=== ika2151_timer ===
===== src/rtl/ika2151_timer.sv =====
// ika2151_timer
// Timer A / Timer B stage. Both timers count sample-period ticks (i_CYCLE_31)
// on the phi1 negative-edge clock enable, reload from their value registers on
// overflow, and raise flags that combine into the active-low chip IRQ. Timer A
// also emits a one-enable overflow pulse used as the CSM key-on trigger.
module ika2151_timer #(
  parameter int TA_WIDTH    = 10,
  parameter int TB_WIDTH    = 8,
  parameter int TB_PRESCALE = 16
) (
  input  logic                i_EMUCLK,
  input  logic                i_RST,
  input  logic                i_phi1_NCEN_n,
  input  logic                i_CYCLE_31,
  input  logic [TA_WIDTH-1:0] i_TA_VAL,
  input  logic [TB_WIDTH-1:0] i_TB_VAL,
  input  logic                i_LOAD_A,
  input  logic                i_LOAD_B,
  input  logic                i_IRQEN_A,
  input  logic                i_IRQEN_B,
  input  logic                i_FRST_A,
  input  logic                i_FRST_B,
  output logic                o_TA_FLAG,
  output logic                o_TB_FLAG,
  output logic                o_TA_OVFL,
  output logic                o_IRQ_n
);

  // Prescaler width; a prescale of 1 still gets a 1-bit register that
  // simply wraps on every tick.
  localparam int TB_PRE_W = (TB_PRESCALE > 1) ? $clog2(TB_PRESCALE) : 1;

  localparam logic [TA_WIDTH-1:0] TA_ONE  = TA_WIDTH'(1);
  localparam logic [TB_WIDTH-1:0] TB_ONE  = TB_WIDTH'(1);
  localparam logic [TB_PRE_W-1:0] PRE_ONE = TB_PRE_W'(1);
  localparam logic [TB_PRE_W-1:0] PRE_TOP = TB_PRE_W'(TB_PRESCALE - 1);

  // State registers and their next-state values.
  logic                ta_ld_z_q, ta_ld_z_d;
  logic                tb_ld_z_q, tb_ld_z_d;
  logic [TA_WIDTH-1:0] ta_cnt_q,  ta_cnt_d;
  logic [TB_WIDTH-1:0] tb_cnt_q,  tb_cnt_d;
  logic [TB_PRE_W-1:0] tb_pre_q,  tb_pre_d;
  logic                ta_flag_q, ta_flag_d;
  logic                tb_flag_q, tb_flag_d;
  logic                ta_ovfl_q, ta_ovfl_d;
  logic                irq_n_q,   irq_n_d;

  // Decoded per-enable events.
  logic ce;
  logic ta_load_edge, ta_run, ta_tick, ta_ovf;
  logic tb_load_edge, tb_run, tb_pre_wrap, tb_tick, tb_ovf;

  assign ce = ~i_phi1_NCEN_n;

  // A timer is "running" once the load bit has been high for at least one
  // enable; the first enable with the bit high is the load edge, which
  // reloads the counter and never counts, even if a tick is present.
  assign ta_load_edge = i_LOAD_A & ~ta_ld_z_q;
  assign ta_run       = i_LOAD_A &  ta_ld_z_q;
  assign ta_tick      = ta_run & i_CYCLE_31;

  assign tb_load_edge = i_LOAD_B & ~tb_ld_z_q;
  assign tb_run       = i_LOAD_B &  tb_ld_z_q;
  assign tb_pre_wrap  = (tb_pre_q == PRE_TOP);
  assign tb_tick      = tb_run & i_CYCLE_31 & tb_pre_wrap;

  // Timer A next state: load edge reloads, tick counts, all-ones tick
  // reloads from the current value register and signals overflow.
  always_comb begin
    // NOTE: every signal written here gets a default first, so no path can
    // leave it unassigned and infer a latch.
    ta_cnt_d  = ta_cnt_q;
    ta_ovf    = 1'b0;
    ta_ld_z_d = i_LOAD_A;
    if (ta_load_edge) begin
      ta_cnt_d = i_TA_VAL;
    end else if (ta_tick) begin
      if (&ta_cnt_q) begin
        ta_cnt_d = i_TA_VAL;
        ta_ovf   = 1'b1;
      end else begin
        ta_cnt_d = ta_cnt_q + TA_ONE;
      end
    end
  end

  // Timer B next state: the prescaler advances on every running sample
  // tick and the counter advances only when the prescaler wraps.
  always_comb begin
    tb_cnt_d  = tb_cnt_q;
    tb_pre_d  = tb_pre_q;
    tb_ovf    = 1'b0;
    tb_ld_z_d = i_LOAD_B;
    if (tb_load_edge) begin
      tb_cnt_d = i_TB_VAL;
      tb_pre_d = '0;
    end else if (tb_run && i_CYCLE_31) begin
      tb_pre_d = tb_pre_wrap ? '0 : (tb_pre_q + PRE_ONE);
      if (tb_tick) begin
        if (&tb_cnt_q) begin
          tb_cnt_d = i_TB_VAL;
          tb_ovf   = 1'b1;
        end else begin
          tb_cnt_d = tb_cnt_q + TB_ONE;
        end
      end
    end
  end

  // Flags: an enabled overflow sets, a clear strobe clears, and a set in the
  // same enable as a clear wins. Disabling the IRQ does not clear a flag.
  // IRQ is derived from the next-state flags so it moves on the same edge.
  always_comb begin
    ta_flag_d = ta_flag_q;
    tb_flag_d = tb_flag_q;
    if (ta_ovf && i_IRQEN_A) begin
      ta_flag_d = 1'b1;
    end else if (i_FRST_A) begin
      ta_flag_d = 1'b0;
    end
    if (tb_ovf && i_IRQEN_B) begin
      tb_flag_d = 1'b1;
    end else if (i_FRST_B) begin
      tb_flag_d = 1'b0;
    end
    ta_ovfl_d = ta_ovf;
    irq_n_d   = ~(ta_flag_d | tb_flag_d);
  end

  // State update on the phi1 clock enable, asynchronous reset.
  always_ff @(posedge i_EMUCLK or posedge i_RST) begin
    if (i_RST) begin
      ta_ld_z_q <= 1'b0;
      tb_ld_z_q <= 1'b0;
      ta_cnt_q  <= '0;
      tb_cnt_q  <= '0;
      tb_pre_q  <= '0;
      ta_flag_q <= 1'b0;
      tb_flag_q <= 1'b0;
      ta_ovfl_q <= 1'b0;
      irq_n_q   <= 1'b1;
    end else if (ce) begin
      // NOTE: non-blocking assignments so every register samples the
      // pre-edge values of the others, matching the hardware.
      ta_ld_z_q <= ta_ld_z_d;
      tb_ld_z_q <= tb_ld_z_d;
      ta_cnt_q  <= ta_cnt_d;
      tb_cnt_q  <= tb_cnt_d;
      tb_pre_q  <= tb_pre_d;
      ta_flag_q <= ta_flag_d;
      tb_flag_q <= tb_flag_d;
      ta_ovfl_q <= ta_ovfl_d;
      irq_n_q   <= irq_n_d;
    end
  end

  assign o_TA_FLAG = ta_flag_q;
  assign o_TB_FLAG = tb_flag_q;
  assign o_TA_OVFL = ta_ovfl_q;
  assign o_IRQ_n   = irq_n_q;

endmodule


===== config.mk =====
export PLATFORM = sky130hd
export DESIGN_NAME = ika2151_timer
export DESIGN_NICKNAME = d
export VERILOG_FILES = /design/src/rtl/ika2151_timer.sv
export SDC_FILE = /design/constraint.sdc
export NUM_CORES = 1
export LEC_CHECK = 0
export ABC_AREA = 1
export CORE_UTILIZATION = 50
export DETAILED_ROUTE_END_ITERATION = 6
export PLACE_DENSITY = 0.87
export SYNTH_ARGS = -nofsm -noshare
export SYNTH_HDL_FRONTEND = slang
export SYNTH_SLANG_ARGS = --single-unit

===== constraint.sdc =====
create_clock -name i_EMUCLK -period 2.4 [get_ports i_EMUCLK]
set_clock_uncertainty 0.1 [all_clocks]
set_input_delay 0.24 -clock i_EMUCLK [delete_from_list [all_inputs] [get_ports i_EMUCLK]]
set_output_delay 0.24 -clock i_EMUCLK [all_outputs]
set_load 0.02 [all_outputs]

=== mem_lsu ===
===== src/rtl/mem_lsu.sv =====
// mem_lsu: load/store unit between the memory stage and the data-memory bus.
// Accepts one load or store per instruction, issues a word-aligned
// ready/valid bus request with byte strobes, formats load data, and
// stalls the pipeline while the access is outstanding. Misaligned or
// illegal accesses and bus timeouts complete with err.
//
// Ports:
//   clk, rst          core clock, synchronous active-high reset
//   req_*             load/store request from the memory stage
//   stall             combinational hold for IF/ID/EX/MEM
//   rdata/done/err    completion pulse with formatted load data
//   bus_req_*         word-aligned bus request (addr, we, wstrb, wdata)
//   bus_rsp_*         bus response beat (reads and writes both respond)
module mem_lsu #(
    parameter int TIMEOUT_CYCLES = 255,
    parameter int CNT_W          = 8
) (
    input  logic        clk,
    input  logic        rst,
    input  logic        req_valid,
    input  logic        req_we,
    input  logic [2:0]  req_funct3,
    input  logic [31:0] req_addr,
    input  logic [31:0] req_wdata,
    output logic        stall,
    output logic [31:0] rdata,
    output logic        done,
    output logic        err,
    output logic        bus_req_valid,
    input  logic        bus_req_ready,
    output logic        bus_we,
    output logic [31:0] bus_addr,
    output logic [3:0]  bus_wstrb,
    output logic [31:0] bus_wdata,
    input  logic        bus_rsp_valid,
    input  logic [31:0] bus_rdata
);

    typedef enum logic [1:0] {
        S_IDLE = 2'd0,
        S_REQ  = 2'd1,
        S_WAIT = 2'd2,
        S_DONE = 2'd3
    } state_t;

    state_t            state_r;
    state_t            state_s;
    logic [31:0]       addr_r;
    logic              we_r;
    logic [2:0]        funct3_r;
    logic [3:0]        wstrb_r;
    logic [31:0]       wdata_r;
    logic [31:0]       rdata_r;
    logic              err_r;
    logic [CNT_W-1:0]  cnt_r;
    logic              legal_s;
    logic              timeout_s;
    logic              stall_s;
    logic              finish_s;
    logic              fail_s;

    // Access is legal when funct3 names a real load/store and the address
    // is naturally aligned for its size.
    function automatic logic access_legal(input logic [2:0] f3, input logic [1:0] lane);
        logic ok;
        case (f3)
            3'b000, 3'b100: ok = 1'b1;
            3'b001, 3'b101: ok = ~lane[0];
            3'b010:         ok = (lane == 2'b00);
            default:        ok = 1'b0;
        endcase
        return ok;
    endfunction

    // Byte enables for a store of the given size at the given lane.
    function automatic logic [3:0] store_strb(input logic [1:0] size, input logic [1:0] lane);
        logic [3:0] s;
        case (size)
            2'b00:   s = 4'b0001 << lane;
            2'b01:   s = 4'b0011 << {lane[1], 1'b0};
            2'b10:   s = 4'b1111;
            default: s = 4'b0000;
        endcase
        return s;
    endfunction

    // Store data replicated across all lanes so the strobes pick the slot.
    function automatic logic [31:0] store_data(input logic [1:0] size, input logic [31:0] d);
        logic [31:0] w;
        case (size)
            2'b00:   w = {4{d[7:0]}};
            2'b01:   w = {2{d[15:0]}};
            2'b10:   w = d;
            default: w = 32'h0000_0000;
        endcase
        return w;
    endfunction

    // Select the addressed byte/halfword and sign- or zero-extend it.
    function automatic logic [31:0] load_format(input logic [2:0] f3, input logic [1:0] lane,
                                                input logic [31:0] word);
        logic [7:0]  b;
        logic [15:0] h;
        logic [31:0] r;
        b = word[{lane, 3'b000} +: 8];
        h = lane[1] ? word[31:16] : word[15:0];
        case (f3)
            3'b000:  r = {{24{b[7]}}, b};
            3'b001:  r = {{16{h[15]}}, h};
            3'b010:  r = word;
            3'b100:  r = {24'h00_0000, b};
            3'b101:  r = {16'h0000, h};
            default: r = 32'h0000_0000;
        endcase
        return r;
    endfunction

    assign legal_s   = access_legal(req_funct3, req_addr[1:0]);
    // Greater-or-equal so a handshake landing on the last cycle cannot let
    // the counter run past the limit and wrap.
    assign timeout_s = (cnt_r >= CNT_W'(TIMEOUT_CYCLES - 1));

    // Next-state, stall and completion decode.
    always_comb begin
        state_s  = state_r;
        stall_s  = 1'b0;
        finish_s = 1'b0;
        fail_s   = 1'b0;
        case (state_r)
            S_IDLE: begin
                if (req_valid) begin
                    if (legal_s) begin
                        stall_s = 1'b1;
                        state_s = S_REQ;
                    end else begin
                        finish_s = 1'b1;
                        fail_s   = 1'b1;
                        state_s  = S_DONE;
                    end
                end else begin
                    state_s = S_IDLE;
                end
            end
            S_REQ: begin
                stall_s = 1'b1;
                if (bus_req_ready) begin
                    state_s = S_WAIT;
                end else if (timeout_s) begin
                    finish_s = 1'b1;
                    fail_s   = 1'b1;
                    state_s  = S_DONE;
                end else begin
                    state_s = S_REQ;
                end
            end
            S_WAIT: begin
                stall_s = 1'b1;
                if (bus_rsp_valid) begin
                    finish_s = 1'b1;
                    state_s  = S_DONE;
                end else if (timeout_s) begin
                    finish_s = 1'b1;
                    fail_s   = 1'b1;
                    state_s  = S_DONE;
                end else begin
                    state_s = S_WAIT;
                end
            end
            S_DONE: begin
                state_s = S_IDLE;
            end
            default: begin
                state_s = S_IDLE;
            end
        endcase
    end

    // State register.
    always_ff @(posedge clk) begin
        if (rst) begin
            state_r <= S_IDLE;
        end else begin
            state_r <= state_s;
        end
    end

    // Request latch, timeout counter and completion result registers.
    always_ff @(posedge clk) begin
        if (rst) begin
            addr_r   <= 32'h0000_0000;
            we_r     <= 1'b0;
            funct3_r <= 3'b000;
            wstrb_r  <= 4'b0000;
            wdata_r  <= 32'h0000_0000;
            rdata_r  <= 32'h0000_0000;
            err_r    <= 1'b0;
            cnt_r    <= '0;
        end else begin
            if (state_r == S_IDLE && req_valid) begin
                addr_r   <= req_addr;
                we_r     <= req_we;
                funct3_r <= req_funct3;
                wstrb_r  <= req_we ? store_strb(req_funct3[1:0], req_addr[1:0]) : 4'b0000;
                wdata_r  <= req_we ? store_data(req_funct3[1:0], req_wdata) : 32'h0000_0000;
            end
            if (state_r != S_REQ && state_s == S_REQ) begin
                cnt_r <= '0;
            end else if (state_r == S_REQ || state_r == S_WAIT) begin
                cnt_r <= cnt_r + {{(CNT_W-1){1'b0}}, 1'b1};
            end
            if (finish_s) begin
                err_r   <= fail_s;
                rdata_r <= (fail_s || we_r) ? 32'h0000_0000
                                            : load_format(funct3_r, addr_r[1:0], bus_rdata);
            end
        end
    end

    assign stall         = stall_s;
    assign done          = (state_r == S_DONE);
    assign err           = (state_r == S_DONE) && err_r;
    assign rdata         = rdata_r;
    assign bus_req_valid = (state_r == S_REQ);
    assign bus_we        = (state_r == S_REQ) && we_r;
    assign bus_addr      = {addr_r[31:2], 2'b00};
    assign bus_wstrb     = (state_r == S_REQ) ? wstrb_r : 4'b0000;
    assign bus_wdata     = wdata_r;

endmodule


===== config.mk =====
export PLATFORM = sky130hd
export DESIGN_NAME = mem_lsu
export DESIGN_NICKNAME = d
export VERILOG_FILES = /design/src/rtl/mem_lsu.sv
export SDC_FILE = /design/constraint.sdc
export NUM_CORES = 1
export LEC_CHECK = 0
export CAP_MARGIN = 15
export CELL_PAD_IN_SITES_DETAIL_PLACEMENT = 1
export CELL_PAD_IN_SITES_GLOBAL_PLACEMENT = 1
export CORE_MARGIN = 4
export CORE_UTILIZATION = 32
export CTS_CLUSTER_DIAMETER = 50
export DETAILED_ROUTE_END_ITERATION = 12
export PLACE_DENSITY = 0.78
export SYNTH_ARGS = -nofsm -noshare
export SYNTH_HDL_FRONTEND = slang
export SYNTH_SLANG_ARGS = --single-unit

===== constraint.sdc =====
create_clock -name clk -period 2.8 [get_ports clk]
set_input_delay 0.84 -clock clk [delete_from_list [all_inputs] [get_ports clk]]
set_output_delay 0.84 -clock clk [all_outputs]
set_load 0.02 [all_outputs]

=== spi_bus_scheduler_flat ===
$ cat src/rtl/spi_bus_if.sv
// spi_bus_if: requester handshake and SPI pins for spi_bus_scheduler.
//   req          3 level requests, one per slave (requester i -> slave i)
//   wr_data      per-requester tx words, slot i belongs to requester i
//   ack          one-cycle done pulse to the granted requester
//   rd_data      last received word, held until the next ack
//   busy         transfer in flight (grant through end of gap)
//   slave_select chip-select demux index, changes only while spi_cs is high
//   spi_*        shared mode-0 SPI lines, spi_cs active low
interface spi_bus_if #(
  parameter int DATA_W = 16
);
  logic [2:0]             req;
  logic [2:0][DATA_W-1:0] wr_data;
  logic [2:0]             ack;
  logic [DATA_W-1:0]      rd_data;
  logic                   busy;
  logic [1:0]             slave_select;
  logic                   spi_cs;
  logic                   spi_sclk;
  logic                   spi_mosi;
  logic                   spi_miso;

  modport master (
    input  req, wr_data, spi_miso,
    output ack, rd_data, busy, slave_select, spi_cs, spi_sclk, spi_mosi
  );

  modport slave (
    output req, wr_data, spi_miso,
    input  ack, rd_data, busy, slave_select, spi_cs, spi_sclk, spi_mosi
  );
endinterface

$ cat src/rtl/spi_bus_scheduler.sv
// spi_bus_scheduler: round-robin SPI master shared by three requesters.
// Grants one requester at a time and runs a mode-0, MSB-first transfer of
// DATA_W bits. SCLK half-period is HALF_DIV clk cycles.
// Ports:
//   clk_i   system clock, rising edge
//   rst_ni  asynchronous active-low reset
//   bus     spi_bus_if.master (requests/acks, rx word, SPI pins, CS demux)
// All outputs are registered so SPI_CS/SCLK/MOSI never glitch.
module spi_bus_scheduler #(
  parameter int DATA_W   = 16,
  parameter int HALF_DIV = 4
) (
  input  logic      clk_i,
  input  logic      rst_ni,
  spi_bus_if.master bus
);
  localparam int CW = (HALF_DIV > 1) ? $clog2(HALF_DIV) : 1;
  localparam int HW = $clog2(2 * DATA_W);
  localparam logic [CW-1:0] CNT_LAST  = CW'(HALF_DIV - 1);
  localparam logic [HW-1:0] HALF_LAST = HW'(2 * DATA_W - 1);
  localparam logic [HW-1:0] FALL_LAST = HW'(2 * DATA_W - 2);

  typedef enum logic [2:0] {
    S_IDLE, S_SELECT, S_LEAD, S_SHIFT, S_TRAIL, S_GAP
  } state_e;

  state_e            state_q, state_d;
  logic [1:0]        ptr_q, ptr_d;
  logic [1:0]        sel_q, sel_d;
  logic [CW-1:0]     cnt_q, cnt_d;
  logic [HW-1:0]     half_q, half_d;
  logic [DATA_W-1:0] tx_q, tx_d;
  logic [DATA_W-1:0] rx_q, rx_d;
  logic [DATA_W-1:0] rd_q, rd_d;
  logic [2:0]        ack_q, ack_d;
  logic              busy_q, busy_d;
  logic              cs_q, cs_d;
  logic              sclk_q, sclk_d;
  logic              mosi_q, mosi_d;

  // Round-robin pick: first set request at or after the pointer (mod 3).
  // Scanning from the farthest offset down lets the nearest one win.
  logic [1:0] gnt;
  logic       gnt_vld;
  always_comb begin
    int idx;
    gnt     = '0;
    gnt_vld = 1'b0;
    for (int k = 2; k >= 0; k--) begin
      idx = int'(ptr_q) + k;
      if (idx >= 3) idx = idx - 3;
      if (bus.req[idx]) begin
        gnt     = 2'(idx);
        gnt_vld = 1'b1;
      end
    end
  end

  wire last_cyc = (cnt_q == CNT_LAST);

  always_comb begin
    state_d = state_q;
    ptr_d   = ptr_q;
    sel_d   = sel_q;
    cnt_d   = cnt_q + 1'b1;
    half_d  = half_q;
    tx_d    = tx_q;
    rx_d    = rx_q;
    rd_d    = rd_q;
    ack_d   = '0;
    busy_d  = busy_q;
    cs_d    = cs_q;
    sclk_d  = sclk_q;
    mosi_d  = mosi_q;
    case (state_q)
      S_IDLE: begin
        cnt_d = '0;
        if (gnt_vld) begin
          sel_d   = gnt;
          ptr_d   = (gnt == 2'd2) ? 2'd0 : gnt + 2'd1;
          tx_d    = bus.wr_data[gnt];
          busy_d  = 1'b1;
          state_d = S_SELECT;
        end
      end
      // CS stays high one cycle so the demux index is stable before CS falls.
      S_SELECT: begin
        cnt_d   = '0;
        mosi_d  = tx_q[DATA_W-1];
        cs_d    = 1'b0;
        state_d = S_LEAD;
      end
      // The lead-in is the setup half for the first rising edge.
      S_LEAD: if (last_cyc) begin
        cnt_d   = '0;
        half_d  = '0;
        sclk_d  = 1'b1;
        rx_d    = {rx_q[DATA_W-2:0], bus.spi_miso};
        state_d = S_SHIFT;
      end
      // Even halves are high, odd halves low; the last half is low and
      // runs straight into the trail.
      S_SHIFT: if (last_cyc) begin
        cnt_d  = '0;
        half_d = half_q + 1'b1;
        if (half_q == HALF_LAST) begin
          state_d = S_TRAIL;
        end else if (!half_q[0]) begin
          sclk_d = 1'b0;
          if (half_q != FALL_LAST) begin
            tx_d   = {tx_q[DATA_W-2:0], 1'b0};
            mosi_d = tx_q[DATA_W-2];
          end
        end else begin
          sclk_d = 1'b1;
          rx_d   = {rx_q[DATA_W-2:0], bus.spi_miso};
        end
      end
      S_TRAIL: if (last_cyc) begin
        cnt_d        = '0;
        cs_d         = 1'b1;
        ack_d[sel_q] = 1'b1;
        rd_d         = rx_q;
        mosi_d       = 1'b0;
        state_d      = S_GAP;
      end
      S_GAP: if (last_cyc) begin
        cnt_d   = '0;
        busy_d  = 1'b0;
        state_d = S_IDLE;
      end
      default: begin
        cnt_d   = '0;
        state_d = S_IDLE;
      end
    endcase
  end

  always_ff @(posedge clk_i or negedge rst_ni) begin
    if (!rst_ni) begin
      state_q <= S_IDLE;
      ptr_q   <= '0;
      sel_q   <= '0;
      cnt_q   <= '0;
      half_q  <= '0;
      tx_q    <= '0;
      rx_q    <= '0;
      rd_q    <= '0;
      ack_q   <= '0;
      busy_q  <= 1'b0;
      cs_q    <= 1'b1;
      sclk_q  <= 1'b0;
      mosi_q  <= 1'b0;
    end else begin
      state_q <= state_d;
      ptr_q   <= ptr_d;
      sel_q   <= sel_d;
      cnt_q   <= cnt_d;
      half_q  <= half_d;
      tx_q    <= tx_d;
      rx_q    <= rx_d;
      rd_q    <= rd_d;
      ack_q   <= ack_d;
      busy_q  <= busy_d;
      cs_q    <= cs_d;
      sclk_q  <= sclk_d;
      mosi_q  <= mosi_d;
    end
  end

  assign bus.ack          = ack_q;
  assign bus.rd_data      = rd_q;
  assign bus.busy         = busy_q;
  assign bus.slave_select = sel_q;
  assign bus.spi_cs       = cs_q;
  assign bus.spi_sclk     = sclk_q;
  assign bus.spi_mosi     = mosi_q;
endmodule

$ cat src/flat_wrapper.sv
// flat-port wrapper written by rule: the top's interface ports become plain ports
module spi_bus_scheduler_flat 
#(
  parameter int DATA_W   = 16,
  parameter int HALF_DIV = 4
)
  (clk_i, rst_ni, bus_req, bus_wr_data, bus_spi_miso, bus_ack, bus_rd_data, bus_busy, bus_slave_select, bus_spi_cs, bus_spi_sclk, bus_spi_mosi);
  spi_bus_if #(.DATA_W(DATA_W)) bus_i ();
  input  logic clk_i;
  input  logic rst_ni;
  input wire logic [$bits(bus_i.req)-1:0] bus_req;
  input wire logic [$bits(bus_i.wr_data)-1:0] bus_wr_data;
  input wire logic [$bits(bus_i.spi_miso)-1:0] bus_spi_miso;
  output wire logic [$bits(bus_i.ack)-1:0] bus_ack;
  output wire logic [$bits(bus_i.rd_data)-1:0] bus_rd_data;
  output wire logic [$bits(bus_i.busy)-1:0] bus_busy;
  output wire logic [$bits(bus_i.slave_select)-1:0] bus_slave_select;
  output wire logic [$bits(bus_i.spi_cs)-1:0] bus_spi_cs;
  output wire logic [$bits(bus_i.spi_sclk)-1:0] bus_spi_sclk;
  output wire logic [$bits(bus_i.spi_mosi)-1:0] bus_spi_mosi;
  assign bus_i.req = bus_req;
  assign bus_i.wr_data = bus_wr_data;
  assign bus_i.spi_miso = bus_spi_miso;
  assign bus_ack = bus_i.ack;
  assign bus_rd_data = bus_i.rd_data;
  assign bus_busy = bus_i.busy;
  assign bus_slave_select = bus_i.slave_select;
  assign bus_spi_cs = bus_i.spi_cs;
  assign bus_spi_sclk = bus_i.spi_sclk;
  assign bus_spi_mosi = bus_i.spi_mosi;
  spi_bus_scheduler #(.DATA_W(DATA_W), .HALF_DIV(HALF_DIV)) u_core (.clk_i(clk_i), .rst_ni(rst_ni), .bus(bus_i));
endmodule
$ cat config.mk
export PLATFORM = sky130hd
export DESIGN_NAME = spi_bus_scheduler_flat
export DESIGN_NICKNAME = d
export VERILOG_FILES = /design/src/rtl/spi_bus_if.sv /design/src/rtl/spi_bus_scheduler.sv /design/src/flat_wrapper.sv
export SDC_FILE = /design/constraint.sdc
export NUM_CORES = 1
export LEC_CHECK = 0
export CORE_MARGIN = 2
export CORE_UTILIZATION = 45
export DETAILED_ROUTE_END_ITERATION = 7
export PLACE_DENSITY = 0.73
export SETUP_SLACK_MARGIN = 0.02
export SYNTH_ARGS = -nofsm -noshare
export SYNTH_HDL_FRONTEND = slang
export SYNTH_SLANG_ARGS = --single-unit
$ cat constraint.sdc
create_clock -name clk_i -period 4.52 [get_ports clk_i]
set_input_delay 1.356 -clock clk_i [delete_from_list [all_inputs] [get_ports clk_i]]
set_output_delay 1.356 -clock clk_i [all_outputs]
set_load 0.005 [all_outputs]
=== if_fetch_ctrl ===
===== src/rtl/if_fetch_ctrl.sv =====
// if_fetch_ctrl: instruction-fetch sequencer.
// Owns the PC, keeps one read outstanding to a multi-cycle instruction memory over a req/ack
// handshake, and buffers one fetched instruction for the IF/ID register. Downstream stall
// freezes the buffer; a branch redirects the PC. A request that is already on the bus when a
// branch arrives is completed and its data dropped (KILL state), never abandoned.
//
// Optional feature: define IF_FETCH_TIMEOUT_EN to add a request-wait counter. When a request
// waits TIMEOUT cycles without ack, fetch_err is set (sticky) and the block parks in ERR until
// reset. Without the macro there is no counter, no ERR state and fetch_err is tied low.
module if_fetch_ctrl #(
  parameter logic [31:0] RESET_PC = 32'h0000_0000,
  parameter int unsigned TIMEOUT  = 16
) (
  input  logic        clk,
  input  logic        rst,
  input  logic        stall_in,
  input  logic        branch_taken,
  input  logic [31:0] branch_address,
  output logic        mem_req,
  output logic [31:0] mem_addr,
  input  logic        mem_ack,
  input  logic [31:0] mem_rdata,
  output logic        instr_valid,
  output logic [31:0] instr_out,
  output logic [31:0] pc_out,
  output logic        fetch_err
);

`ifdef IF_FETCH_TIMEOUT_EN
  typedef enum logic [1:0] {
    StIdle  = 2'd0,
    StFetch = 2'd1,
    StKill  = 2'd2,
    StErr   = 2'd3
  } state_e;
`else
  typedef enum logic [1:0] {
    StIdle  = 2'd0,
    StFetch = 2'd1,
    StKill  = 2'd2
  } state_e;
`endif

  // A zero timeout would make every request fail before memory can answer.
  if (TIMEOUT == 0) begin : gen_timeout_chk
    $error("if_fetch_ctrl: TIMEOUT must be non-zero");
  end

  state_e      state_q;
  logic [31:0] pc_q;
  logic [31:0] kill_addr_q;
  logic        instr_valid_q;
  logic [31:0] instr_q;
  logic [31:0] pc_out_q;

  logic        xfer;
  logic        timeout_hit;

  // Request is combinational so a freed buffer slot is refilled in the same cycle.
  always_comb begin
    mem_req = 1'b0;
    unique case (state_q)
      StFetch: mem_req = !instr_valid_q || !stall_in;
      StKill:  mem_req = 1'b1;
      default: mem_req = 1'b0;
    endcase
  end

  // While killing, keep presenting the old address until memory answers it.
  assign mem_addr = (state_q == StKill) ? kill_addr_q : pc_q;

  assign xfer = mem_req && mem_ack;

`ifdef IF_FETCH_TIMEOUT_EN
  localparam int unsigned CntW = $clog2(TIMEOUT + 1);

  logic [CntW-1:0] cnt_q;
  logic            err_q;
  logic            waiting;

  assign waiting     = mem_req && !mem_ack;
  assign timeout_hit = waiting && !branch_taken && (cnt_q == CntW'(TIMEOUT - 1));
  assign fetch_err   = err_q;

  // Count cycles a request waits for ack; the flag stays set until reset.
  always_ff @(posedge clk or negedge rst) begin
    if (!rst) begin
      cnt_q <= '0;
      err_q <= 1'b0;
    end else if (branch_taken || mem_ack) begin
      cnt_q <= '0;
    end else if (timeout_hit) begin
      cnt_q <= '0;
      err_q <= 1'b1;
    end else if (waiting) begin
      cnt_q <= cnt_q + 1'b1;
    end
  end
`else
  assign timeout_hit = 1'b0;
  assign fetch_err   = 1'b0;
`endif

  // Fetch FSM together with the PC and the one-entry instruction buffer.
  always_ff @(posedge clk or negedge rst) begin
    if (!rst) begin
      state_q       <= StIdle;
      pc_q          <= RESET_PC;
      kill_addr_q   <= RESET_PC;
      instr_valid_q <= 1'b0;
      instr_q       <= '0;
      pc_out_q      <= '0;
    end else begin
      unique case (state_q)
        StIdle: begin
          state_q <= StFetch;
        end

        StFetch: begin
          if (branch_taken) begin
            // Branch wins over stall and over any data returning this edge.
            instr_valid_q <= 1'b0;
            pc_q          <= branch_address;
            if (mem_req && !mem_ack) begin
              kill_addr_q <= pc_q;
              state_q     <= StKill;
            end
          end else if (timeout_hit) begin
            instr_valid_q <= 1'b0;
            state_q       <= state_e'(2'd3);
          end else if (xfer) begin
            instr_q       <= mem_rdata;
            pc_out_q      <= pc_q;
            instr_valid_q <= 1'b1;
            pc_q          <= pc_q + 32'd4;
          end else if (instr_valid_q && !stall_in) begin
            instr_valid_q <= 1'b0;
          end
        end

        StKill: begin
          // Latest branch target wins; the stale request still has to complete.
          if (branch_taken) begin
            pc_q <= branch_address;
          end
          if (mem_ack) begin
            state_q <= StFetch;
          end else if (timeout_hit) begin
            state_q <= state_e'(2'd3);
          end
        end

        default: begin
          // ERR parks here until reset; an undefined encoding recovers through IDLE.
`ifdef IF_FETCH_TIMEOUT_EN
          state_q <= state_q;
`else
          state_q <= StIdle;
`endif
        end
      endcase
    end
  end

  assign instr_valid = instr_valid_q;
  assign instr_out   = instr_q;
  assign pc_out      = pc_out_q;

endmodule

===== config.mk =====
export PLATFORM = sky130hd
export DESIGN_NAME = if_fetch_ctrl
export DESIGN_NICKNAME = d
export VERILOG_FILES = /design/src/rtl/if_fetch_ctrl.sv
export SDC_FILE = /design/constraint.sdc
export NUM_CORES = 1
export LEC_CHECK = 0
export CAP_MARGIN = 40
export CELL_PAD_IN_SITES_DETAIL_PLACEMENT = 1
export CELL_PAD_IN_SITES_GLOBAL_PLACEMENT = 2
export CORE_MARGIN = 10
export CORE_UTILIZATION = 31
export CTS_BUF_LIST = sky130_fd_sc_hd__clkbuf_8 sky130_fd_sc_hd__clkbuf_16
export CTS_CLUSTER_SIZE = 30
export DETAILED_ROUTE_END_ITERATION = 7
export GPL_TIMING_DRIVEN = 1
export HOLD_SLACK_MARGIN = 0.12
export MAX_ROUTING_LAYER = met4
export PLACE_DENSITY = 0.88
export SYNTH_ARGS = -nofsm -noshare
export SYNTH_HDL_FRONTEND = slang
export SYNTH_SLANG_ARGS = --single-unit

===== constraint.sdc =====
create_clock -name clk -period 2.6 [get_ports clk]
set_input_delay 0.26 -clock clk [delete_from_list [all_inputs] [get_ports clk]]
set_output_delay 0.26 -clock clk [all_outputs]
set_load 0.02 [all_outputs]

### Nets reached from selected ports, mem_lsu

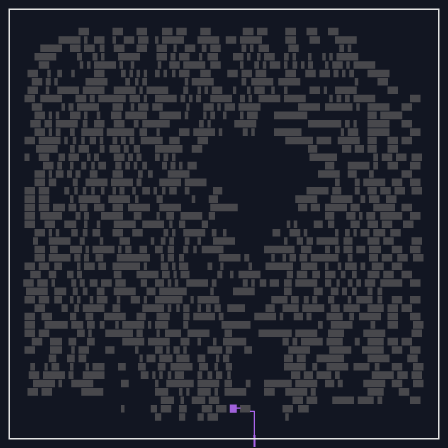
[`err`] purple | bits: 1 | direction: output | end cells: 1 | buffers: 1 | wire: 11.1 um
I/O Pins: 210
# port buffers: 207

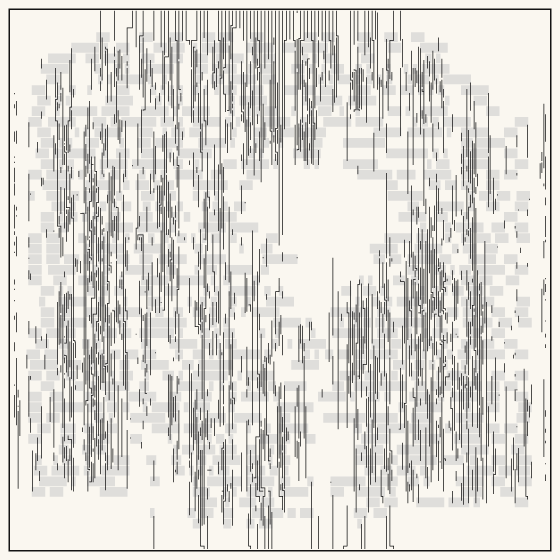
*Met2 routing, mem_lsu*
Cells faint in the background.
longest straight run: 60.3 um
wire length on this layer: 9610 um
main direction: vertical
nets with wire on the layer: 844
via count: 5293
Total Wirelength: 19500 um
met2 global-route usage: 34.1%

==> deck_impl_summary.md, mem_lsu <==
Physical Implementation Snapshot

Pwr
  – Clock share of power: 40.8%
  – Proportion of power drawn by combinational gates: between 20% and 30%
  – LEAKAGE: 3.01 nW
  – Comb power: 1.49 mW
  – Total Power: 5.73 mW
  – Sw frac: between 30% and 40%
  – Internal power: 3.98 mW

Layout
  – Final core utilization: slightly below 50%
  – Logic share of the area: 32.6%
  – Final instance area: 0.00821 sq mm

Place
  – Post-Place Worst Slack: -0.775 ns

Die
  – Initial Util: between 30 and 40%

Final timing
  – Worst relative slew slack: 48.5%
  – Setup tns final: 0 ns
  – Worst hold margin: around 0.45 ns
  – Fmax: roughly 370 MHz

Logic synthesis
  – Most common reg cell: dfxtp_1
  – XOR/XNOR Fraction of Synth Area: 0.958%
  – Mapped Cells: about 640
  – Syn avg cell area: roughly 8.5 sq um
  – Yosys aoi share: approximately a quarter
  – Netlist cell types: about 54
  – Synth async-reset ratio: 0%
  – EDFF count, synth: 0

Worst setup path
  – CP peak stage delay: approximately 0.60 ns
  – CP top delay family: buffers and inverters
  – CP Cell Sequence: inv_1 > ha_4 > and2_1 > clkdlybuf4s50_1
  – CP required: 1.96 ns

CTS
  – Worst-path clk slew: ~0.05 ns
  – CTS Buffer Depth: 2
  – Root buffer cell: clkbuf_16
  – Clk latency late pin: about 0.41 ns

Route
  – Antenna Violating Nets Remaining: 0
  – DR top layer: met4
  – Metal-1 WL: roughly 8000 um

Global route
  – Initial antenna violation count: 0

Status
  – Status: completed

Run
  – OpenROAD warning count: 32
mem_lsu: how the worst max path moves through the flow:
| stage | end | slack [ns] | cells after the start |
|---|---|---|---|
| after detailed placement | stall | -0.77 | 7 |
| after floorplan | stall | 0.22 | 6 |
| after CTS | stall | 0.01 | 7 |
| final | bus_we | 0.11 | 4 |
| after global routing | bus_we | 0.02 | 4 |
| after global placement | stall | -0.74 | 7 |
mem_lsu: flip-flops by register name (all words and copies together), names as in the netlist:
name	count
rdata	32
state_r	2
funct3_r	3
cnt_r	8
wstrb_r	4
addr_r	32
we_r	1
err_r	1
bus_wdata	32
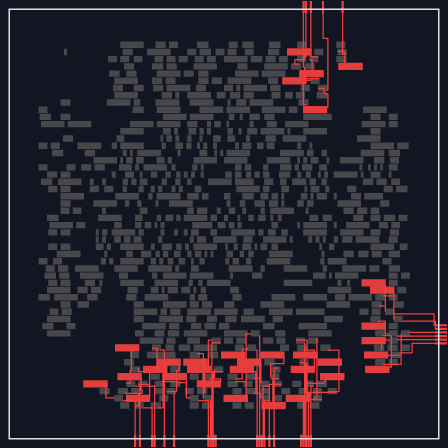
*Nets reached from selected ports, if_fetch_ctrl*
[`instr_out`] red | bits: 32 | direction: output | end cells: 32 | buffers: 32 | wire: 1250 um
I/O Pins: 168
# port buffers: 166

==> deck_impl_summary.md, if_fetch_ctrl <==
Physical Implementation Snapshot

Status
  – Status: completed

Final timing
  – Worst hold margin: around 0.4 ns
  – Cycle use final: 97.1%
  – Min Clock Period, post-route: around 2.5 ns
  – Worst relative slew slack: 59.1%
  – Clk_skew: 0.00842 ns
  – Setup violations, final: 0
  – Slew @ Worst Pin: approximately 0.6 ns

Layout
  – Seq/total area: between 30% and 40%
  – Non-Filler Instances: slightly below 1000
  – Num sequential: 131
  – Multi-input gates: 340
  – Logic share of the area: 29.9%
  – Clock network area share: between 7 and 8%

Pwr
  – Power Dens Cells: about 1400 mW/mm^2
  – Sw Pwr: between 4 and 5 mW
  – Sequential power: roughly 3.8 mW
  – Leading power group: combinational logic
  – Seq pwr share: between 20% and 30%
  – LEAKAGE: approximately 3.9 nW
  – Peak supply drop: 555 uV
  – Sw frac: 37.8%

Die
  – Die X: between 150 and 200 um
  – Initial Util: a little under a third
  – Die Ht: ~160 um

Place
  – GP Congestion: 0.815
  – Placed Cells: about 940
  – Dpl cell area: ~0.0083 sq mm

Route
  – Initial DRT Pass Iterations: 4
  – Metal2 WL: slightly above 10000 um
  – Total Wirelength: roughly 20000 um
  – Vias/cell: between 5 and 6
  – Via count: a little under 5000
  – DRT iter0 DRCs: 225
  – Met3 WL post-DR: a little under 900 um

CTS
  – H-tree Lvls: 4
  – CTS tree: done

Logic synthesis
  – Simple share: a little under a tenth
  – Area leader, netlist: dfrtp_1
  – YS chip area: between 0.006 and 0.007 sq mm
  – Synth cell count leaders: 131 x dfrtp_1, 122 x mux2_2, 37 x nand2_1, 32 x a21oi_1, 24 x o21ai_0
  – Seq share, synth: between 50% and 60%
  – Most common reg cell: dfrtp_1
  – Largest cells by area after synthesis: dfrtp_1 53%, mux2_2 22%, a21oi_1 2.6%
  – Mapped Cells: between 500 and 600

Worst setup path
  – CP Data Arrival Time: 2.26 ns
  – Critical path type: reg2out
  – CP top delay family: buffers and inverters

Min path
  – Hold Path Class: in2reg

Global route
  – GR Overflow Total: 0
  – Met2 global-route usage: 26.2%
[if_fetch_ctrl: path summary, 6_finish.rpt]
kind / endpoint / slack (ns) / startpoint / depth (start not counted)
setup / recovery: mem_addr[25] / 0.08 / state_q[0] / 5
hold / removal: pc_q[1] / 0.39 / branch_address[1] / 3
setup reg to reg: pc_q[30] / 0.35 / pc_q[2] / 6
hold reg to reg: kill_addr_q[23] / 0.50 / kill_addr_q[23] / 2
max in group asynchronous: pc_q[7] / 1.41 / rst / 3
min in group asynchronous: kill_addr_q[27] / 0.41 / rst / 2
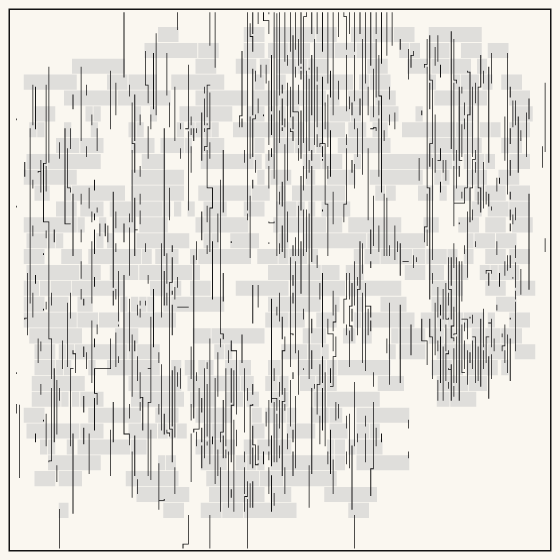
*Met2 routing, spi_bus_scheduler_flat*
Cells faint in the background.
nets with wire on the layer: 411
main direction: vertical
share of all routed wire: 47%
wire length on this layer: 3770 um
met2 global-route usage: 30.2%
via count: 2828
Total Wirelength: 8000 um

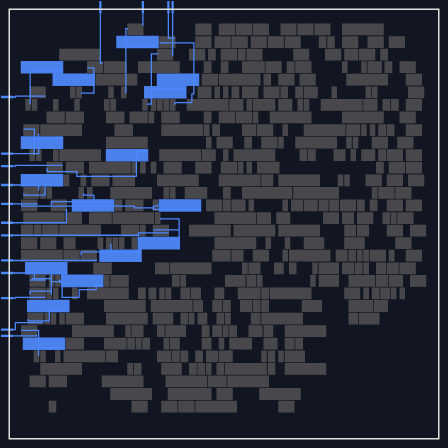
*Nets reached from selected ports, spi_bus_scheduler_flat*
[`bus_rd_data`] blue | bits: 16 | direction: output | end cells: 16 | buffers: 16 | wire: 466 um
I/O Pins: 79
# port buffers: 78

==> deck_impl_summary.md, spi_bus_scheduler_flat <==
Physical Implementation Snapshot

Route
  – Metal2 WL: approximately 3800 um
  – Drt drc: 0

Worst setup path
  – Reg2Reg Launch Point: u_core.ptr_q[0]
  – Setup crit end: u_core.tx_q[1]
  – Crit path depth: 8
  – CP top delay family: AND-OR/OR-AND gates
  – CP Launch Point: bus_req[2]
  – CP max stage cell: a22oi_2

Layout
  – Seq/total area: a little under two fifths
  – Ant. Diodes: 0
  – Register Area: between 0.0015 and 0.002 sq mm
  – Filler instances: 669

Pwr
  – Seq pwr share: around half
  – Peak supply drop: slightly above 200 uV

Global route
  – Top Usage Layer GRT: met2

Final timing
  – Worst relative slew slack: a little under a third
  – Final Hold Fails: 0

CTS
  – CTS tree: done

Status
  – Status: completed

Place
  – Placed Cells: roughly 520

Logic synthesis
  – XOR/XNOR Fraction of Synth Area: less than 1%
==> spi_bus_scheduler_flat: state kept, by name (all words and copies together) (netlist names) <==
name / count
u_core.bus.busy: 1
u_core.state_q: 3
u_core.bus.spi_sclk: 1
u_core.tx_q: 16
u_core.half_q: 5
u_core.ptr_q: 2
u_core.bus.slave_select: 2
u_core.bus.spi_mosi: 1
u_core.bus.rd_data: 16
u_core.bus.ack: 3
u_core.bus.spi_cs: 1
u_core.rx_q: 16
u_core.cnt_q: 2
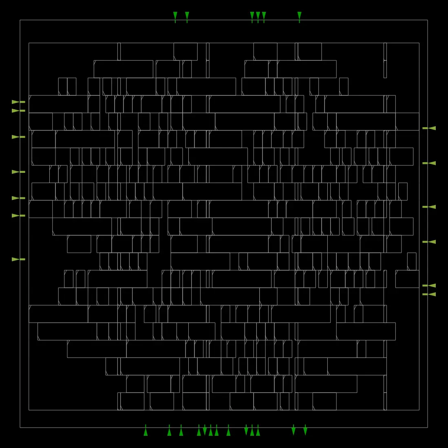
*Placement view, ika2151_timer*
filler instances: 304
Rows: 21
final core utilization: 66.3%
core area: 0.00347 sq mm
Tap Count: 46

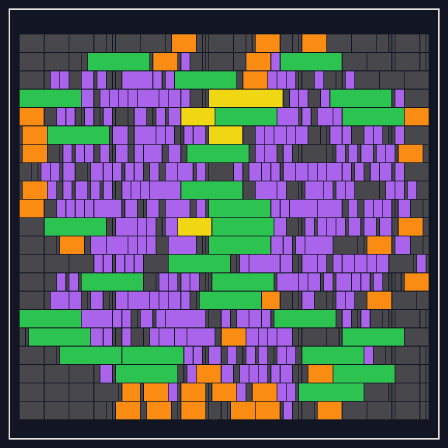
*Placement by cell class, ika2151_timer*
Fill, decap, tap and diode cells in grey.
[combinational and other logic] purple | cells: 242 | share of their area: 51%
[sequential cells] green | cells: 28 | share of their area: 31%
[clock drivers and dummy loads] yellow | cells: 4 | share of their area: 3.2%
[remaining buffers and delay cells] orange | cells: 33 | share of their area: 15%
Seq/total area: 30.5%
final instance area: 0.00230 sq mm

==> deck_impl_summary.md, ika2151_timer <==
Physical Implementation Snapshot

CTS
  – Postcts setup bufs: 0
  – CTS Buffer Depth: 2
  – Root buffer cell: clkbuf_8
  – CTS tree: done
  – CTS hold repair buffers: 0

Worst setup path
  – CP Data Arrival Time: approximately 1.4 ns
  – Worst R2R End: tb_cnt_q[3]
  – Type of origin of the critical path: flop
  – CP Cell Sequence: clkdlybuf4s50_1

Status
  – Status: completed

Pwr
  – Sw frac: 34.6%
  – Comb power: 481 uW
  – Proportion of power drawn by combinational gates: 30.3%
  – Sequential power: ~740 uW

Logic synthesis
  – Most common reg cell: dfrtp_1
  – Largest logic family: simple AND/OR/NAND/NOR gates
  – Floorplan Nets: slightly above 300
  – EDFF count, synth: 0
  – Yosys aoi share: 9.02%

Route
  – Initial DRT Pass Iterations: 4
  – Metal-1 WL: 1830 um
  – Vias/cell: approximately 4.9
  – Total Wirelength: approximately 3800 um
  – DR top layer: met4

Layout
  – Nets: around 340
  – Most frequent logic cells in the routed design: 100 x nand2_1, 34 x inv_1, 31 x clkdlybuf4s50_1

Global route
  – Initial antenna violation count: 0
  – Met3 Track Usage GR: approximately 2.5%

Die
  – Full die area: between 0.004 and 0.005 sq mm

Place
  – DP HPWL: 2970 um
ika2151_timer: area by class of cell:
type	instances	area share, %
Clock buffer	3	1.79
Sequential cell	28	30.5
Tap cell	46	2.50
Clock inverter	1	1.31
Inverter	41	6.91
Multi-Input combinational cell	201	42.8
Timing Repair Buffer	33	14.1
ika2151_timer: per-stage QoR:
step	setup slack (ns)	instances	total power, mW	utilization (%)
global route	0.578	353	1.71	66.3
global placement	0.649	349	1.20	64.3
finish	0.642	353	1.59	66.3
floorplan	0.984	273	1.09	-
detailed placement	0.583	349	1.22	64.3
CTS	0.637	353	1.59	66.3

## Gallery

Met3 routing.
Plate I
Bar = 50 um.
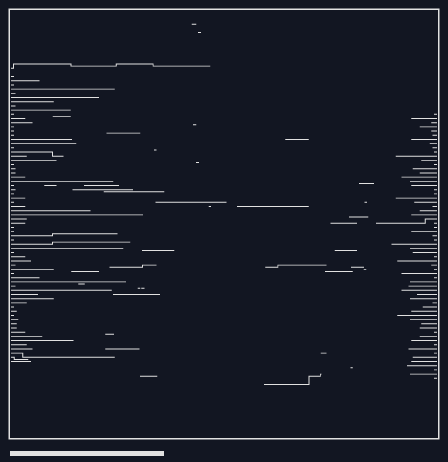
Plate II
Bar = 20 um.
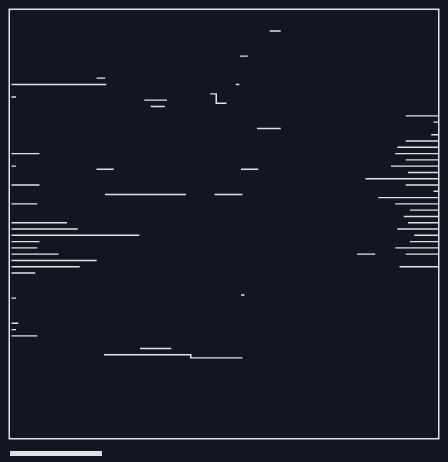
Plate III
Bar = 50 um.
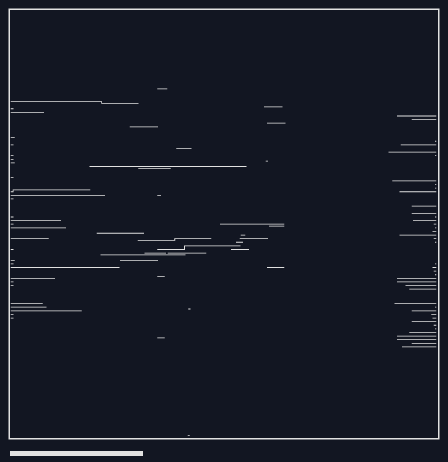
Plate IV
Bar = 20 um.
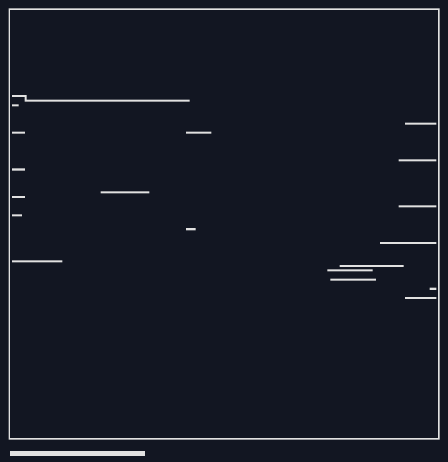
For spi_bus_scheduler_flat, see Plate II.
For if_fetch_ctrl, see Plate III.
For mem_lsu, see Plate I.
For ika2151_timer, see Plate IV.
- largest die: Plate III
- smallest die: Plate IV

Key to Plate I:
wire length on this layer: 1390 um
main direction: horizontal
longest straight run: 42.5 um
share of all routed wire: 7.1%
nets with wire on the layer: 154


=== histogram_count_pipeline ===
### Nets reached from selected ports, histogram_count_pipeline

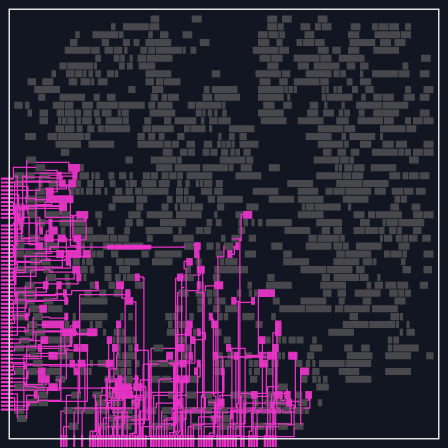

File: config.mk
export PLATFORM = sky130hd
export DESIGN_NAME = histogram_count_pipeline
export DESIGN_NICKNAME = d
export VERILOG_FILES = /design/src/rtl/histogram_count_pipeline.sv
export SDC_FILE = /design/constraint.sdc
export NUM_CORES = 1
export LEC_CHECK = 0
export CORE_UTILIZATION = 28
export DETAILED_ROUTE_END_ITERATION = 7
export HOLD_SLACK_MARGIN = 0.15
export PLACE_DENSITY_LB_ADDON = 0.1
export SYNTH_ARGS = -nofsm -noshare
export SYNTH_HDL_FRONTEND = slang
export SYNTH_SLANG_ARGS = --single-unit
export TNS_END_PERCENT = 5
File: constraint.sdc
create_clock -name clock -period 2.7 [get_ports clock]
set_input_delay 0.54 -clock clock [delete_from_list [all_inputs] [get_ports clock]]
set_output_delay 0.54 -clock clock [all_outputs]
set_load 0.01 [all_outputs]
File: src/rtl/histogram_count_pipeline.sv
// Histogram count stage: clears the 2^PIXEL_W-bin scratchpad, then counts every m1 pixel
// at one pixel per cycle with read-after-write forwarding. Define HIST_SATURATE_EN to clamp bins.
module histogram_count_pipeline #(
    parameter int PIXEL_W      = 8,
    parameter int PIX_PER_WORD = 16,
    parameter int NUM_WORDS    = 4,
    parameter int BIN_W        = 16,
    parameter int ADDR_W       = 16
) (
    input  logic                            clock,
    input  logic                            rst_n,
    input  logic                            start,
    input  logic [PIX_PER_WORD*PIXEL_W-1:0] m1ReadVal,
    input  logic [BIN_W-1:0]                m2ReadVal,
    output logic [ADDR_W-1:0]               m1ReadAddr,
    output logic [PIXEL_W-1:0]              m2ReadAddr,
    output logic [PIXEL_W-1:0]              m2WriteAddr,
    output logic [BIN_W-1:0]                m2WriteVal,
    output logic                            m2WE,
    output logic                            busy,
    output logic                            done
);

    localparam int LANE_W = (PIX_PER_WORD > 1) ? $clog2(PIX_PER_WORD) : 1;
    localparam logic [PIXEL_W-1:0] LAST_BIN  = '1;
    localparam logic [LANE_W-1:0]  LAST_LANE = LANE_W'(PIX_PER_WORD - 1);
    localparam logic [ADDR_W-1:0]  LAST_WORD = ADDR_W'(NUM_WORDS - 1);

    typedef enum logic [2:0] {S_IDLE, S_CLEAR, S_COUNT, S_DRAIN, S_DONE} state_t;

    state_t              state, state_nx;
    logic [PIXEL_W-1:0]  clr_cnt;
    logic [LANE_W-1:0]   lane_cnt;
    logic [ADDR_W-1:0]   word_cnt;
    logic [1:0]          drain_cnt;
    logic                start_ok;
    logic [PIXEL_W-1:0]  pixel;

    logic                r_valid, a_valid, w_valid;
    logic [PIXEL_W-1:0]  r_bin, a_bin, w_bin;
    logic [BIN_W-1:0]    a_cnt, w_val, r_sel, a_inc;

    assign start_ok = start && (state == S_IDLE || state == S_DONE);

    always_ff @(posedge clock or negedge rst_n) begin
        if (!rst_n) state <= S_IDLE;
        else        state <= state_nx;
    end

    always_comb begin
        state_nx = state;
        case (state)
            S_IDLE, S_DONE: if (start) state_nx = S_CLEAR;
            S_CLEAR:        if (clr_cnt == LAST_BIN) state_nx = S_COUNT;
            S_COUNT:        if (lane_cnt == LAST_LANE && word_cnt == LAST_WORD) state_nx = S_DRAIN;
            S_DRAIN:        if (drain_cnt == 2'd2) state_nx = S_DONE;
            default:        state_nx = S_IDLE;
        endcase
    end

    always_comb begin
        busy        = (state == S_CLEAR) || (state == S_COUNT) || (state == S_DRAIN);
        done        = (state == S_DONE);
        m2WE        = (state == S_CLEAR) || w_valid;
        m2WriteAddr = (state == S_CLEAR) ? clr_cnt : w_bin;
        m2WriteVal  = (state == S_CLEAR) ? '0 : w_val;
        m2ReadAddr  = (state == S_COUNT) ? pixel : '0;
        // Next word is fetched during the last lane so its data lands on lane 0.
        if (state == S_COUNT && lane_cnt == LAST_LANE && word_cnt != LAST_WORD)
            m1ReadAddr = word_cnt + ADDR_W'(1);
        else
            m1ReadAddr = word_cnt;
    end

    always_comb begin
        pixel = '0;
        for (int unsigned i = 0; i < PIX_PER_WORD; i++)
            if (lane_cnt == LANE_W'(i)) pixel = m1ReadVal[i*PIXEL_W +: PIXEL_W];
    end

    always_ff @(posedge clock or negedge rst_n) begin
        if (!rst_n) begin
            clr_cnt   <= '0;
            lane_cnt  <= '0;
            word_cnt  <= '0;
            drain_cnt <= '0;
        end else if (start_ok) begin
            clr_cnt   <= '0;
            lane_cnt  <= '0;
            word_cnt  <= '0;
            drain_cnt <= '0;
        end else begin
            case (state)
                S_CLEAR: clr_cnt <= clr_cnt + PIXEL_W'(1);
                S_COUNT: begin
                    if (lane_cnt == LAST_LANE) begin
                        lane_cnt <= '0;
                        if (word_cnt != LAST_WORD) word_cnt <= word_cnt + ADDR_W'(1);
                    end else begin
                        lane_cnt <= lane_cnt + LANE_W'(1);
                    end
                end
                S_DRAIN: drain_cnt <= drain_cnt + 2'd1;
                default: ;
            endcase
        end
    end

    // Newest in-flight value for the bin wins: A-stage result, then W-stage data, then memory.
    always_comb begin
        if (a_valid && a_bin == r_bin)      r_sel = a_inc;
        else if (w_valid && w_bin == r_bin) r_sel = w_val;
        else                                r_sel = m2ReadVal;
    end

`ifdef HIST_SATURATE_EN
    assign a_inc = (a_cnt == '1) ? a_cnt : a_cnt + BIN_W'(1);
`else
    assign a_inc = a_cnt + BIN_W'(1);
`endif

    always_ff @(posedge clock or negedge rst_n) begin
        if (!rst_n) begin
            r_valid <= 1'b0;
            a_valid <= 1'b0;
            w_valid <= 1'b0;
            r_bin   <= '0;
            a_bin   <= '0;
            w_bin   <= '0;
            a_cnt   <= '0;
            w_val   <= '0;
        end else begin
            r_valid <= (state == S_COUNT);
            r_bin   <= pixel;
            a_valid <= r_valid;
            a_bin   <= r_bin;
            a_cnt   <= r_sel;
            w_valid <= a_valid;
            w_bin   <= a_bin;
            w_val   <= a_inc;
        end
    end

endmodule

=== frontend_ocin_gen ===
`config.mk`:
```
export PLATFORM = sky130hd
export DESIGN_NAME = frontend_ocin_gen
export DESIGN_NICKNAME = d
export VERILOG_FILES = /design/src/rtl/frontend_ocin_gen.sv
export SDC_FILE = /design/constraint.sdc
export NUM_CORES = 1
export LEC_CHECK = 0
export ABC_AREA = 0
export CAP_MARGIN = 20
export CORE_MARGIN = 1
export CORE_UTILIZATION = 37
export CTS_CLUSTER_DIAMETER = 30
export DETAILED_ROUTE_END_ITERATION = 8
export PLACE_DENSITY = 0.56
export SLEW_MARGIN = 10
export SYNTH_ARGS = -nofsm -noshare
export SYNTH_HDL_FRONTEND = slang
export SYNTH_SLANG_ARGS = --single-unit
export TNS_END_PERCENT = 1
```
`constraint.sdc`:
```
create_clock -name clk -period 6.3 [get_ports clk]
set_input_delay 1.89 -clock clk [delete_from_list [all_inputs] [get_ports clk]]
set_output_delay 1.89 -clock clk [all_outputs]
set_load 0.05 [all_outputs]
```
`src/rtl/frontend_ocin_gen.sv`:
```
// -----------------------------------------------------------------------------
// frontend_ocin_gen
//
// Opto-coupler input / driven output frontend for one DIOB2 plugin slot group.
// Sits between the diob pin mapper and the blackbox internal_in/internal_out
// bus.
//
// Input path, per channel:
//   pin_in -> two sync flops -> debounce filter -> in_data
//   Changes of the debounced level are captured as rise/fall events into
//   sticky evt flags. Masked flags are ORed into a registered irq.
//
// Output path:
//   out_data -> registered pin_out, forced low while the plugin is disabled.
//   pin_dir is tied all-ones (every output and LED pin is driven).
//
// Status LEDs:
//   Each led_req pulse (re)loads a down-counter. The LED stays lit while the
//   counter is non-zero, so single-cycle bus events remain visible.
//
// Configuration check:
//   plugin_error flags blackbox enable bits that contradict the slot
//   direction: input slots with output_enable set without input_enable, and
//   output slots with input_enable set without output_enable.
//
// Ports:
//   clk, rst            system clock, synchronous active-high reset
//   plugin_enable       plugin active; 0 forces pin_out low, blocks events
//   pin_in              raw asynchronous input pins          [N_IN]
//   in_data             debounced input levels               [N_IN]
//   out_data            output levels from internal_out      [N_OUT]
//   pin_out             registered output drive              [N_OUT]
//   pin_dir             constant all-ones direction          [N_OUT+N_LED]
//   rise_en, fall_en    per-channel edge capture enables     [N_IN]
//   evt                 sticky event flags                   [N_IN]
//   evt_clr             write-1-to-clear pulses for evt      [N_IN]
//   evt_mask            interrupt mask, 1 = enabled          [N_IN]
//   irq                 registered level interrupt
//   led_req             LED trigger pulses                   [N_LED]
//   led_out             stretched LED drive                  [N_LED]
//   input_enable        blackbox input-enable bits           [N_IN+N_OUT]
//   output_enable       blackbox output-enable bits          [N_IN+N_OUT]
//   plugin_error        registered configuration error
// -----------------------------------------------------------------------------
module frontend_ocin_gen #(
    parameter int N_IN        = 30,
    parameter int N_OUT       = 4,
    parameter int N_LED       = 8,
    parameter int DEB_CYCLES  = 16,
    parameter int LED_STRETCH = 2500000
) (
    input  logic                   clk,
    input  logic                   rst,
    input  logic                   plugin_enable,
    input  logic [N_IN-1:0]        pin_in,
    output logic [N_IN-1:0]        in_data,
    input  logic [N_OUT-1:0]       out_data,
    output logic [N_OUT-1:0]       pin_out,
    output logic [N_OUT+N_LED-1:0] pin_dir,
    input  logic [N_IN-1:0]        rise_en,
    input  logic [N_IN-1:0]        fall_en,
    output logic [N_IN-1:0]        evt,
    input  logic [N_IN-1:0]        evt_clr,
    input  logic [N_IN-1:0]        evt_mask,
    output logic                   irq,
    input  logic [N_LED-1:0]       led_req,
    output logic [N_LED-1:0]       led_out,
    input  logic [N_IN+N_OUT-1:0]  input_enable,
    input  logic [N_IN+N_OUT-1:0]  output_enable,
    output logic                   plugin_error
);

    localparam int DW = (DEB_CYCLES < 2) ? 1 : $clog2(DEB_CYCLES);
    localparam int LW = (LED_STRETCH < 2) ? 1 : $clog2(LED_STRETCH + 1);
    localparam logic [LW-1:0] LED_LOAD = LW'(LED_STRETCH);

    logic [N_IN-1:0] sync1;
    logic [N_IN-1:0] sync2;
    logic [N_IN-1:0] stable;
    logic [N_IN-1:0] stable_d;
    logic [N_IN-1:0] evt_set;

    // Two-flop synchroniser for the asynchronous pins.
    always_ff @(posedge clk) begin
        if (rst) begin
            sync1 <= '0;
            sync2 <= '0;
        end else begin
            sync1 <= pin_in;
            sync2 <= sync1;
        end
    end

    // Debounce: the synchronised level must differ from the accepted level
    // for DEB_CYCLES consecutive samples before it is taken over. Any sample
    // that agrees again restarts the window.
    generate
        if (DEB_CYCLES == 0) begin : g_deb_bypass
            always_ff @(posedge clk) begin
                if (rst) begin
                    stable <= '0;
                end else begin
                    stable <= sync2;
                end
            end
        end else begin : g_deb
            localparam logic [DW-1:0] DEB_LAST = DW'(DEB_CYCLES - 1);
            for (genvar i = 0; i < N_IN; i++) begin : g_ch
                logic [DW-1:0] cnt;
                logic          level;

                always_ff @(posedge clk) begin
                    if (rst) begin
                        cnt   <= '0;
                        level <= 1'b0;
                    end else if (sync2[i] == level) begin
                        cnt <= '0;
                    end else if (cnt == DEB_LAST) begin
                        level <= sync2[i];
                        cnt   <= '0;
                    end else begin
                        cnt <= cnt + DW'(1);
                    end
                end

                assign stable[i] = level;
            end
        end
    endgenerate

    assign in_data = stable;

    // Edges of the debounced level, compared against its previous value.
    assign evt_set = plugin_enable
                   ? ((stable & ~stable_d & rise_en) | (~stable & stable_d & fall_en))
                   : '0;

    always_ff @(posedge clk) begin
        if (rst) begin
            stable_d     <= '0;
            evt          <= '0;
            irq          <= 1'b0;
            pin_out      <= '0;
            plugin_error <= 1'b0;
        end else begin
            stable_d     <= stable;
            // A new event wins over a simultaneous clear.
            evt          <= (evt & ~evt_clr) | evt_set;
            irq          <= |(evt & evt_mask);
            pin_out      <= plugin_enable ? out_data : '0;
            plugin_error <= (|(output_enable[N_IN-1:0] & ~input_enable[N_IN-1:0])) |
                            (|(input_enable[N_IN+N_OUT-1:N_IN] &
                               ~output_enable[N_IN+N_OUT-1:N_IN]));
        end
    end

    assign pin_dir = '1;

    // LED stretchers: a request reloads the full on-time, so repeated
    // requests keep the LED lit until LED_STRETCH cycles after the last one.
    generate
        for (genvar j = 0; j < N_LED; j++) begin : g_led
            logic [LW-1:0] lcnt;

            always_ff @(posedge clk) begin
                if (rst) begin
                    lcnt <= '0;
                end else if (led_req[j]) begin
                    lcnt <= LED_LOAD;
                end else if (lcnt != '0) begin
                    lcnt <= lcnt - LW'(1);
                end
            end

            assign led_out[j] = (lcnt != '0);
        end
    endgenerate

endmodule

```

==> notes/layouts.md <==
Pictures saved along the way, in no particular order.

Placement by cell class.
Fill, decap, tap and diode cells in grey.
image #1
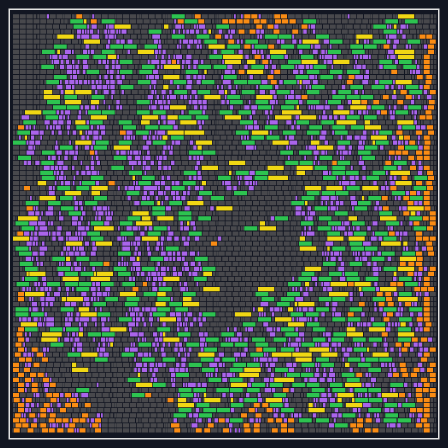
image #2
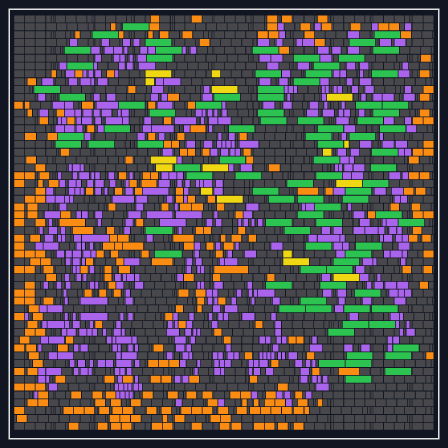
- most sequential cells: image #1
frontend_ocin_gen: image #1
histogram_count_pipeline: image #2

Key to image #1:
[remaining buffers and delay cells] orange | cells: 311 | share of their area: 12%
[clock drivers and dummy loads] yellow | cells: 210 | share of their area: 16%
[combinational and other logic] purple | cells: 1607 | share of their area: 38%
[sequential cells] green | cells: 452 | share of their area: 35%

### Nets reached from selected ports, frontend_ocin_gen

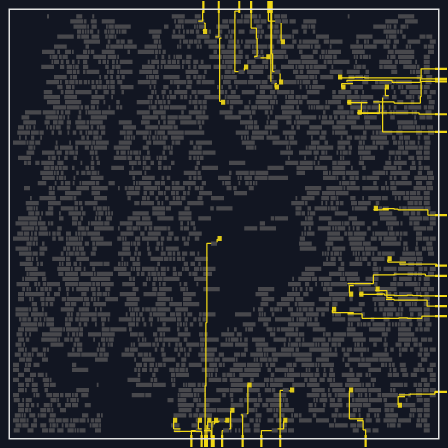
[`pin_in`] yellow | bits: 30 | direction: input | end cells: 30 | buffers: 30 | wire: 1160 um
I/O Pins: 319
# port buffers: 306

==> deck_impl_summary.md, frontend_ocin_gen <==
Physical Implementation Snapshot

Status
  – Status: completed

Logic synthesis
  – Largest cells by area after synthesis: dfxtp_1 47%, nor2_1 5.9%, xnor2_1 4.6%
  – XOR/XNOR Fraction of Synth Area: roughly 8.4%
  – Largest logic family: simple AND/OR/NAND/NOR gates
  – Yosys stat cell total: 2147
  – Post-synthesis cell area: roughly 0.019 sq mm
  – Netlist cell types: approximately 74
  – Yosys reg bits: 452
  – Yosys Warn Count: 0
  – Yosys aoi share: about a tenth
  – Syn avg cell area: 9.00 sq um

Global route
  – Met3 Track Usage GR: under 10%
  – GR Overflow Total: 0
  – Top Usage Layer GRT: met2
  – Wire length of the first global-routing pass: 75900 um
  – Met1 usage: 20.1%
  – Met2 global-route usage: 29.4%

Final timing
  – Worst relative slew slack: 33.5%
  – Setup violations, final: 0
  – Fmax: approximately 180 MHz
  – Min Clock Period, post-route: between 5 and 6 ns
  – Cycle use final: roughly 86%

Place
  – GP Congestion: around 0.84
  – Post-Place Worst Slack: 1.55 ns
  – DP HPWL: about 32000 um

Worst setup path
  – CP peak stage delay: 0.75 ns
  – CP Cell Sequence: inv_1 > ha_1 > or4b_2 > or4_4 > or2_1 > clkdlybuf4s50_1
  – CP required: between 4 and 5 ns
  – CP max stage cell: clkdlybuf4s50_1

Route
  – Metal-1 WL: between 20000 and 25000 um
  – Initial DRT Pass Iterations: 5
  – DR top layer: met4
  – Metal2 WL: between 20000 and 25000 um
  – Total Wirelength: between 40000 and 50000 um
  – Drt drc: 0

CTS
  – Postcts setup bufs: 0
  – Root buffer cell: clkbuf_16
  – TritonCTS Sinks: around 450
  – CTS Buffer Depth: 3

Layout
  – Largest regs: g_led.lcnt: 176 flops, g_deb.g_ch.cnt: 120 flops
  – Final core utilization: 52.1%
  – Ratio of cells with drive above 1 in the final layout: about a tenth
  – Largest register by flop count: g_led.lcnt

Min path
  – Worst hold start: sync1[4]

Pwr
  – Sw frac: 22.8%
  – Power Clock: 6.02 mW
  – Power Dens Cells: 369 mW/mm^2
  – Sequential power: 3.07 mW
  – Clock share of power: 60.8%
  – Sw Pwr: between 2 and 2.5 mW

Run
  – OpenROAD warning count: 37

Die
  – Die Ht: between 200 and 250 um
  – Die X: approximately 230 um
[frontend_ocin_gen: critical path: cells and delay by family (launching register included)]
family	cells	cell delay, ns
adders and majority gates	1	0.17
and+or+nand+nor	3	1.51
DFF	1	0.34
buffers and inverters	2	0.88
[frontend_ocin_gen: final cells by class]
class | count | area [sq um]
fillers | 4730 | 24700
multi-input cells | 1506 | 9390
flip-flops and latches | 452 | 9050
clock buffers | 141 | 3110
repair buffers | 311 | 3100
clock inverters | 69 | 956
well taps | 680 | 851
inverters | 101 | 379
diodes | 1 | 2.50
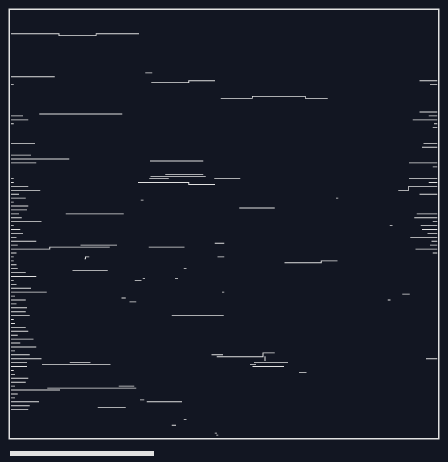
*Met3 routing, histogram_count_pipeline*
Bar = 50 um.
wire length on this layer: 988 um
longest straight run: 30.6 um
main direction: horizontal
met3 Track Usage GR: 3.77%
Total Wirelength: 22000 um
via count: 6030

About 'Nets reached from selected ports' of histogram_count_pipeline:
[`m1ReadVal`] magenta | bits: 128 | direction: input | end cells: 129 | buffers: 129 | wire: 4270 um
I/O Pins: 198
# port buffers: 197

==> deck_impl_summary.md, histogram_count_pipeline <==
Physical Implementation Snapshot

Die
  – Core area: 0.0210 sq mm
  – Tap Count: 275
  – Die Ht: approximately 150 um
  – Full die area: roughly 0.022 sq mm

CTS
  – CTS tree: done
  – TritonCTS Sinks: 92
  – H-tree Lvls: 3
  – CTS hold repair buffers: 0

Worst setup path
  – Critical-path maximum fanout: 17
  – Worst R2R End: r_bin[7]
  – CP Launch Point: lane_cnt[0]
  – CP dominant cell by count: buf_4
  – CP Data Arrival Time: between 2 and 2.5 ns
  – CP Capture Type: output port

Logic synthesis
  – Largest type area fraction: roughly two fifths
  – Largest cells by area after synthesis: dfrtp_1 38%, mux2_2 7.3%, a21oi_1 4.6%
  – Post-synthesis cell area: about 0.0060 sq mm
  – Synth top cell by count: dfrtp_1
  – Floorplan Nets: around 830

Layout
  – Logic share of the area: 39.6%
  – Most frequent logic cells in the routed design: 164 x clkdlybuf4s50_1, 90 x dfrtp_1, 80 x buf_4
  – Nets: 1092
  – Clock buffer cells: 9
  – Final core utilization: 45.8%
  – Number of logic inverters in the finished layout: 22
  – Final instance area: between 0.009 and 0.01 sq mm
  – Largest regs: a_cnt: 16 flops, w_val: 16 flops, word_cnt: 16 flops
  – Area Overhead vs Synth: 59.7%

Status
  – Failing checks: setup timing
  – Status: finished with violations

Final timing
  – Clk_skew: between 0.01 and 0.015 ns
  – Slew @ Worst Pin: 0.583 ns
  – Max-slew violation count: 0
  – Final Hold Fails: 0
  – Setup violations, final: 10
  – Cycle use final: 110%
  – Setup tns final: -1.57 ns
  – Fin worst setup slack: -0.269 ns

Min path
  – Hold Path Class: in2async

Pwr
  – Sequential power: about 2 mW
  – Sw frac: around two fifths
  – Power Clock: approximately 1.2 mW
  – Proportion of power drawn by combinational gates: between 50% and 60%

Global route
  – GRT Util Overall: 20.6%
  – Vias in the first global route: approximately 6500
  – Largest net degree at the start of global routing: approximately 50
  – Wire length of the first global-routing pass: approximately 35000 um

Route
  – Routed WL per cell: approximately 18 um
  – Vias/cell: around 4.9

Place
  – Placed Cells: about 1200
histogram_count_pipeline: metal layers:
metal / wire (um) / track usage, %
met2: 10900 / 35.5
met5: 13 / 0
met3: 988 / 3.77
met1: 9560 / 25.5
met4: 507 / 7.37
histogram_count_pipeline: cell families (layout without fill, tap and decap cells):
logic type,after synthesis,in the layout,share of synthesized area (%)
other cells,0,2,0
flops,92,92,38.2
xor+xnor,51,51,7.42
buf+inv,61,332,4.43
mux,44,44,8.12
compound gates,185,185,19.7
simple gates,230,230,20.5
fa+ha+maj,8,8,1.66

=== scfifo_s_showahead_flat ===
<file path="src/rtl/scfifo_s_showahead_if.sv">
// scfifo_s_showahead_if: handshake/status bundle between a show-ahead FIFO
// and its user. The master drives data and requests. The slave (the FIFO)
// drives the head word and the status flags.
// When SCFIFO_S_SHOWAHEAD_ERR_FLAGS_EN is defined, the bundle also carries
// the sticky overflow/underflow outputs.
interface scfifo_s_showahead_if #(
  parameter int WIDTH     = 16,
  parameter int LOG_DEPTH = 4
);
  logic [WIDTH-1:0]     data;
  logic                 wrreq;
  logic                 rdreq;
  logic [WIDTH-1:0]     q;
  logic [LOG_DEPTH-1:0] usedw;
  logic                 empty;
  logic                 full;
  logic                 almost_empty;
  logic                 almost_full;
`ifdef SCFIFO_S_SHOWAHEAD_ERR_FLAGS_EN
  logic                 overflow;
  logic                 underflow;

  modport master (
    output data, wrreq, rdreq,
    input  q, usedw, empty, full, almost_empty, almost_full, overflow, underflow
  );
  modport slave (
    input  data, wrreq, rdreq,
    output q, usedw, empty, full, almost_empty, almost_full, overflow, underflow
  );
`else
  modport master (
    output data, wrreq, rdreq,
    input  q, usedw, empty, full, almost_empty, almost_full
  );
  modport slave (
    input  data, wrreq, rdreq,
    output q, usedw, empty, full, almost_empty, almost_full
  );
`endif
endinterface

</file>
<file path="src/rtl/scfifo_s_showahead.sv">
// scfifo_s_showahead: single-clock first-word-fall-through FIFO.
// The storage array has a synchronous read port. A two-stage prefetch
// (memory read register p1, then output register p2) hides that read latency,
// so the head word sits on q whenever empty is low. usedw counts every
// accepted word that has not been popped, including words still in flight
// in p1/p2.
// Optional feature: define SCFIFO_S_SHOWAHEAD_ERR_FLAGS_EN to add the sticky
// overflow/underflow outputs.
module scfifo_s_showahead #(
  parameter int WIDTH              = 16,
  parameter int LOG_DEPTH          = 4,
  parameter int NUM_WORDS          = 2**LOG_DEPTH - 1,
  parameter int ALMOST_FULL_VALUE  = 12,
  parameter int ALMOST_EMPTY_VALUE = 2
) (
  input  logic                clock,
  input  logic                aclr_n,
  input  logic                sclr,
  scfifo_s_showahead_if.slave fif
);
  localparam int DEPTH = 2**LOG_DEPTH;
  typedef logic [LOG_DEPTH-1:0] ptr_t;

  if (LOG_DEPTH < 3 || LOG_DEPTH > 10) begin : g_bad_log_depth
    $error("scfifo_s_showahead: LOG_DEPTH must be in 3..10");
  end
  if (NUM_WORDS < 1 || NUM_WORDS > DEPTH - 1) begin : g_bad_num_words
    $error("scfifo_s_showahead: NUM_WORDS must be in 1..2**LOG_DEPTH-1");
  end
  if (ALMOST_FULL_VALUE < 1 || ALMOST_FULL_VALUE > NUM_WORDS) begin : g_bad_af
    $error("scfifo_s_showahead: ALMOST_FULL_VALUE must be in 1..NUM_WORDS");
  end
  if (ALMOST_EMPTY_VALUE < 1 || ALMOST_EMPTY_VALUE > NUM_WORDS) begin : g_bad_ae
    $error("scfifo_s_showahead: ALMOST_EMPTY_VALUE must be in 1..NUM_WORDS");
  end

  logic [WIDTH-1:0] mem [DEPTH];

  ptr_t             wr_ptr_q, wr_ptr_d;
  ptr_t             rd_ptr_q, rd_ptr_d;
  ptr_t             arr_cnt_q, arr_cnt_d;   // words still held in the array
  ptr_t             usedw_q, usedw_d;
  logic             vld_p1_q, vld_p1_d;
  logic             vld_p2_q, vld_p2_d;
  logic [WIDTH-1:0] data_p1_q;
  logic [WIDTH-1:0] data_p2_q, data_p2_d;
  logic             empty_q, empty_d;
  logic             full_q, full_d;
  logic             aempty_q, aempty_d;
  logic             afull_q, afull_d;
  logic             acc_wr, acc_rd, take_p2, fetch, mem_we;
`ifdef SCFIFO_S_SHOWAHEAD_ERR_FLAGS_EN
  logic             overflow_q, overflow_d;
  logic             underflow_q, underflow_d;
`endif

  // Accept decisions, prefetch movement, occupancy and flag next-state
  always_comb begin
    acc_wr    = fif.wrreq & ~full_q;
    acc_rd    = fif.rdreq & ~empty_q;
    // p1 -> p2 when p2 is vacant or its word is being popped this edge
    take_p2   = vld_p1_q & (~vld_p2_q | acc_rd);
    // array -> p1 when p1 is vacant or is draining into p2 this edge
    fetch     = (arr_cnt_q != '0) & (~vld_p1_q | take_p2);
    mem_we    = acc_wr & ~sclr;
    wr_ptr_d  = wr_ptr_q + ptr_t'(acc_wr);
    rd_ptr_d  = rd_ptr_q + ptr_t'(fetch);
    arr_cnt_d = arr_cnt_q + ptr_t'(acc_wr) - ptr_t'(fetch);
    usedw_d   = usedw_q + ptr_t'(acc_wr) - ptr_t'(acc_rd);
    vld_p1_d  = fetch | (vld_p1_q & ~take_p2);
    vld_p2_d  = take_p2 | (vld_p2_q & ~acc_rd);
    data_p2_d = take_p2 ? data_p1_q : data_p2_q;
`ifdef SCFIFO_S_SHOWAHEAD_ERR_FLAGS_EN
    overflow_d  = overflow_q | (fif.wrreq & full_q);
    underflow_d = underflow_q | (fif.rdreq & empty_q);
`endif
    if (sclr) begin
      wr_ptr_d  = '0;
      rd_ptr_d  = '0;
      arr_cnt_d = '0;
      usedw_d   = '0;
      vld_p1_d  = 1'b0;
      vld_p2_d  = 1'b0;
      data_p2_d = '0;
`ifdef SCFIFO_S_SHOWAHEAD_ERR_FLAGS_EN
      overflow_d  = 1'b0;
      underflow_d = 1'b0;
`endif
    end
    // Flags follow the next usedw so they line up with the registered count
    empty_d  = ~vld_p2_d;
    full_d   = (usedw_d == ptr_t'(NUM_WORDS));
    afull_d  = (usedw_d >= ptr_t'(ALMOST_FULL_VALUE));
    aempty_d = (usedw_d < ptr_t'(ALMOST_EMPTY_VALUE));
  end

  // ---- stage p1 boundary: array write and synchronous read into p1 ----
  always_ff @(posedge clock) begin
    if (mem_we) mem[wr_ptr_q] <= fif.data;
    if (fetch)  data_p1_q <= mem[rd_ptr_q];
  end

  // ---- stage p2 boundary: control state, output register and flags ----
  always_ff @(posedge clock or negedge aclr_n) begin
    if (!aclr_n) begin
      wr_ptr_q  <= '0;
      rd_ptr_q  <= '0;
      arr_cnt_q <= '0;
      usedw_q   <= '0;
      vld_p1_q  <= 1'b0;
      vld_p2_q  <= 1'b0;
      data_p2_q <= '0;
      empty_q   <= 1'b1;
      full_q    <= 1'b0;
      aempty_q  <= 1'b1;
      afull_q   <= 1'b0;
    end else begin
      wr_ptr_q  <= wr_ptr_d;
      rd_ptr_q  <= rd_ptr_d;
      arr_cnt_q <= arr_cnt_d;
      usedw_q   <= usedw_d;
      vld_p1_q  <= vld_p1_d;
      vld_p2_q  <= vld_p2_d;
      data_p2_q <= data_p2_d;
      empty_q   <= empty_d;
      full_q    <= full_d;
      aempty_q  <= aempty_d;
      afull_q   <= afull_d;
    end
  end

`ifdef SCFIFO_S_SHOWAHEAD_ERR_FLAGS_EN
  // Sticky error flags, cleared only by aclr_n or sclr
  always_ff @(posedge clock or negedge aclr_n) begin
    if (!aclr_n) begin
      overflow_q  <= 1'b0;
      underflow_q <= 1'b0;
    end else begin
      overflow_q  <= overflow_d;
      underflow_q <= underflow_d;
    end
  end

  assign fif.overflow  = overflow_q;
  assign fif.underflow = underflow_q;
`endif

  assign fif.q            = data_p2_q;
  assign fif.usedw        = usedw_q;
  assign fif.empty        = empty_q;
  assign fif.full         = full_q;
  assign fif.almost_empty = aempty_q;
  assign fif.almost_full  = afull_q;
endmodule

</file>
<file path="src/flat_wrapper.sv">
// flat-port wrapper written by rule: the top's interface ports become plain ports
module scfifo_s_showahead_flat 
#(
  parameter int WIDTH              = 16,
  parameter int LOG_DEPTH          = 4,
  parameter int NUM_WORDS          = 2**LOG_DEPTH - 1,
  parameter int ALMOST_FULL_VALUE  = 12,
  parameter int ALMOST_EMPTY_VALUE = 2
)
  (clock, aclr_n, sclr, fif_data, fif_wrreq, fif_rdreq, fif_q, fif_usedw, fif_empty, fif_full, fif_almost_empty, fif_almost_full);
  scfifo_s_showahead_if #(.WIDTH(WIDTH), .LOG_DEPTH(LOG_DEPTH)) fif_i ();
  input  logic clock;
  input  logic aclr_n;
  input  logic sclr;
  input wire logic [$bits(fif_i.data)-1:0] fif_data;
  input wire logic [$bits(fif_i.wrreq)-1:0] fif_wrreq;
  input wire logic [$bits(fif_i.rdreq)-1:0] fif_rdreq;
  output wire logic [$bits(fif_i.q)-1:0] fif_q;
  output wire logic [$bits(fif_i.usedw)-1:0] fif_usedw;
  output wire logic [$bits(fif_i.empty)-1:0] fif_empty;
  output wire logic [$bits(fif_i.full)-1:0] fif_full;
  output wire logic [$bits(fif_i.almost_empty)-1:0] fif_almost_empty;
  output wire logic [$bits(fif_i.almost_full)-1:0] fif_almost_full;
  assign fif_i.data = fif_data;
  assign fif_i.wrreq = fif_wrreq;
  assign fif_i.rdreq = fif_rdreq;
  assign fif_q = fif_i.q;
  assign fif_usedw = fif_i.usedw;
  assign fif_empty = fif_i.empty;
  assign fif_full = fif_i.full;
  assign fif_almost_empty = fif_i.almost_empty;
  assign fif_almost_full = fif_i.almost_full;
  scfifo_s_showahead #(.WIDTH(WIDTH), .LOG_DEPTH(LOG_DEPTH), .NUM_WORDS(NUM_WORDS), .ALMOST_FULL_VALUE(ALMOST_FULL_VALUE), .ALMOST_EMPTY_VALUE(ALMOST_EMPTY_VALUE)) u_core (.clock(clock), .aclr_n(aclr_n), .sclr(sclr), .fif(fif_i));
endmodule
</file>
<file path="config.mk">
export PLATFORM = sky130hd
export DESIGN_NAME = scfifo_s_showahead_flat
export DESIGN_NICKNAME = d
export VERILOG_FILES = /design/src/rtl/scfifo_s_showahead_if.sv /design/src/rtl/scfifo_s_showahead.sv /design/src/flat_wrapper.sv
export SDC_FILE = /design/constraint.sdc
export NUM_CORES = 1
export LEC_CHECK = 0
export ABC_AREA = 1
export CAP_MARGIN = 20
export CORE_UTILIZATION = 40
export CTS_BUF_LIST = sky130_fd_sc_hd__clkbuf_8
export CTS_CLUSTER_DIAMETER = 50
export DETAILED_ROUTE_END_ITERATION = 8
export SLEW_MARGIN = 10
export SYNTH_ARGS = -nofsm -noshare
export SYNTH_HDL_FRONTEND = slang
export SYNTH_SLANG_ARGS = --single-unit
</file>
<file path="constraint.sdc">
create_clock -name clock -period 6.04 [get_ports clock]
set_clock_uncertainty 0.05 [all_clocks]
set_input_delay 1.208 -clock clock [delete_from_list [all_inputs] [get_ports clock]]
set_output_delay 1.208 -clock clock [all_outputs]
set_load 0.005 [all_outputs]
</file>
=== if_prefetch_queue ===
File: config.mk
export PLATFORM = sky130hd
export DESIGN_NAME = if_prefetch_queue
export DESIGN_NICKNAME = d
export VERILOG_FILES = /design/src/rtl/fetch_pkg.sv /design/src/rtl/fetch_queue.sv /design/src/rtl/if_prefetch_queue.sv
export SDC_FILE = /design/constraint.sdc
export NUM_CORES = 1
export LEC_CHECK = 0
export CAP_MARGIN = 5
export CORE_UTILIZATION = 50
export CTS_BUF_LIST = sky130_fd_sc_hd__clkbuf_8
export DETAILED_ROUTE_END_ITERATION = 7
export PLACE_DENSITY = 0.74
export SETUP_SLACK_MARGIN = 0.02
export SYNTH_ARGS = -nofsm -noshare
export SYNTH_HDL_FRONTEND = slang
export SYNTH_SLANG_ARGS = --single-unit
File: constraint.sdc
create_clock -name clk -period 4.85 [get_ports clk]
set_input_delay 0.485 -clock clk [delete_from_list [all_inputs] [get_ports clk]]
set_output_delay 0.485 -clock clk [all_outputs]
set_load 0.005 [all_outputs]
File: src/rtl/fetch_pkg.sv
// Shared types and constants for the prefetching fetch stage.
package fetch_pkg;

  localparam int unsigned AddrW  = 32;
  localparam int unsigned InstrW = 32;

  localparam logic [6:0]        OP_B      = 7'b1100000;
  localparam logic [6:0]        OP_BR     = 7'b1100010;
  localparam logic [InstrW-1:0] NOP_INSTR = 32'hC800_0000;

  typedef struct packed {
    logic [AddrW-1:0]  pc;
    logic [InstrW-1:0] instr;
  } entry_t;

  // Signed word offset to a byte offset.
  function automatic logic [AddrW-1:0] word_offset(input logic [15:0] rel);
    return {{(AddrW - 18){rel[15]}}, rel, 2'b00};
  endfunction

endpackage

File: src/rtl/fetch_queue.sv
// Synchronous FIFO of fetched {pc, instr} entries; flush overrides push and pop.
module fetch_queue
  import fetch_pkg::*;
#(
  parameter int unsigned Depth = 4
) (
  input  logic                       clk,
  input  logic                       rst,
  input  logic                       flush_i,
  input  logic                       push_i,
  input  entry_t                     push_entry_i,
  input  logic                       pop_i,
  output logic [$clog2(Depth):0]     count_o,
  output entry_t                     head_o
);

  localparam int unsigned PtrW = $clog2(Depth);
  localparam int unsigned CntW = PtrW + 1;

  entry_t            mem_q [Depth];
  logic [PtrW-1:0]   wr_ptr_q, wr_ptr_d;
  logic [PtrW-1:0]   rd_ptr_q, rd_ptr_d;
  logic [CntW-1:0]   count_q, count_d;
  logic              do_push, do_pop;

  always_comb begin
    do_push  = push_i && !flush_i;
    do_pop   = pop_i && !flush_i && (count_q != '0);
    wr_ptr_d = wr_ptr_q;
    rd_ptr_d = rd_ptr_q;
    count_d  = count_q;
    if (flush_i) begin
      wr_ptr_d = '0;
      rd_ptr_d = '0;
      count_d  = '0;
    end else begin
      if (do_push) wr_ptr_d = wr_ptr_q + PtrW'(1);
      if (do_pop)  rd_ptr_d = rd_ptr_q + PtrW'(1);
      count_d = count_q + CntW'(do_push) - CntW'(do_pop);
    end
  end

  always_ff @(posedge clk or posedge rst) begin
    if (rst) begin
      wr_ptr_q <= '0;
      rd_ptr_q <= '0;
      count_q  <= '0;
    end else begin
      wr_ptr_q <= wr_ptr_d;
      rd_ptr_q <= rd_ptr_d;
      count_q  <= count_d;
    end
  end

  always_ff @(posedge clk) begin
    if (do_push) mem_q[wr_ptr_q] <= push_entry_i;
  end

  assign count_o = count_q;
  assign head_o  = mem_q[rd_ptr_q];

endmodule

File: src/rtl/if_prefetch_queue.sv
// Fetch stage with a DEPTH-entry prefetch queue, early B/BR resolution and ID redirect.
module if_prefetch_queue
  import fetch_pkg::*;
#(
  parameter int unsigned         ADDR_W   = AddrW,
  parameter int unsigned         INSTR_W  = InstrW,
  parameter int unsigned         DEPTH    = 4,
  parameter logic [ADDR_W-1:0]   RESET_PC = '0,
  parameter logic [INSTR_W-1:0]  NOP      = INSTR_W'(NOP_INSTR)
) (
  input  logic               clk,
  input  logic               rst,
  output logic               im_req,
  output logic [ADDR_W-1:0]  im_addr,
  input  logic [INSTR_W-1:0] im_data,
  output logic               id_valid,
  output logic [INSTR_W-1:0] id_instr,
  output logic [ADDR_W-1:0]  id_pc,
  input  logic               id_ready,
  input  logic               redirect_valid,
  input  logic [ADDR_W-1:0]  redirect_pc,
  input  logic [15:0]        redirect_rel,
  output logic [2:0]         br_addr,
  input  logic [31:0]        br_value,
  input  logic               wb_en,
  input  logic [2:0]         wb_addr,
  input  logic [31:0]        wb_value
);

  localparam int unsigned CntW = $clog2(DEPTH) + 1;

  logic [ADDR_W-1:0] fetch_pc_q, fetch_pc_d;
  logic [ADDR_W-1:0] inflight_pc_q, inflight_pc_d;
  logic              inflight_q, inflight_d;
  logic [CntW-1:0]   count;
  entry_t            head, push_entry;
  logic [6:0]        opcode;
  logic              resp_valid, is_b, is_br, push, pop;
  logic [ADDR_W-1:0] br_base, resp_off;

  always_comb begin
    opcode     = im_data[31:25];
    resp_valid = inflight_q && !redirect_valid;
    is_b       = resp_valid && (opcode == OP_B);
    is_br      = resp_valid && (opcode == OP_BR);
    br_addr    = inflight_q ? im_data[24:22] : 3'd0;
    br_base    = (wb_en && (wb_addr == br_addr)) ? ADDR_W'(wb_value) : ADDR_W'(br_value);
    resp_off   = ADDR_W'(word_offset(im_data[15:0]));

    // Credit counts the in-flight response so a push can never hit a full queue.
    im_req = !rst && !redirect_valid && !is_b && !is_br &&
             ((count + CntW'(inflight_q)) < CntW'(DEPTH));

    fetch_pc_d = fetch_pc_q;
    if (redirect_valid)  fetch_pc_d = redirect_pc + ADDR_W'(word_offset(redirect_rel));
    else if (is_b)       fetch_pc_d = inflight_pc_q + resp_off;
    else if (is_br)      fetch_pc_d = br_base + resp_off;
    else if (im_req)     fetch_pc_d = fetch_pc_q + ADDR_W'(4);

    inflight_d    = im_req;
    inflight_pc_d = im_req ? fetch_pc_q : inflight_pc_q;

    push       = resp_valid && !is_b && !is_br;
    push_entry = '{pc: AddrW'(inflight_pc_q), instr: InstrW'(im_data)};
    pop        = id_valid && id_ready && !redirect_valid;
  end

  always_ff @(posedge clk or posedge rst) begin
    if (rst) begin
      fetch_pc_q    <= RESET_PC;
      inflight_pc_q <= '0;
      inflight_q    <= 1'b0;
    end else begin
      fetch_pc_q    <= fetch_pc_d;
      inflight_pc_q <= inflight_pc_d;
      inflight_q    <= inflight_d;
    end
  end

  fetch_queue #(
    .Depth (DEPTH)
  ) u_queue (
    .clk          (clk),
    .rst          (rst),
    .flush_i      (redirect_valid),
    .push_i       (push),
    .push_entry_i (push_entry),
    .pop_i        (pop),
    .count_o      (count),
    .head_o       (head)
  );

  always_comb begin
    im_addr  = fetch_pc_q;
    id_valid = (count != '0);
    id_instr = id_valid ? INSTR_W'(head.instr) : NOP;
    id_pc    = id_valid ? ADDR_W'(head.pc) : '0;
  end

endmodule


## Gallery

Met3 routing.
Bar = 50 um.
picture 1
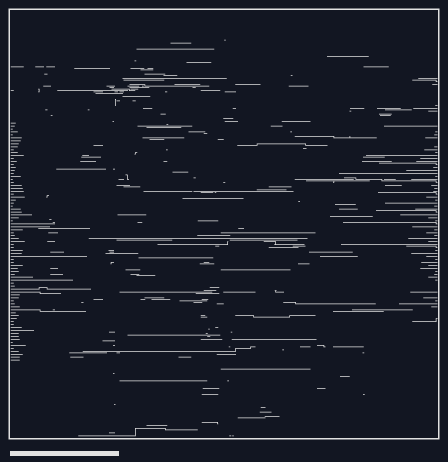
picture 2
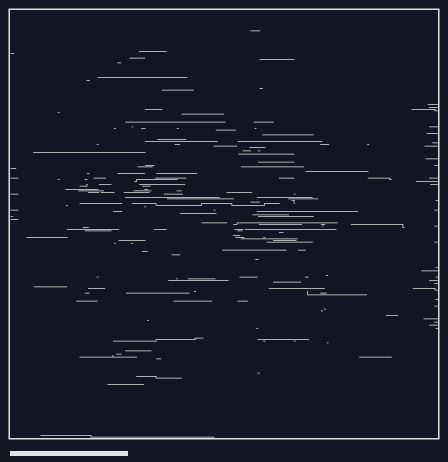
Of these, largest die: picture 1
Picture 1 is if_prefetch_queue.
Picture 2 is scfifo_s_showahead_flat.

Key to picture 2:
nets with wire on the layer: 109
share of all routed wire: 5.7%

### Nets reached from selected ports, scfifo_s_showahead_flat

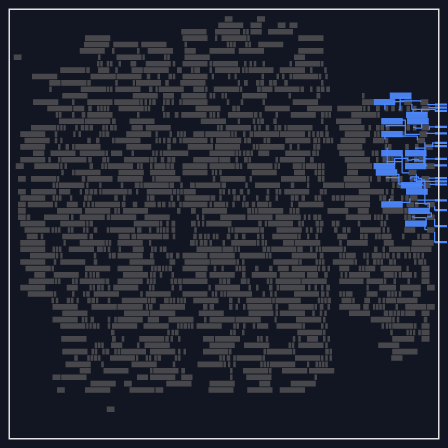
[`fif_q`] blue | bits: 16 | direction: output | end cells: 16 | buffers: 16 | wire: 323 um
# port buffers: 44
I/O Pins: 45

==> deck_impl_summary.md, scfifo_s_showahead_flat <==
Physical Implementation Snapshot

Layout
  – Seq/total area: between 60% and 70%
  – Final instance area: around 0.015 sq mm
  – Logic share of the area: a little over a fifth
  – Clock buffer cells: roughly 52
  – Most frequent logic cells in the routed design: 358 x nand2_1, 272 x edfxtp_1, 154 x nand3_1

Worst setup path
  – Worst r2r path cells: 7
  – CP max stage cell: nor2_2
  – CP peak stage delay: 0.86 ns

CTS
  – Root buffer cell: clkbuf_8
  – Total CTS buffers: 51
  – Postcts setup bufs: 0
  – Clk latency late pin: 0.58 ns

Final timing
  – Fmax: around 260 MHz
  – Cycle use final: 63.5%
  – RSZ-0062 raised after global routing: no
  – Final Hold Fails: 0
  – Fin worst setup slack: between 2 and 2.5 ns
  – Worst relative slew slack: 29.4%

Pwr
  – Peak supply drop: 207 uV
  – Clock share of power: roughly 29%
  – Seq pwr share: 43.9%
  – Total Power: 5.99 mW

Logic synthesis
  – Largest cells by area after synthesis: edfxtp_1 63%, nand2_1 10%, dfrtp_1 7.0%
  – Yosys reg bits: roughly 310
  – Yosys stat cell total: ~1200
  – YS chip area: roughly 0.013 sq mm
  – Syn avg cell area: around 11 sq um
  – Netlist cell types: 27
  – Post-synthesis cell area: between 0.01 and 0.015 sq mm
  – Seq share, synth: a little over two thirds
  – Mux share of post-synthesis cell area: 0%
  – Floorplan Nets: ~1200
  – Synth Area in Adders: around 1.5%

Place
  – GP Congestion: slightly above 0.8
  – Post-Place Worst Slack: between 1.5 and 2 ns
  – Dpl cell area: between 0.01 and 0.015 sq mm
  – Placed Cells: 1570

Run
  – Max-cap violations: 0
  – OpenROAD warning count: 26

Die
  – Full die area: roughly 0.033 sq mm
  – Tap Count: around 400

Route
  – Metal-1 WL: 13500 um

Global route
  – Top Usage Layer GRT: met2
  – GR Overflow Total: 0
  – Met1 usage: about a quarter

Status
  – Status: completed

Min path
  – Min-Delay Endpoint: u_core.fif.q[9]
scfifo_s_showahead_flat: synth_stat cells:
cell / n
ha_1: 12
inv_4: 1
a21oi_1: 8
buf_1: 2
buf_4: 9
nand3_1: 154
nand2_1: 358
o21ai_1: 14
nand3_2: 1
buf_6: 9
dfstp_2: 2
nand4_1: 1
o211ai_1: 3
fa_1: 2
nor3_1: 1
buf_2: 28
nor2_1: 93
nor2_2: 1
o21ai_0: 36
inv_1: 121
clkinv_1: 1
dfrtp_1: 36
inv_2: 1
buf_8: 1
xnor2_1: 1
edfxtp_1: 272
clkbuf_1: 8
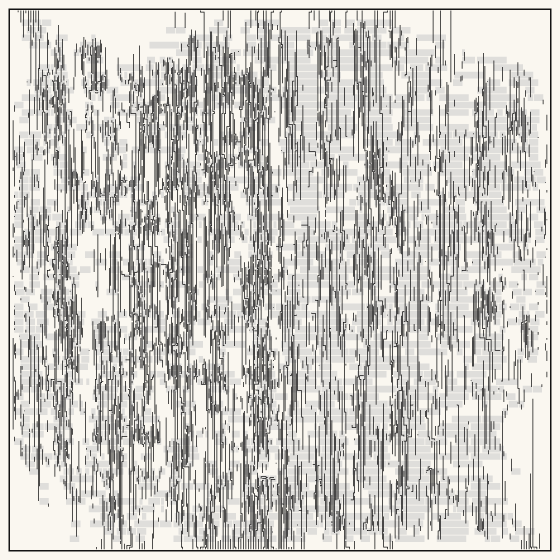
*Met2 routing, if_prefetch_queue*
Cells faint in the background.
share of all routed wire: 47%
main direction: vertical
longest straight run: 66.6 um
Total Wirelength: 51200 um
via count: 14000

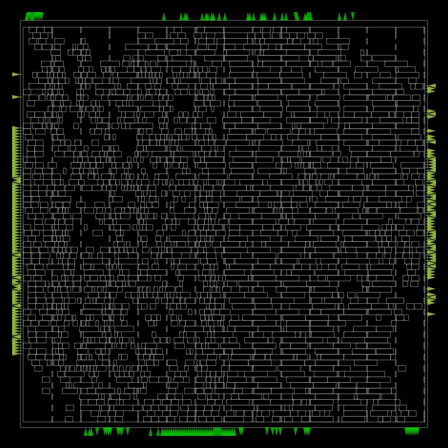
*Placement view, if_prefetch_queue*
final core utilization: 62.7%
Non-Filler Instances: 2364
Rows: 70
filler instances: 2873
Tap Count: 504

==> deck_impl_summary.md, if_prefetch_queue <==
Physical Implementation Snapshot

Status
  – Status: completed

Route
  – DRT iter0 DRCs: between 800 and 900
  – Vias/cell: approximately 5.9
  – Initial DRT Pass Iterations: 6

Worst setup path
  – Worst R2R End: im_addr[26]
  – Crit path depth: 19
  – CP peak stage delay: approximately 0.52 ns
  – Buf/Inv on CP: 3

Pwr
  – Internal power: 6.81 mW
  – Sw frac: 34.4%
  – Seq pwr share: between 30% and 40%

Logic synthesis
  – Synth Area in Adders: 6.78%
  – EDFF count, synth: about 260
  – Mux share of post-synthesis cell area: 11.6%
  – Most common reg cell: edfxtp_1
  – Yosys aoi share: 13.8%
  – Area leader, netlist: edfxtp_1
  – YS chip area: approximately 0.019 sq mm

Layout
  – Area share of buffers outside the clock network: 12.4%
  – Number of logic inverters in the finished layout: 35
  – Ant. Diodes: 1
  – Largest register FFs: approximately 260
  – Logic share of the area: between 30% and 40%
  – Area Overhead vs Synth: 22.4%

CTS
  – Clk latency late pin: approximately 0.59 ns
  – PostCTS Resize Cnt: 0
  – Worst-path clk slew: ~0.06 ns
  – CTS tree: done

Die
  – Full die area: 0.0386 sq mm

Final timing
  – Final Hold Fails: 0
  – Clk_skew: ~0.030 ns
  – Min Clock Period, post-route: roughly 4.4 ns
  – Max-slew violation count: 0

Global route
  – Met1 usage: a little under two fifths
if_prefetch_queue: through the flow:
| stage | util (%) | power [mW] | setup TNS [ns] | hold WS [ns] |
|---|---|---|---|---|
| after CTS | 62.7 | 10.4 | 0 | 0.451 |
| after global routing | 62.7 | 11.0 | 0 | 0.481 |
| after floorplan | - | 6.40 | 0 | 0.493 |
| after detailed placement | 60.2 | 8.22 | -0.195 | 0.535 |
| final | 62.7 | 10.4 | 0 | 0.457 |
| after global placement | 60.2 | 8.15 | 0 | 0.518 |


==> notes/layouts.md <==
Pictures saved along the way, in no particular order.

Placement by cell class.
Fill, decap, tap and diode cells in grey.
shot_01.png
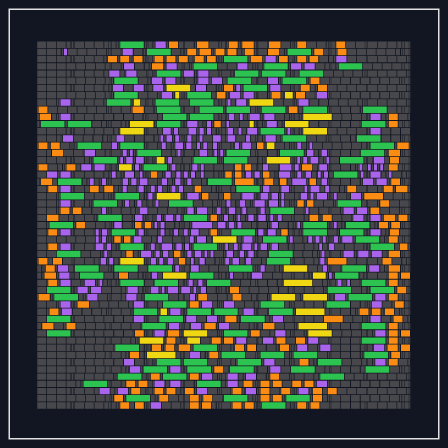
shot_02.png
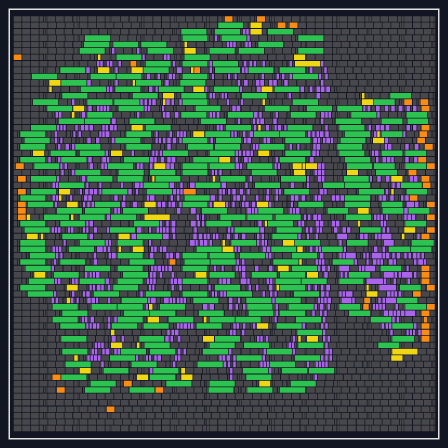
shot_03.png
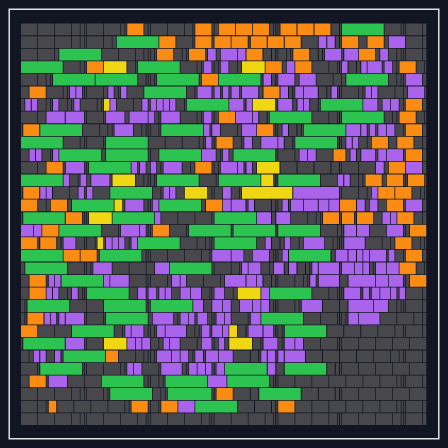
shot_04.png
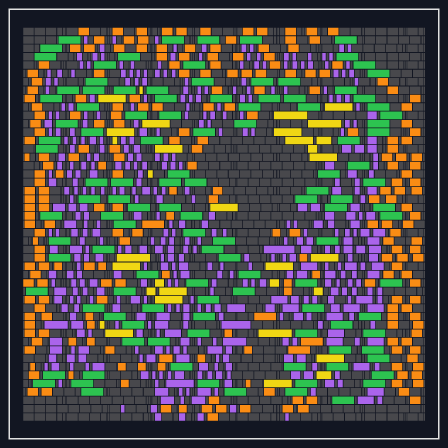
shot_05.png
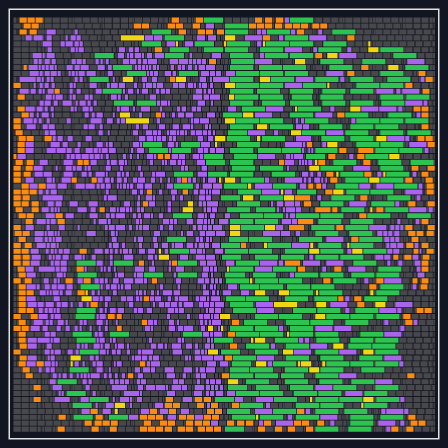
mem_lsu is shot_04.png.
spi_bus_scheduler_flat is shot_03.png.
if_fetch_ctrl is shot_01.png.
if_prefetch_queue is shot_05.png.
scfifo_s_showahead_flat is shot_02.png.

Key to shot_05.png:
[remaining buffers and delay cells] orange | cells: 291 | share of their area: 13%
[combinational and other logic] purple | cells: 1149 | share of their area: 41%
[clock drivers and dummy loads] yellow | cells: 91 | share of their area: 4.2%
[sequential cells] green | cells: 328 | share of their area: 42%


==> notes/layouts.md <==
Pictures saved along the way, in no particular order.

Met2 routing.
Cells faint in the background.
panel A
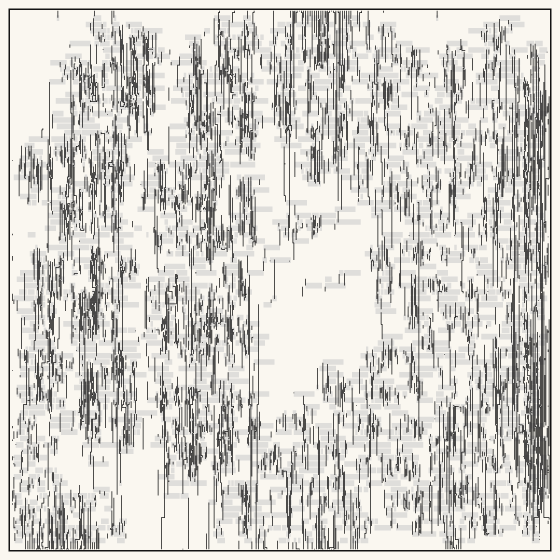
panel B
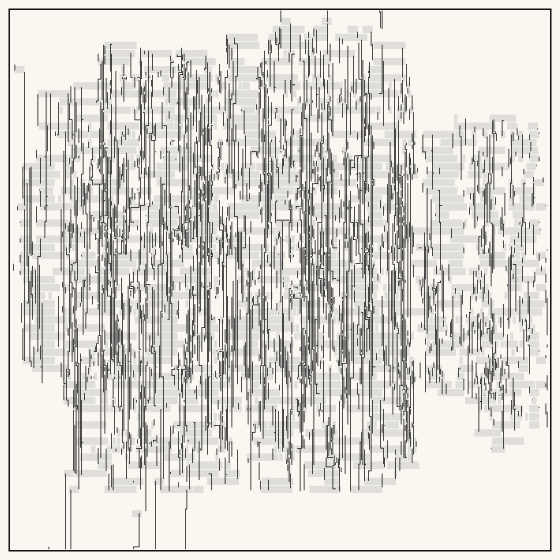
panel C
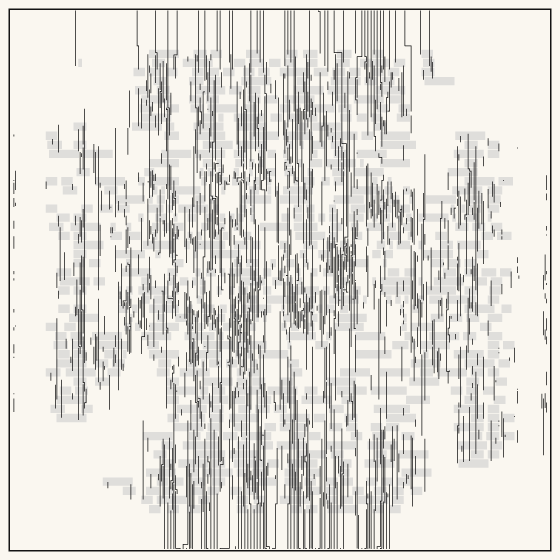
panel D
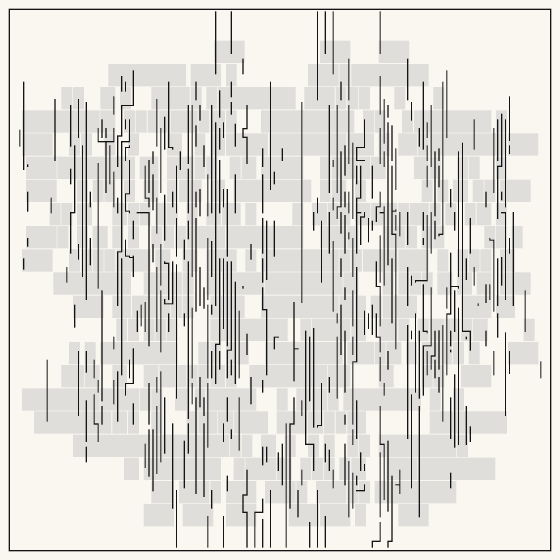
panel E
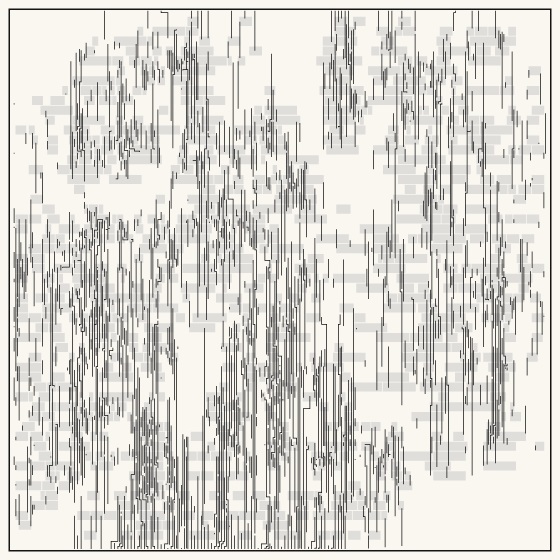
| picture | from |
|---|---|
| panel D | ika2151_timer |
| panel E | histogram_count_pipeline |
| panel C | if_fetch_ctrl |
| panel A | frontend_ocin_gen |
| panel B | scfifo_s_showahead_flat |

Power figures rest on the tool's default switching activity, not on a simulated workload.
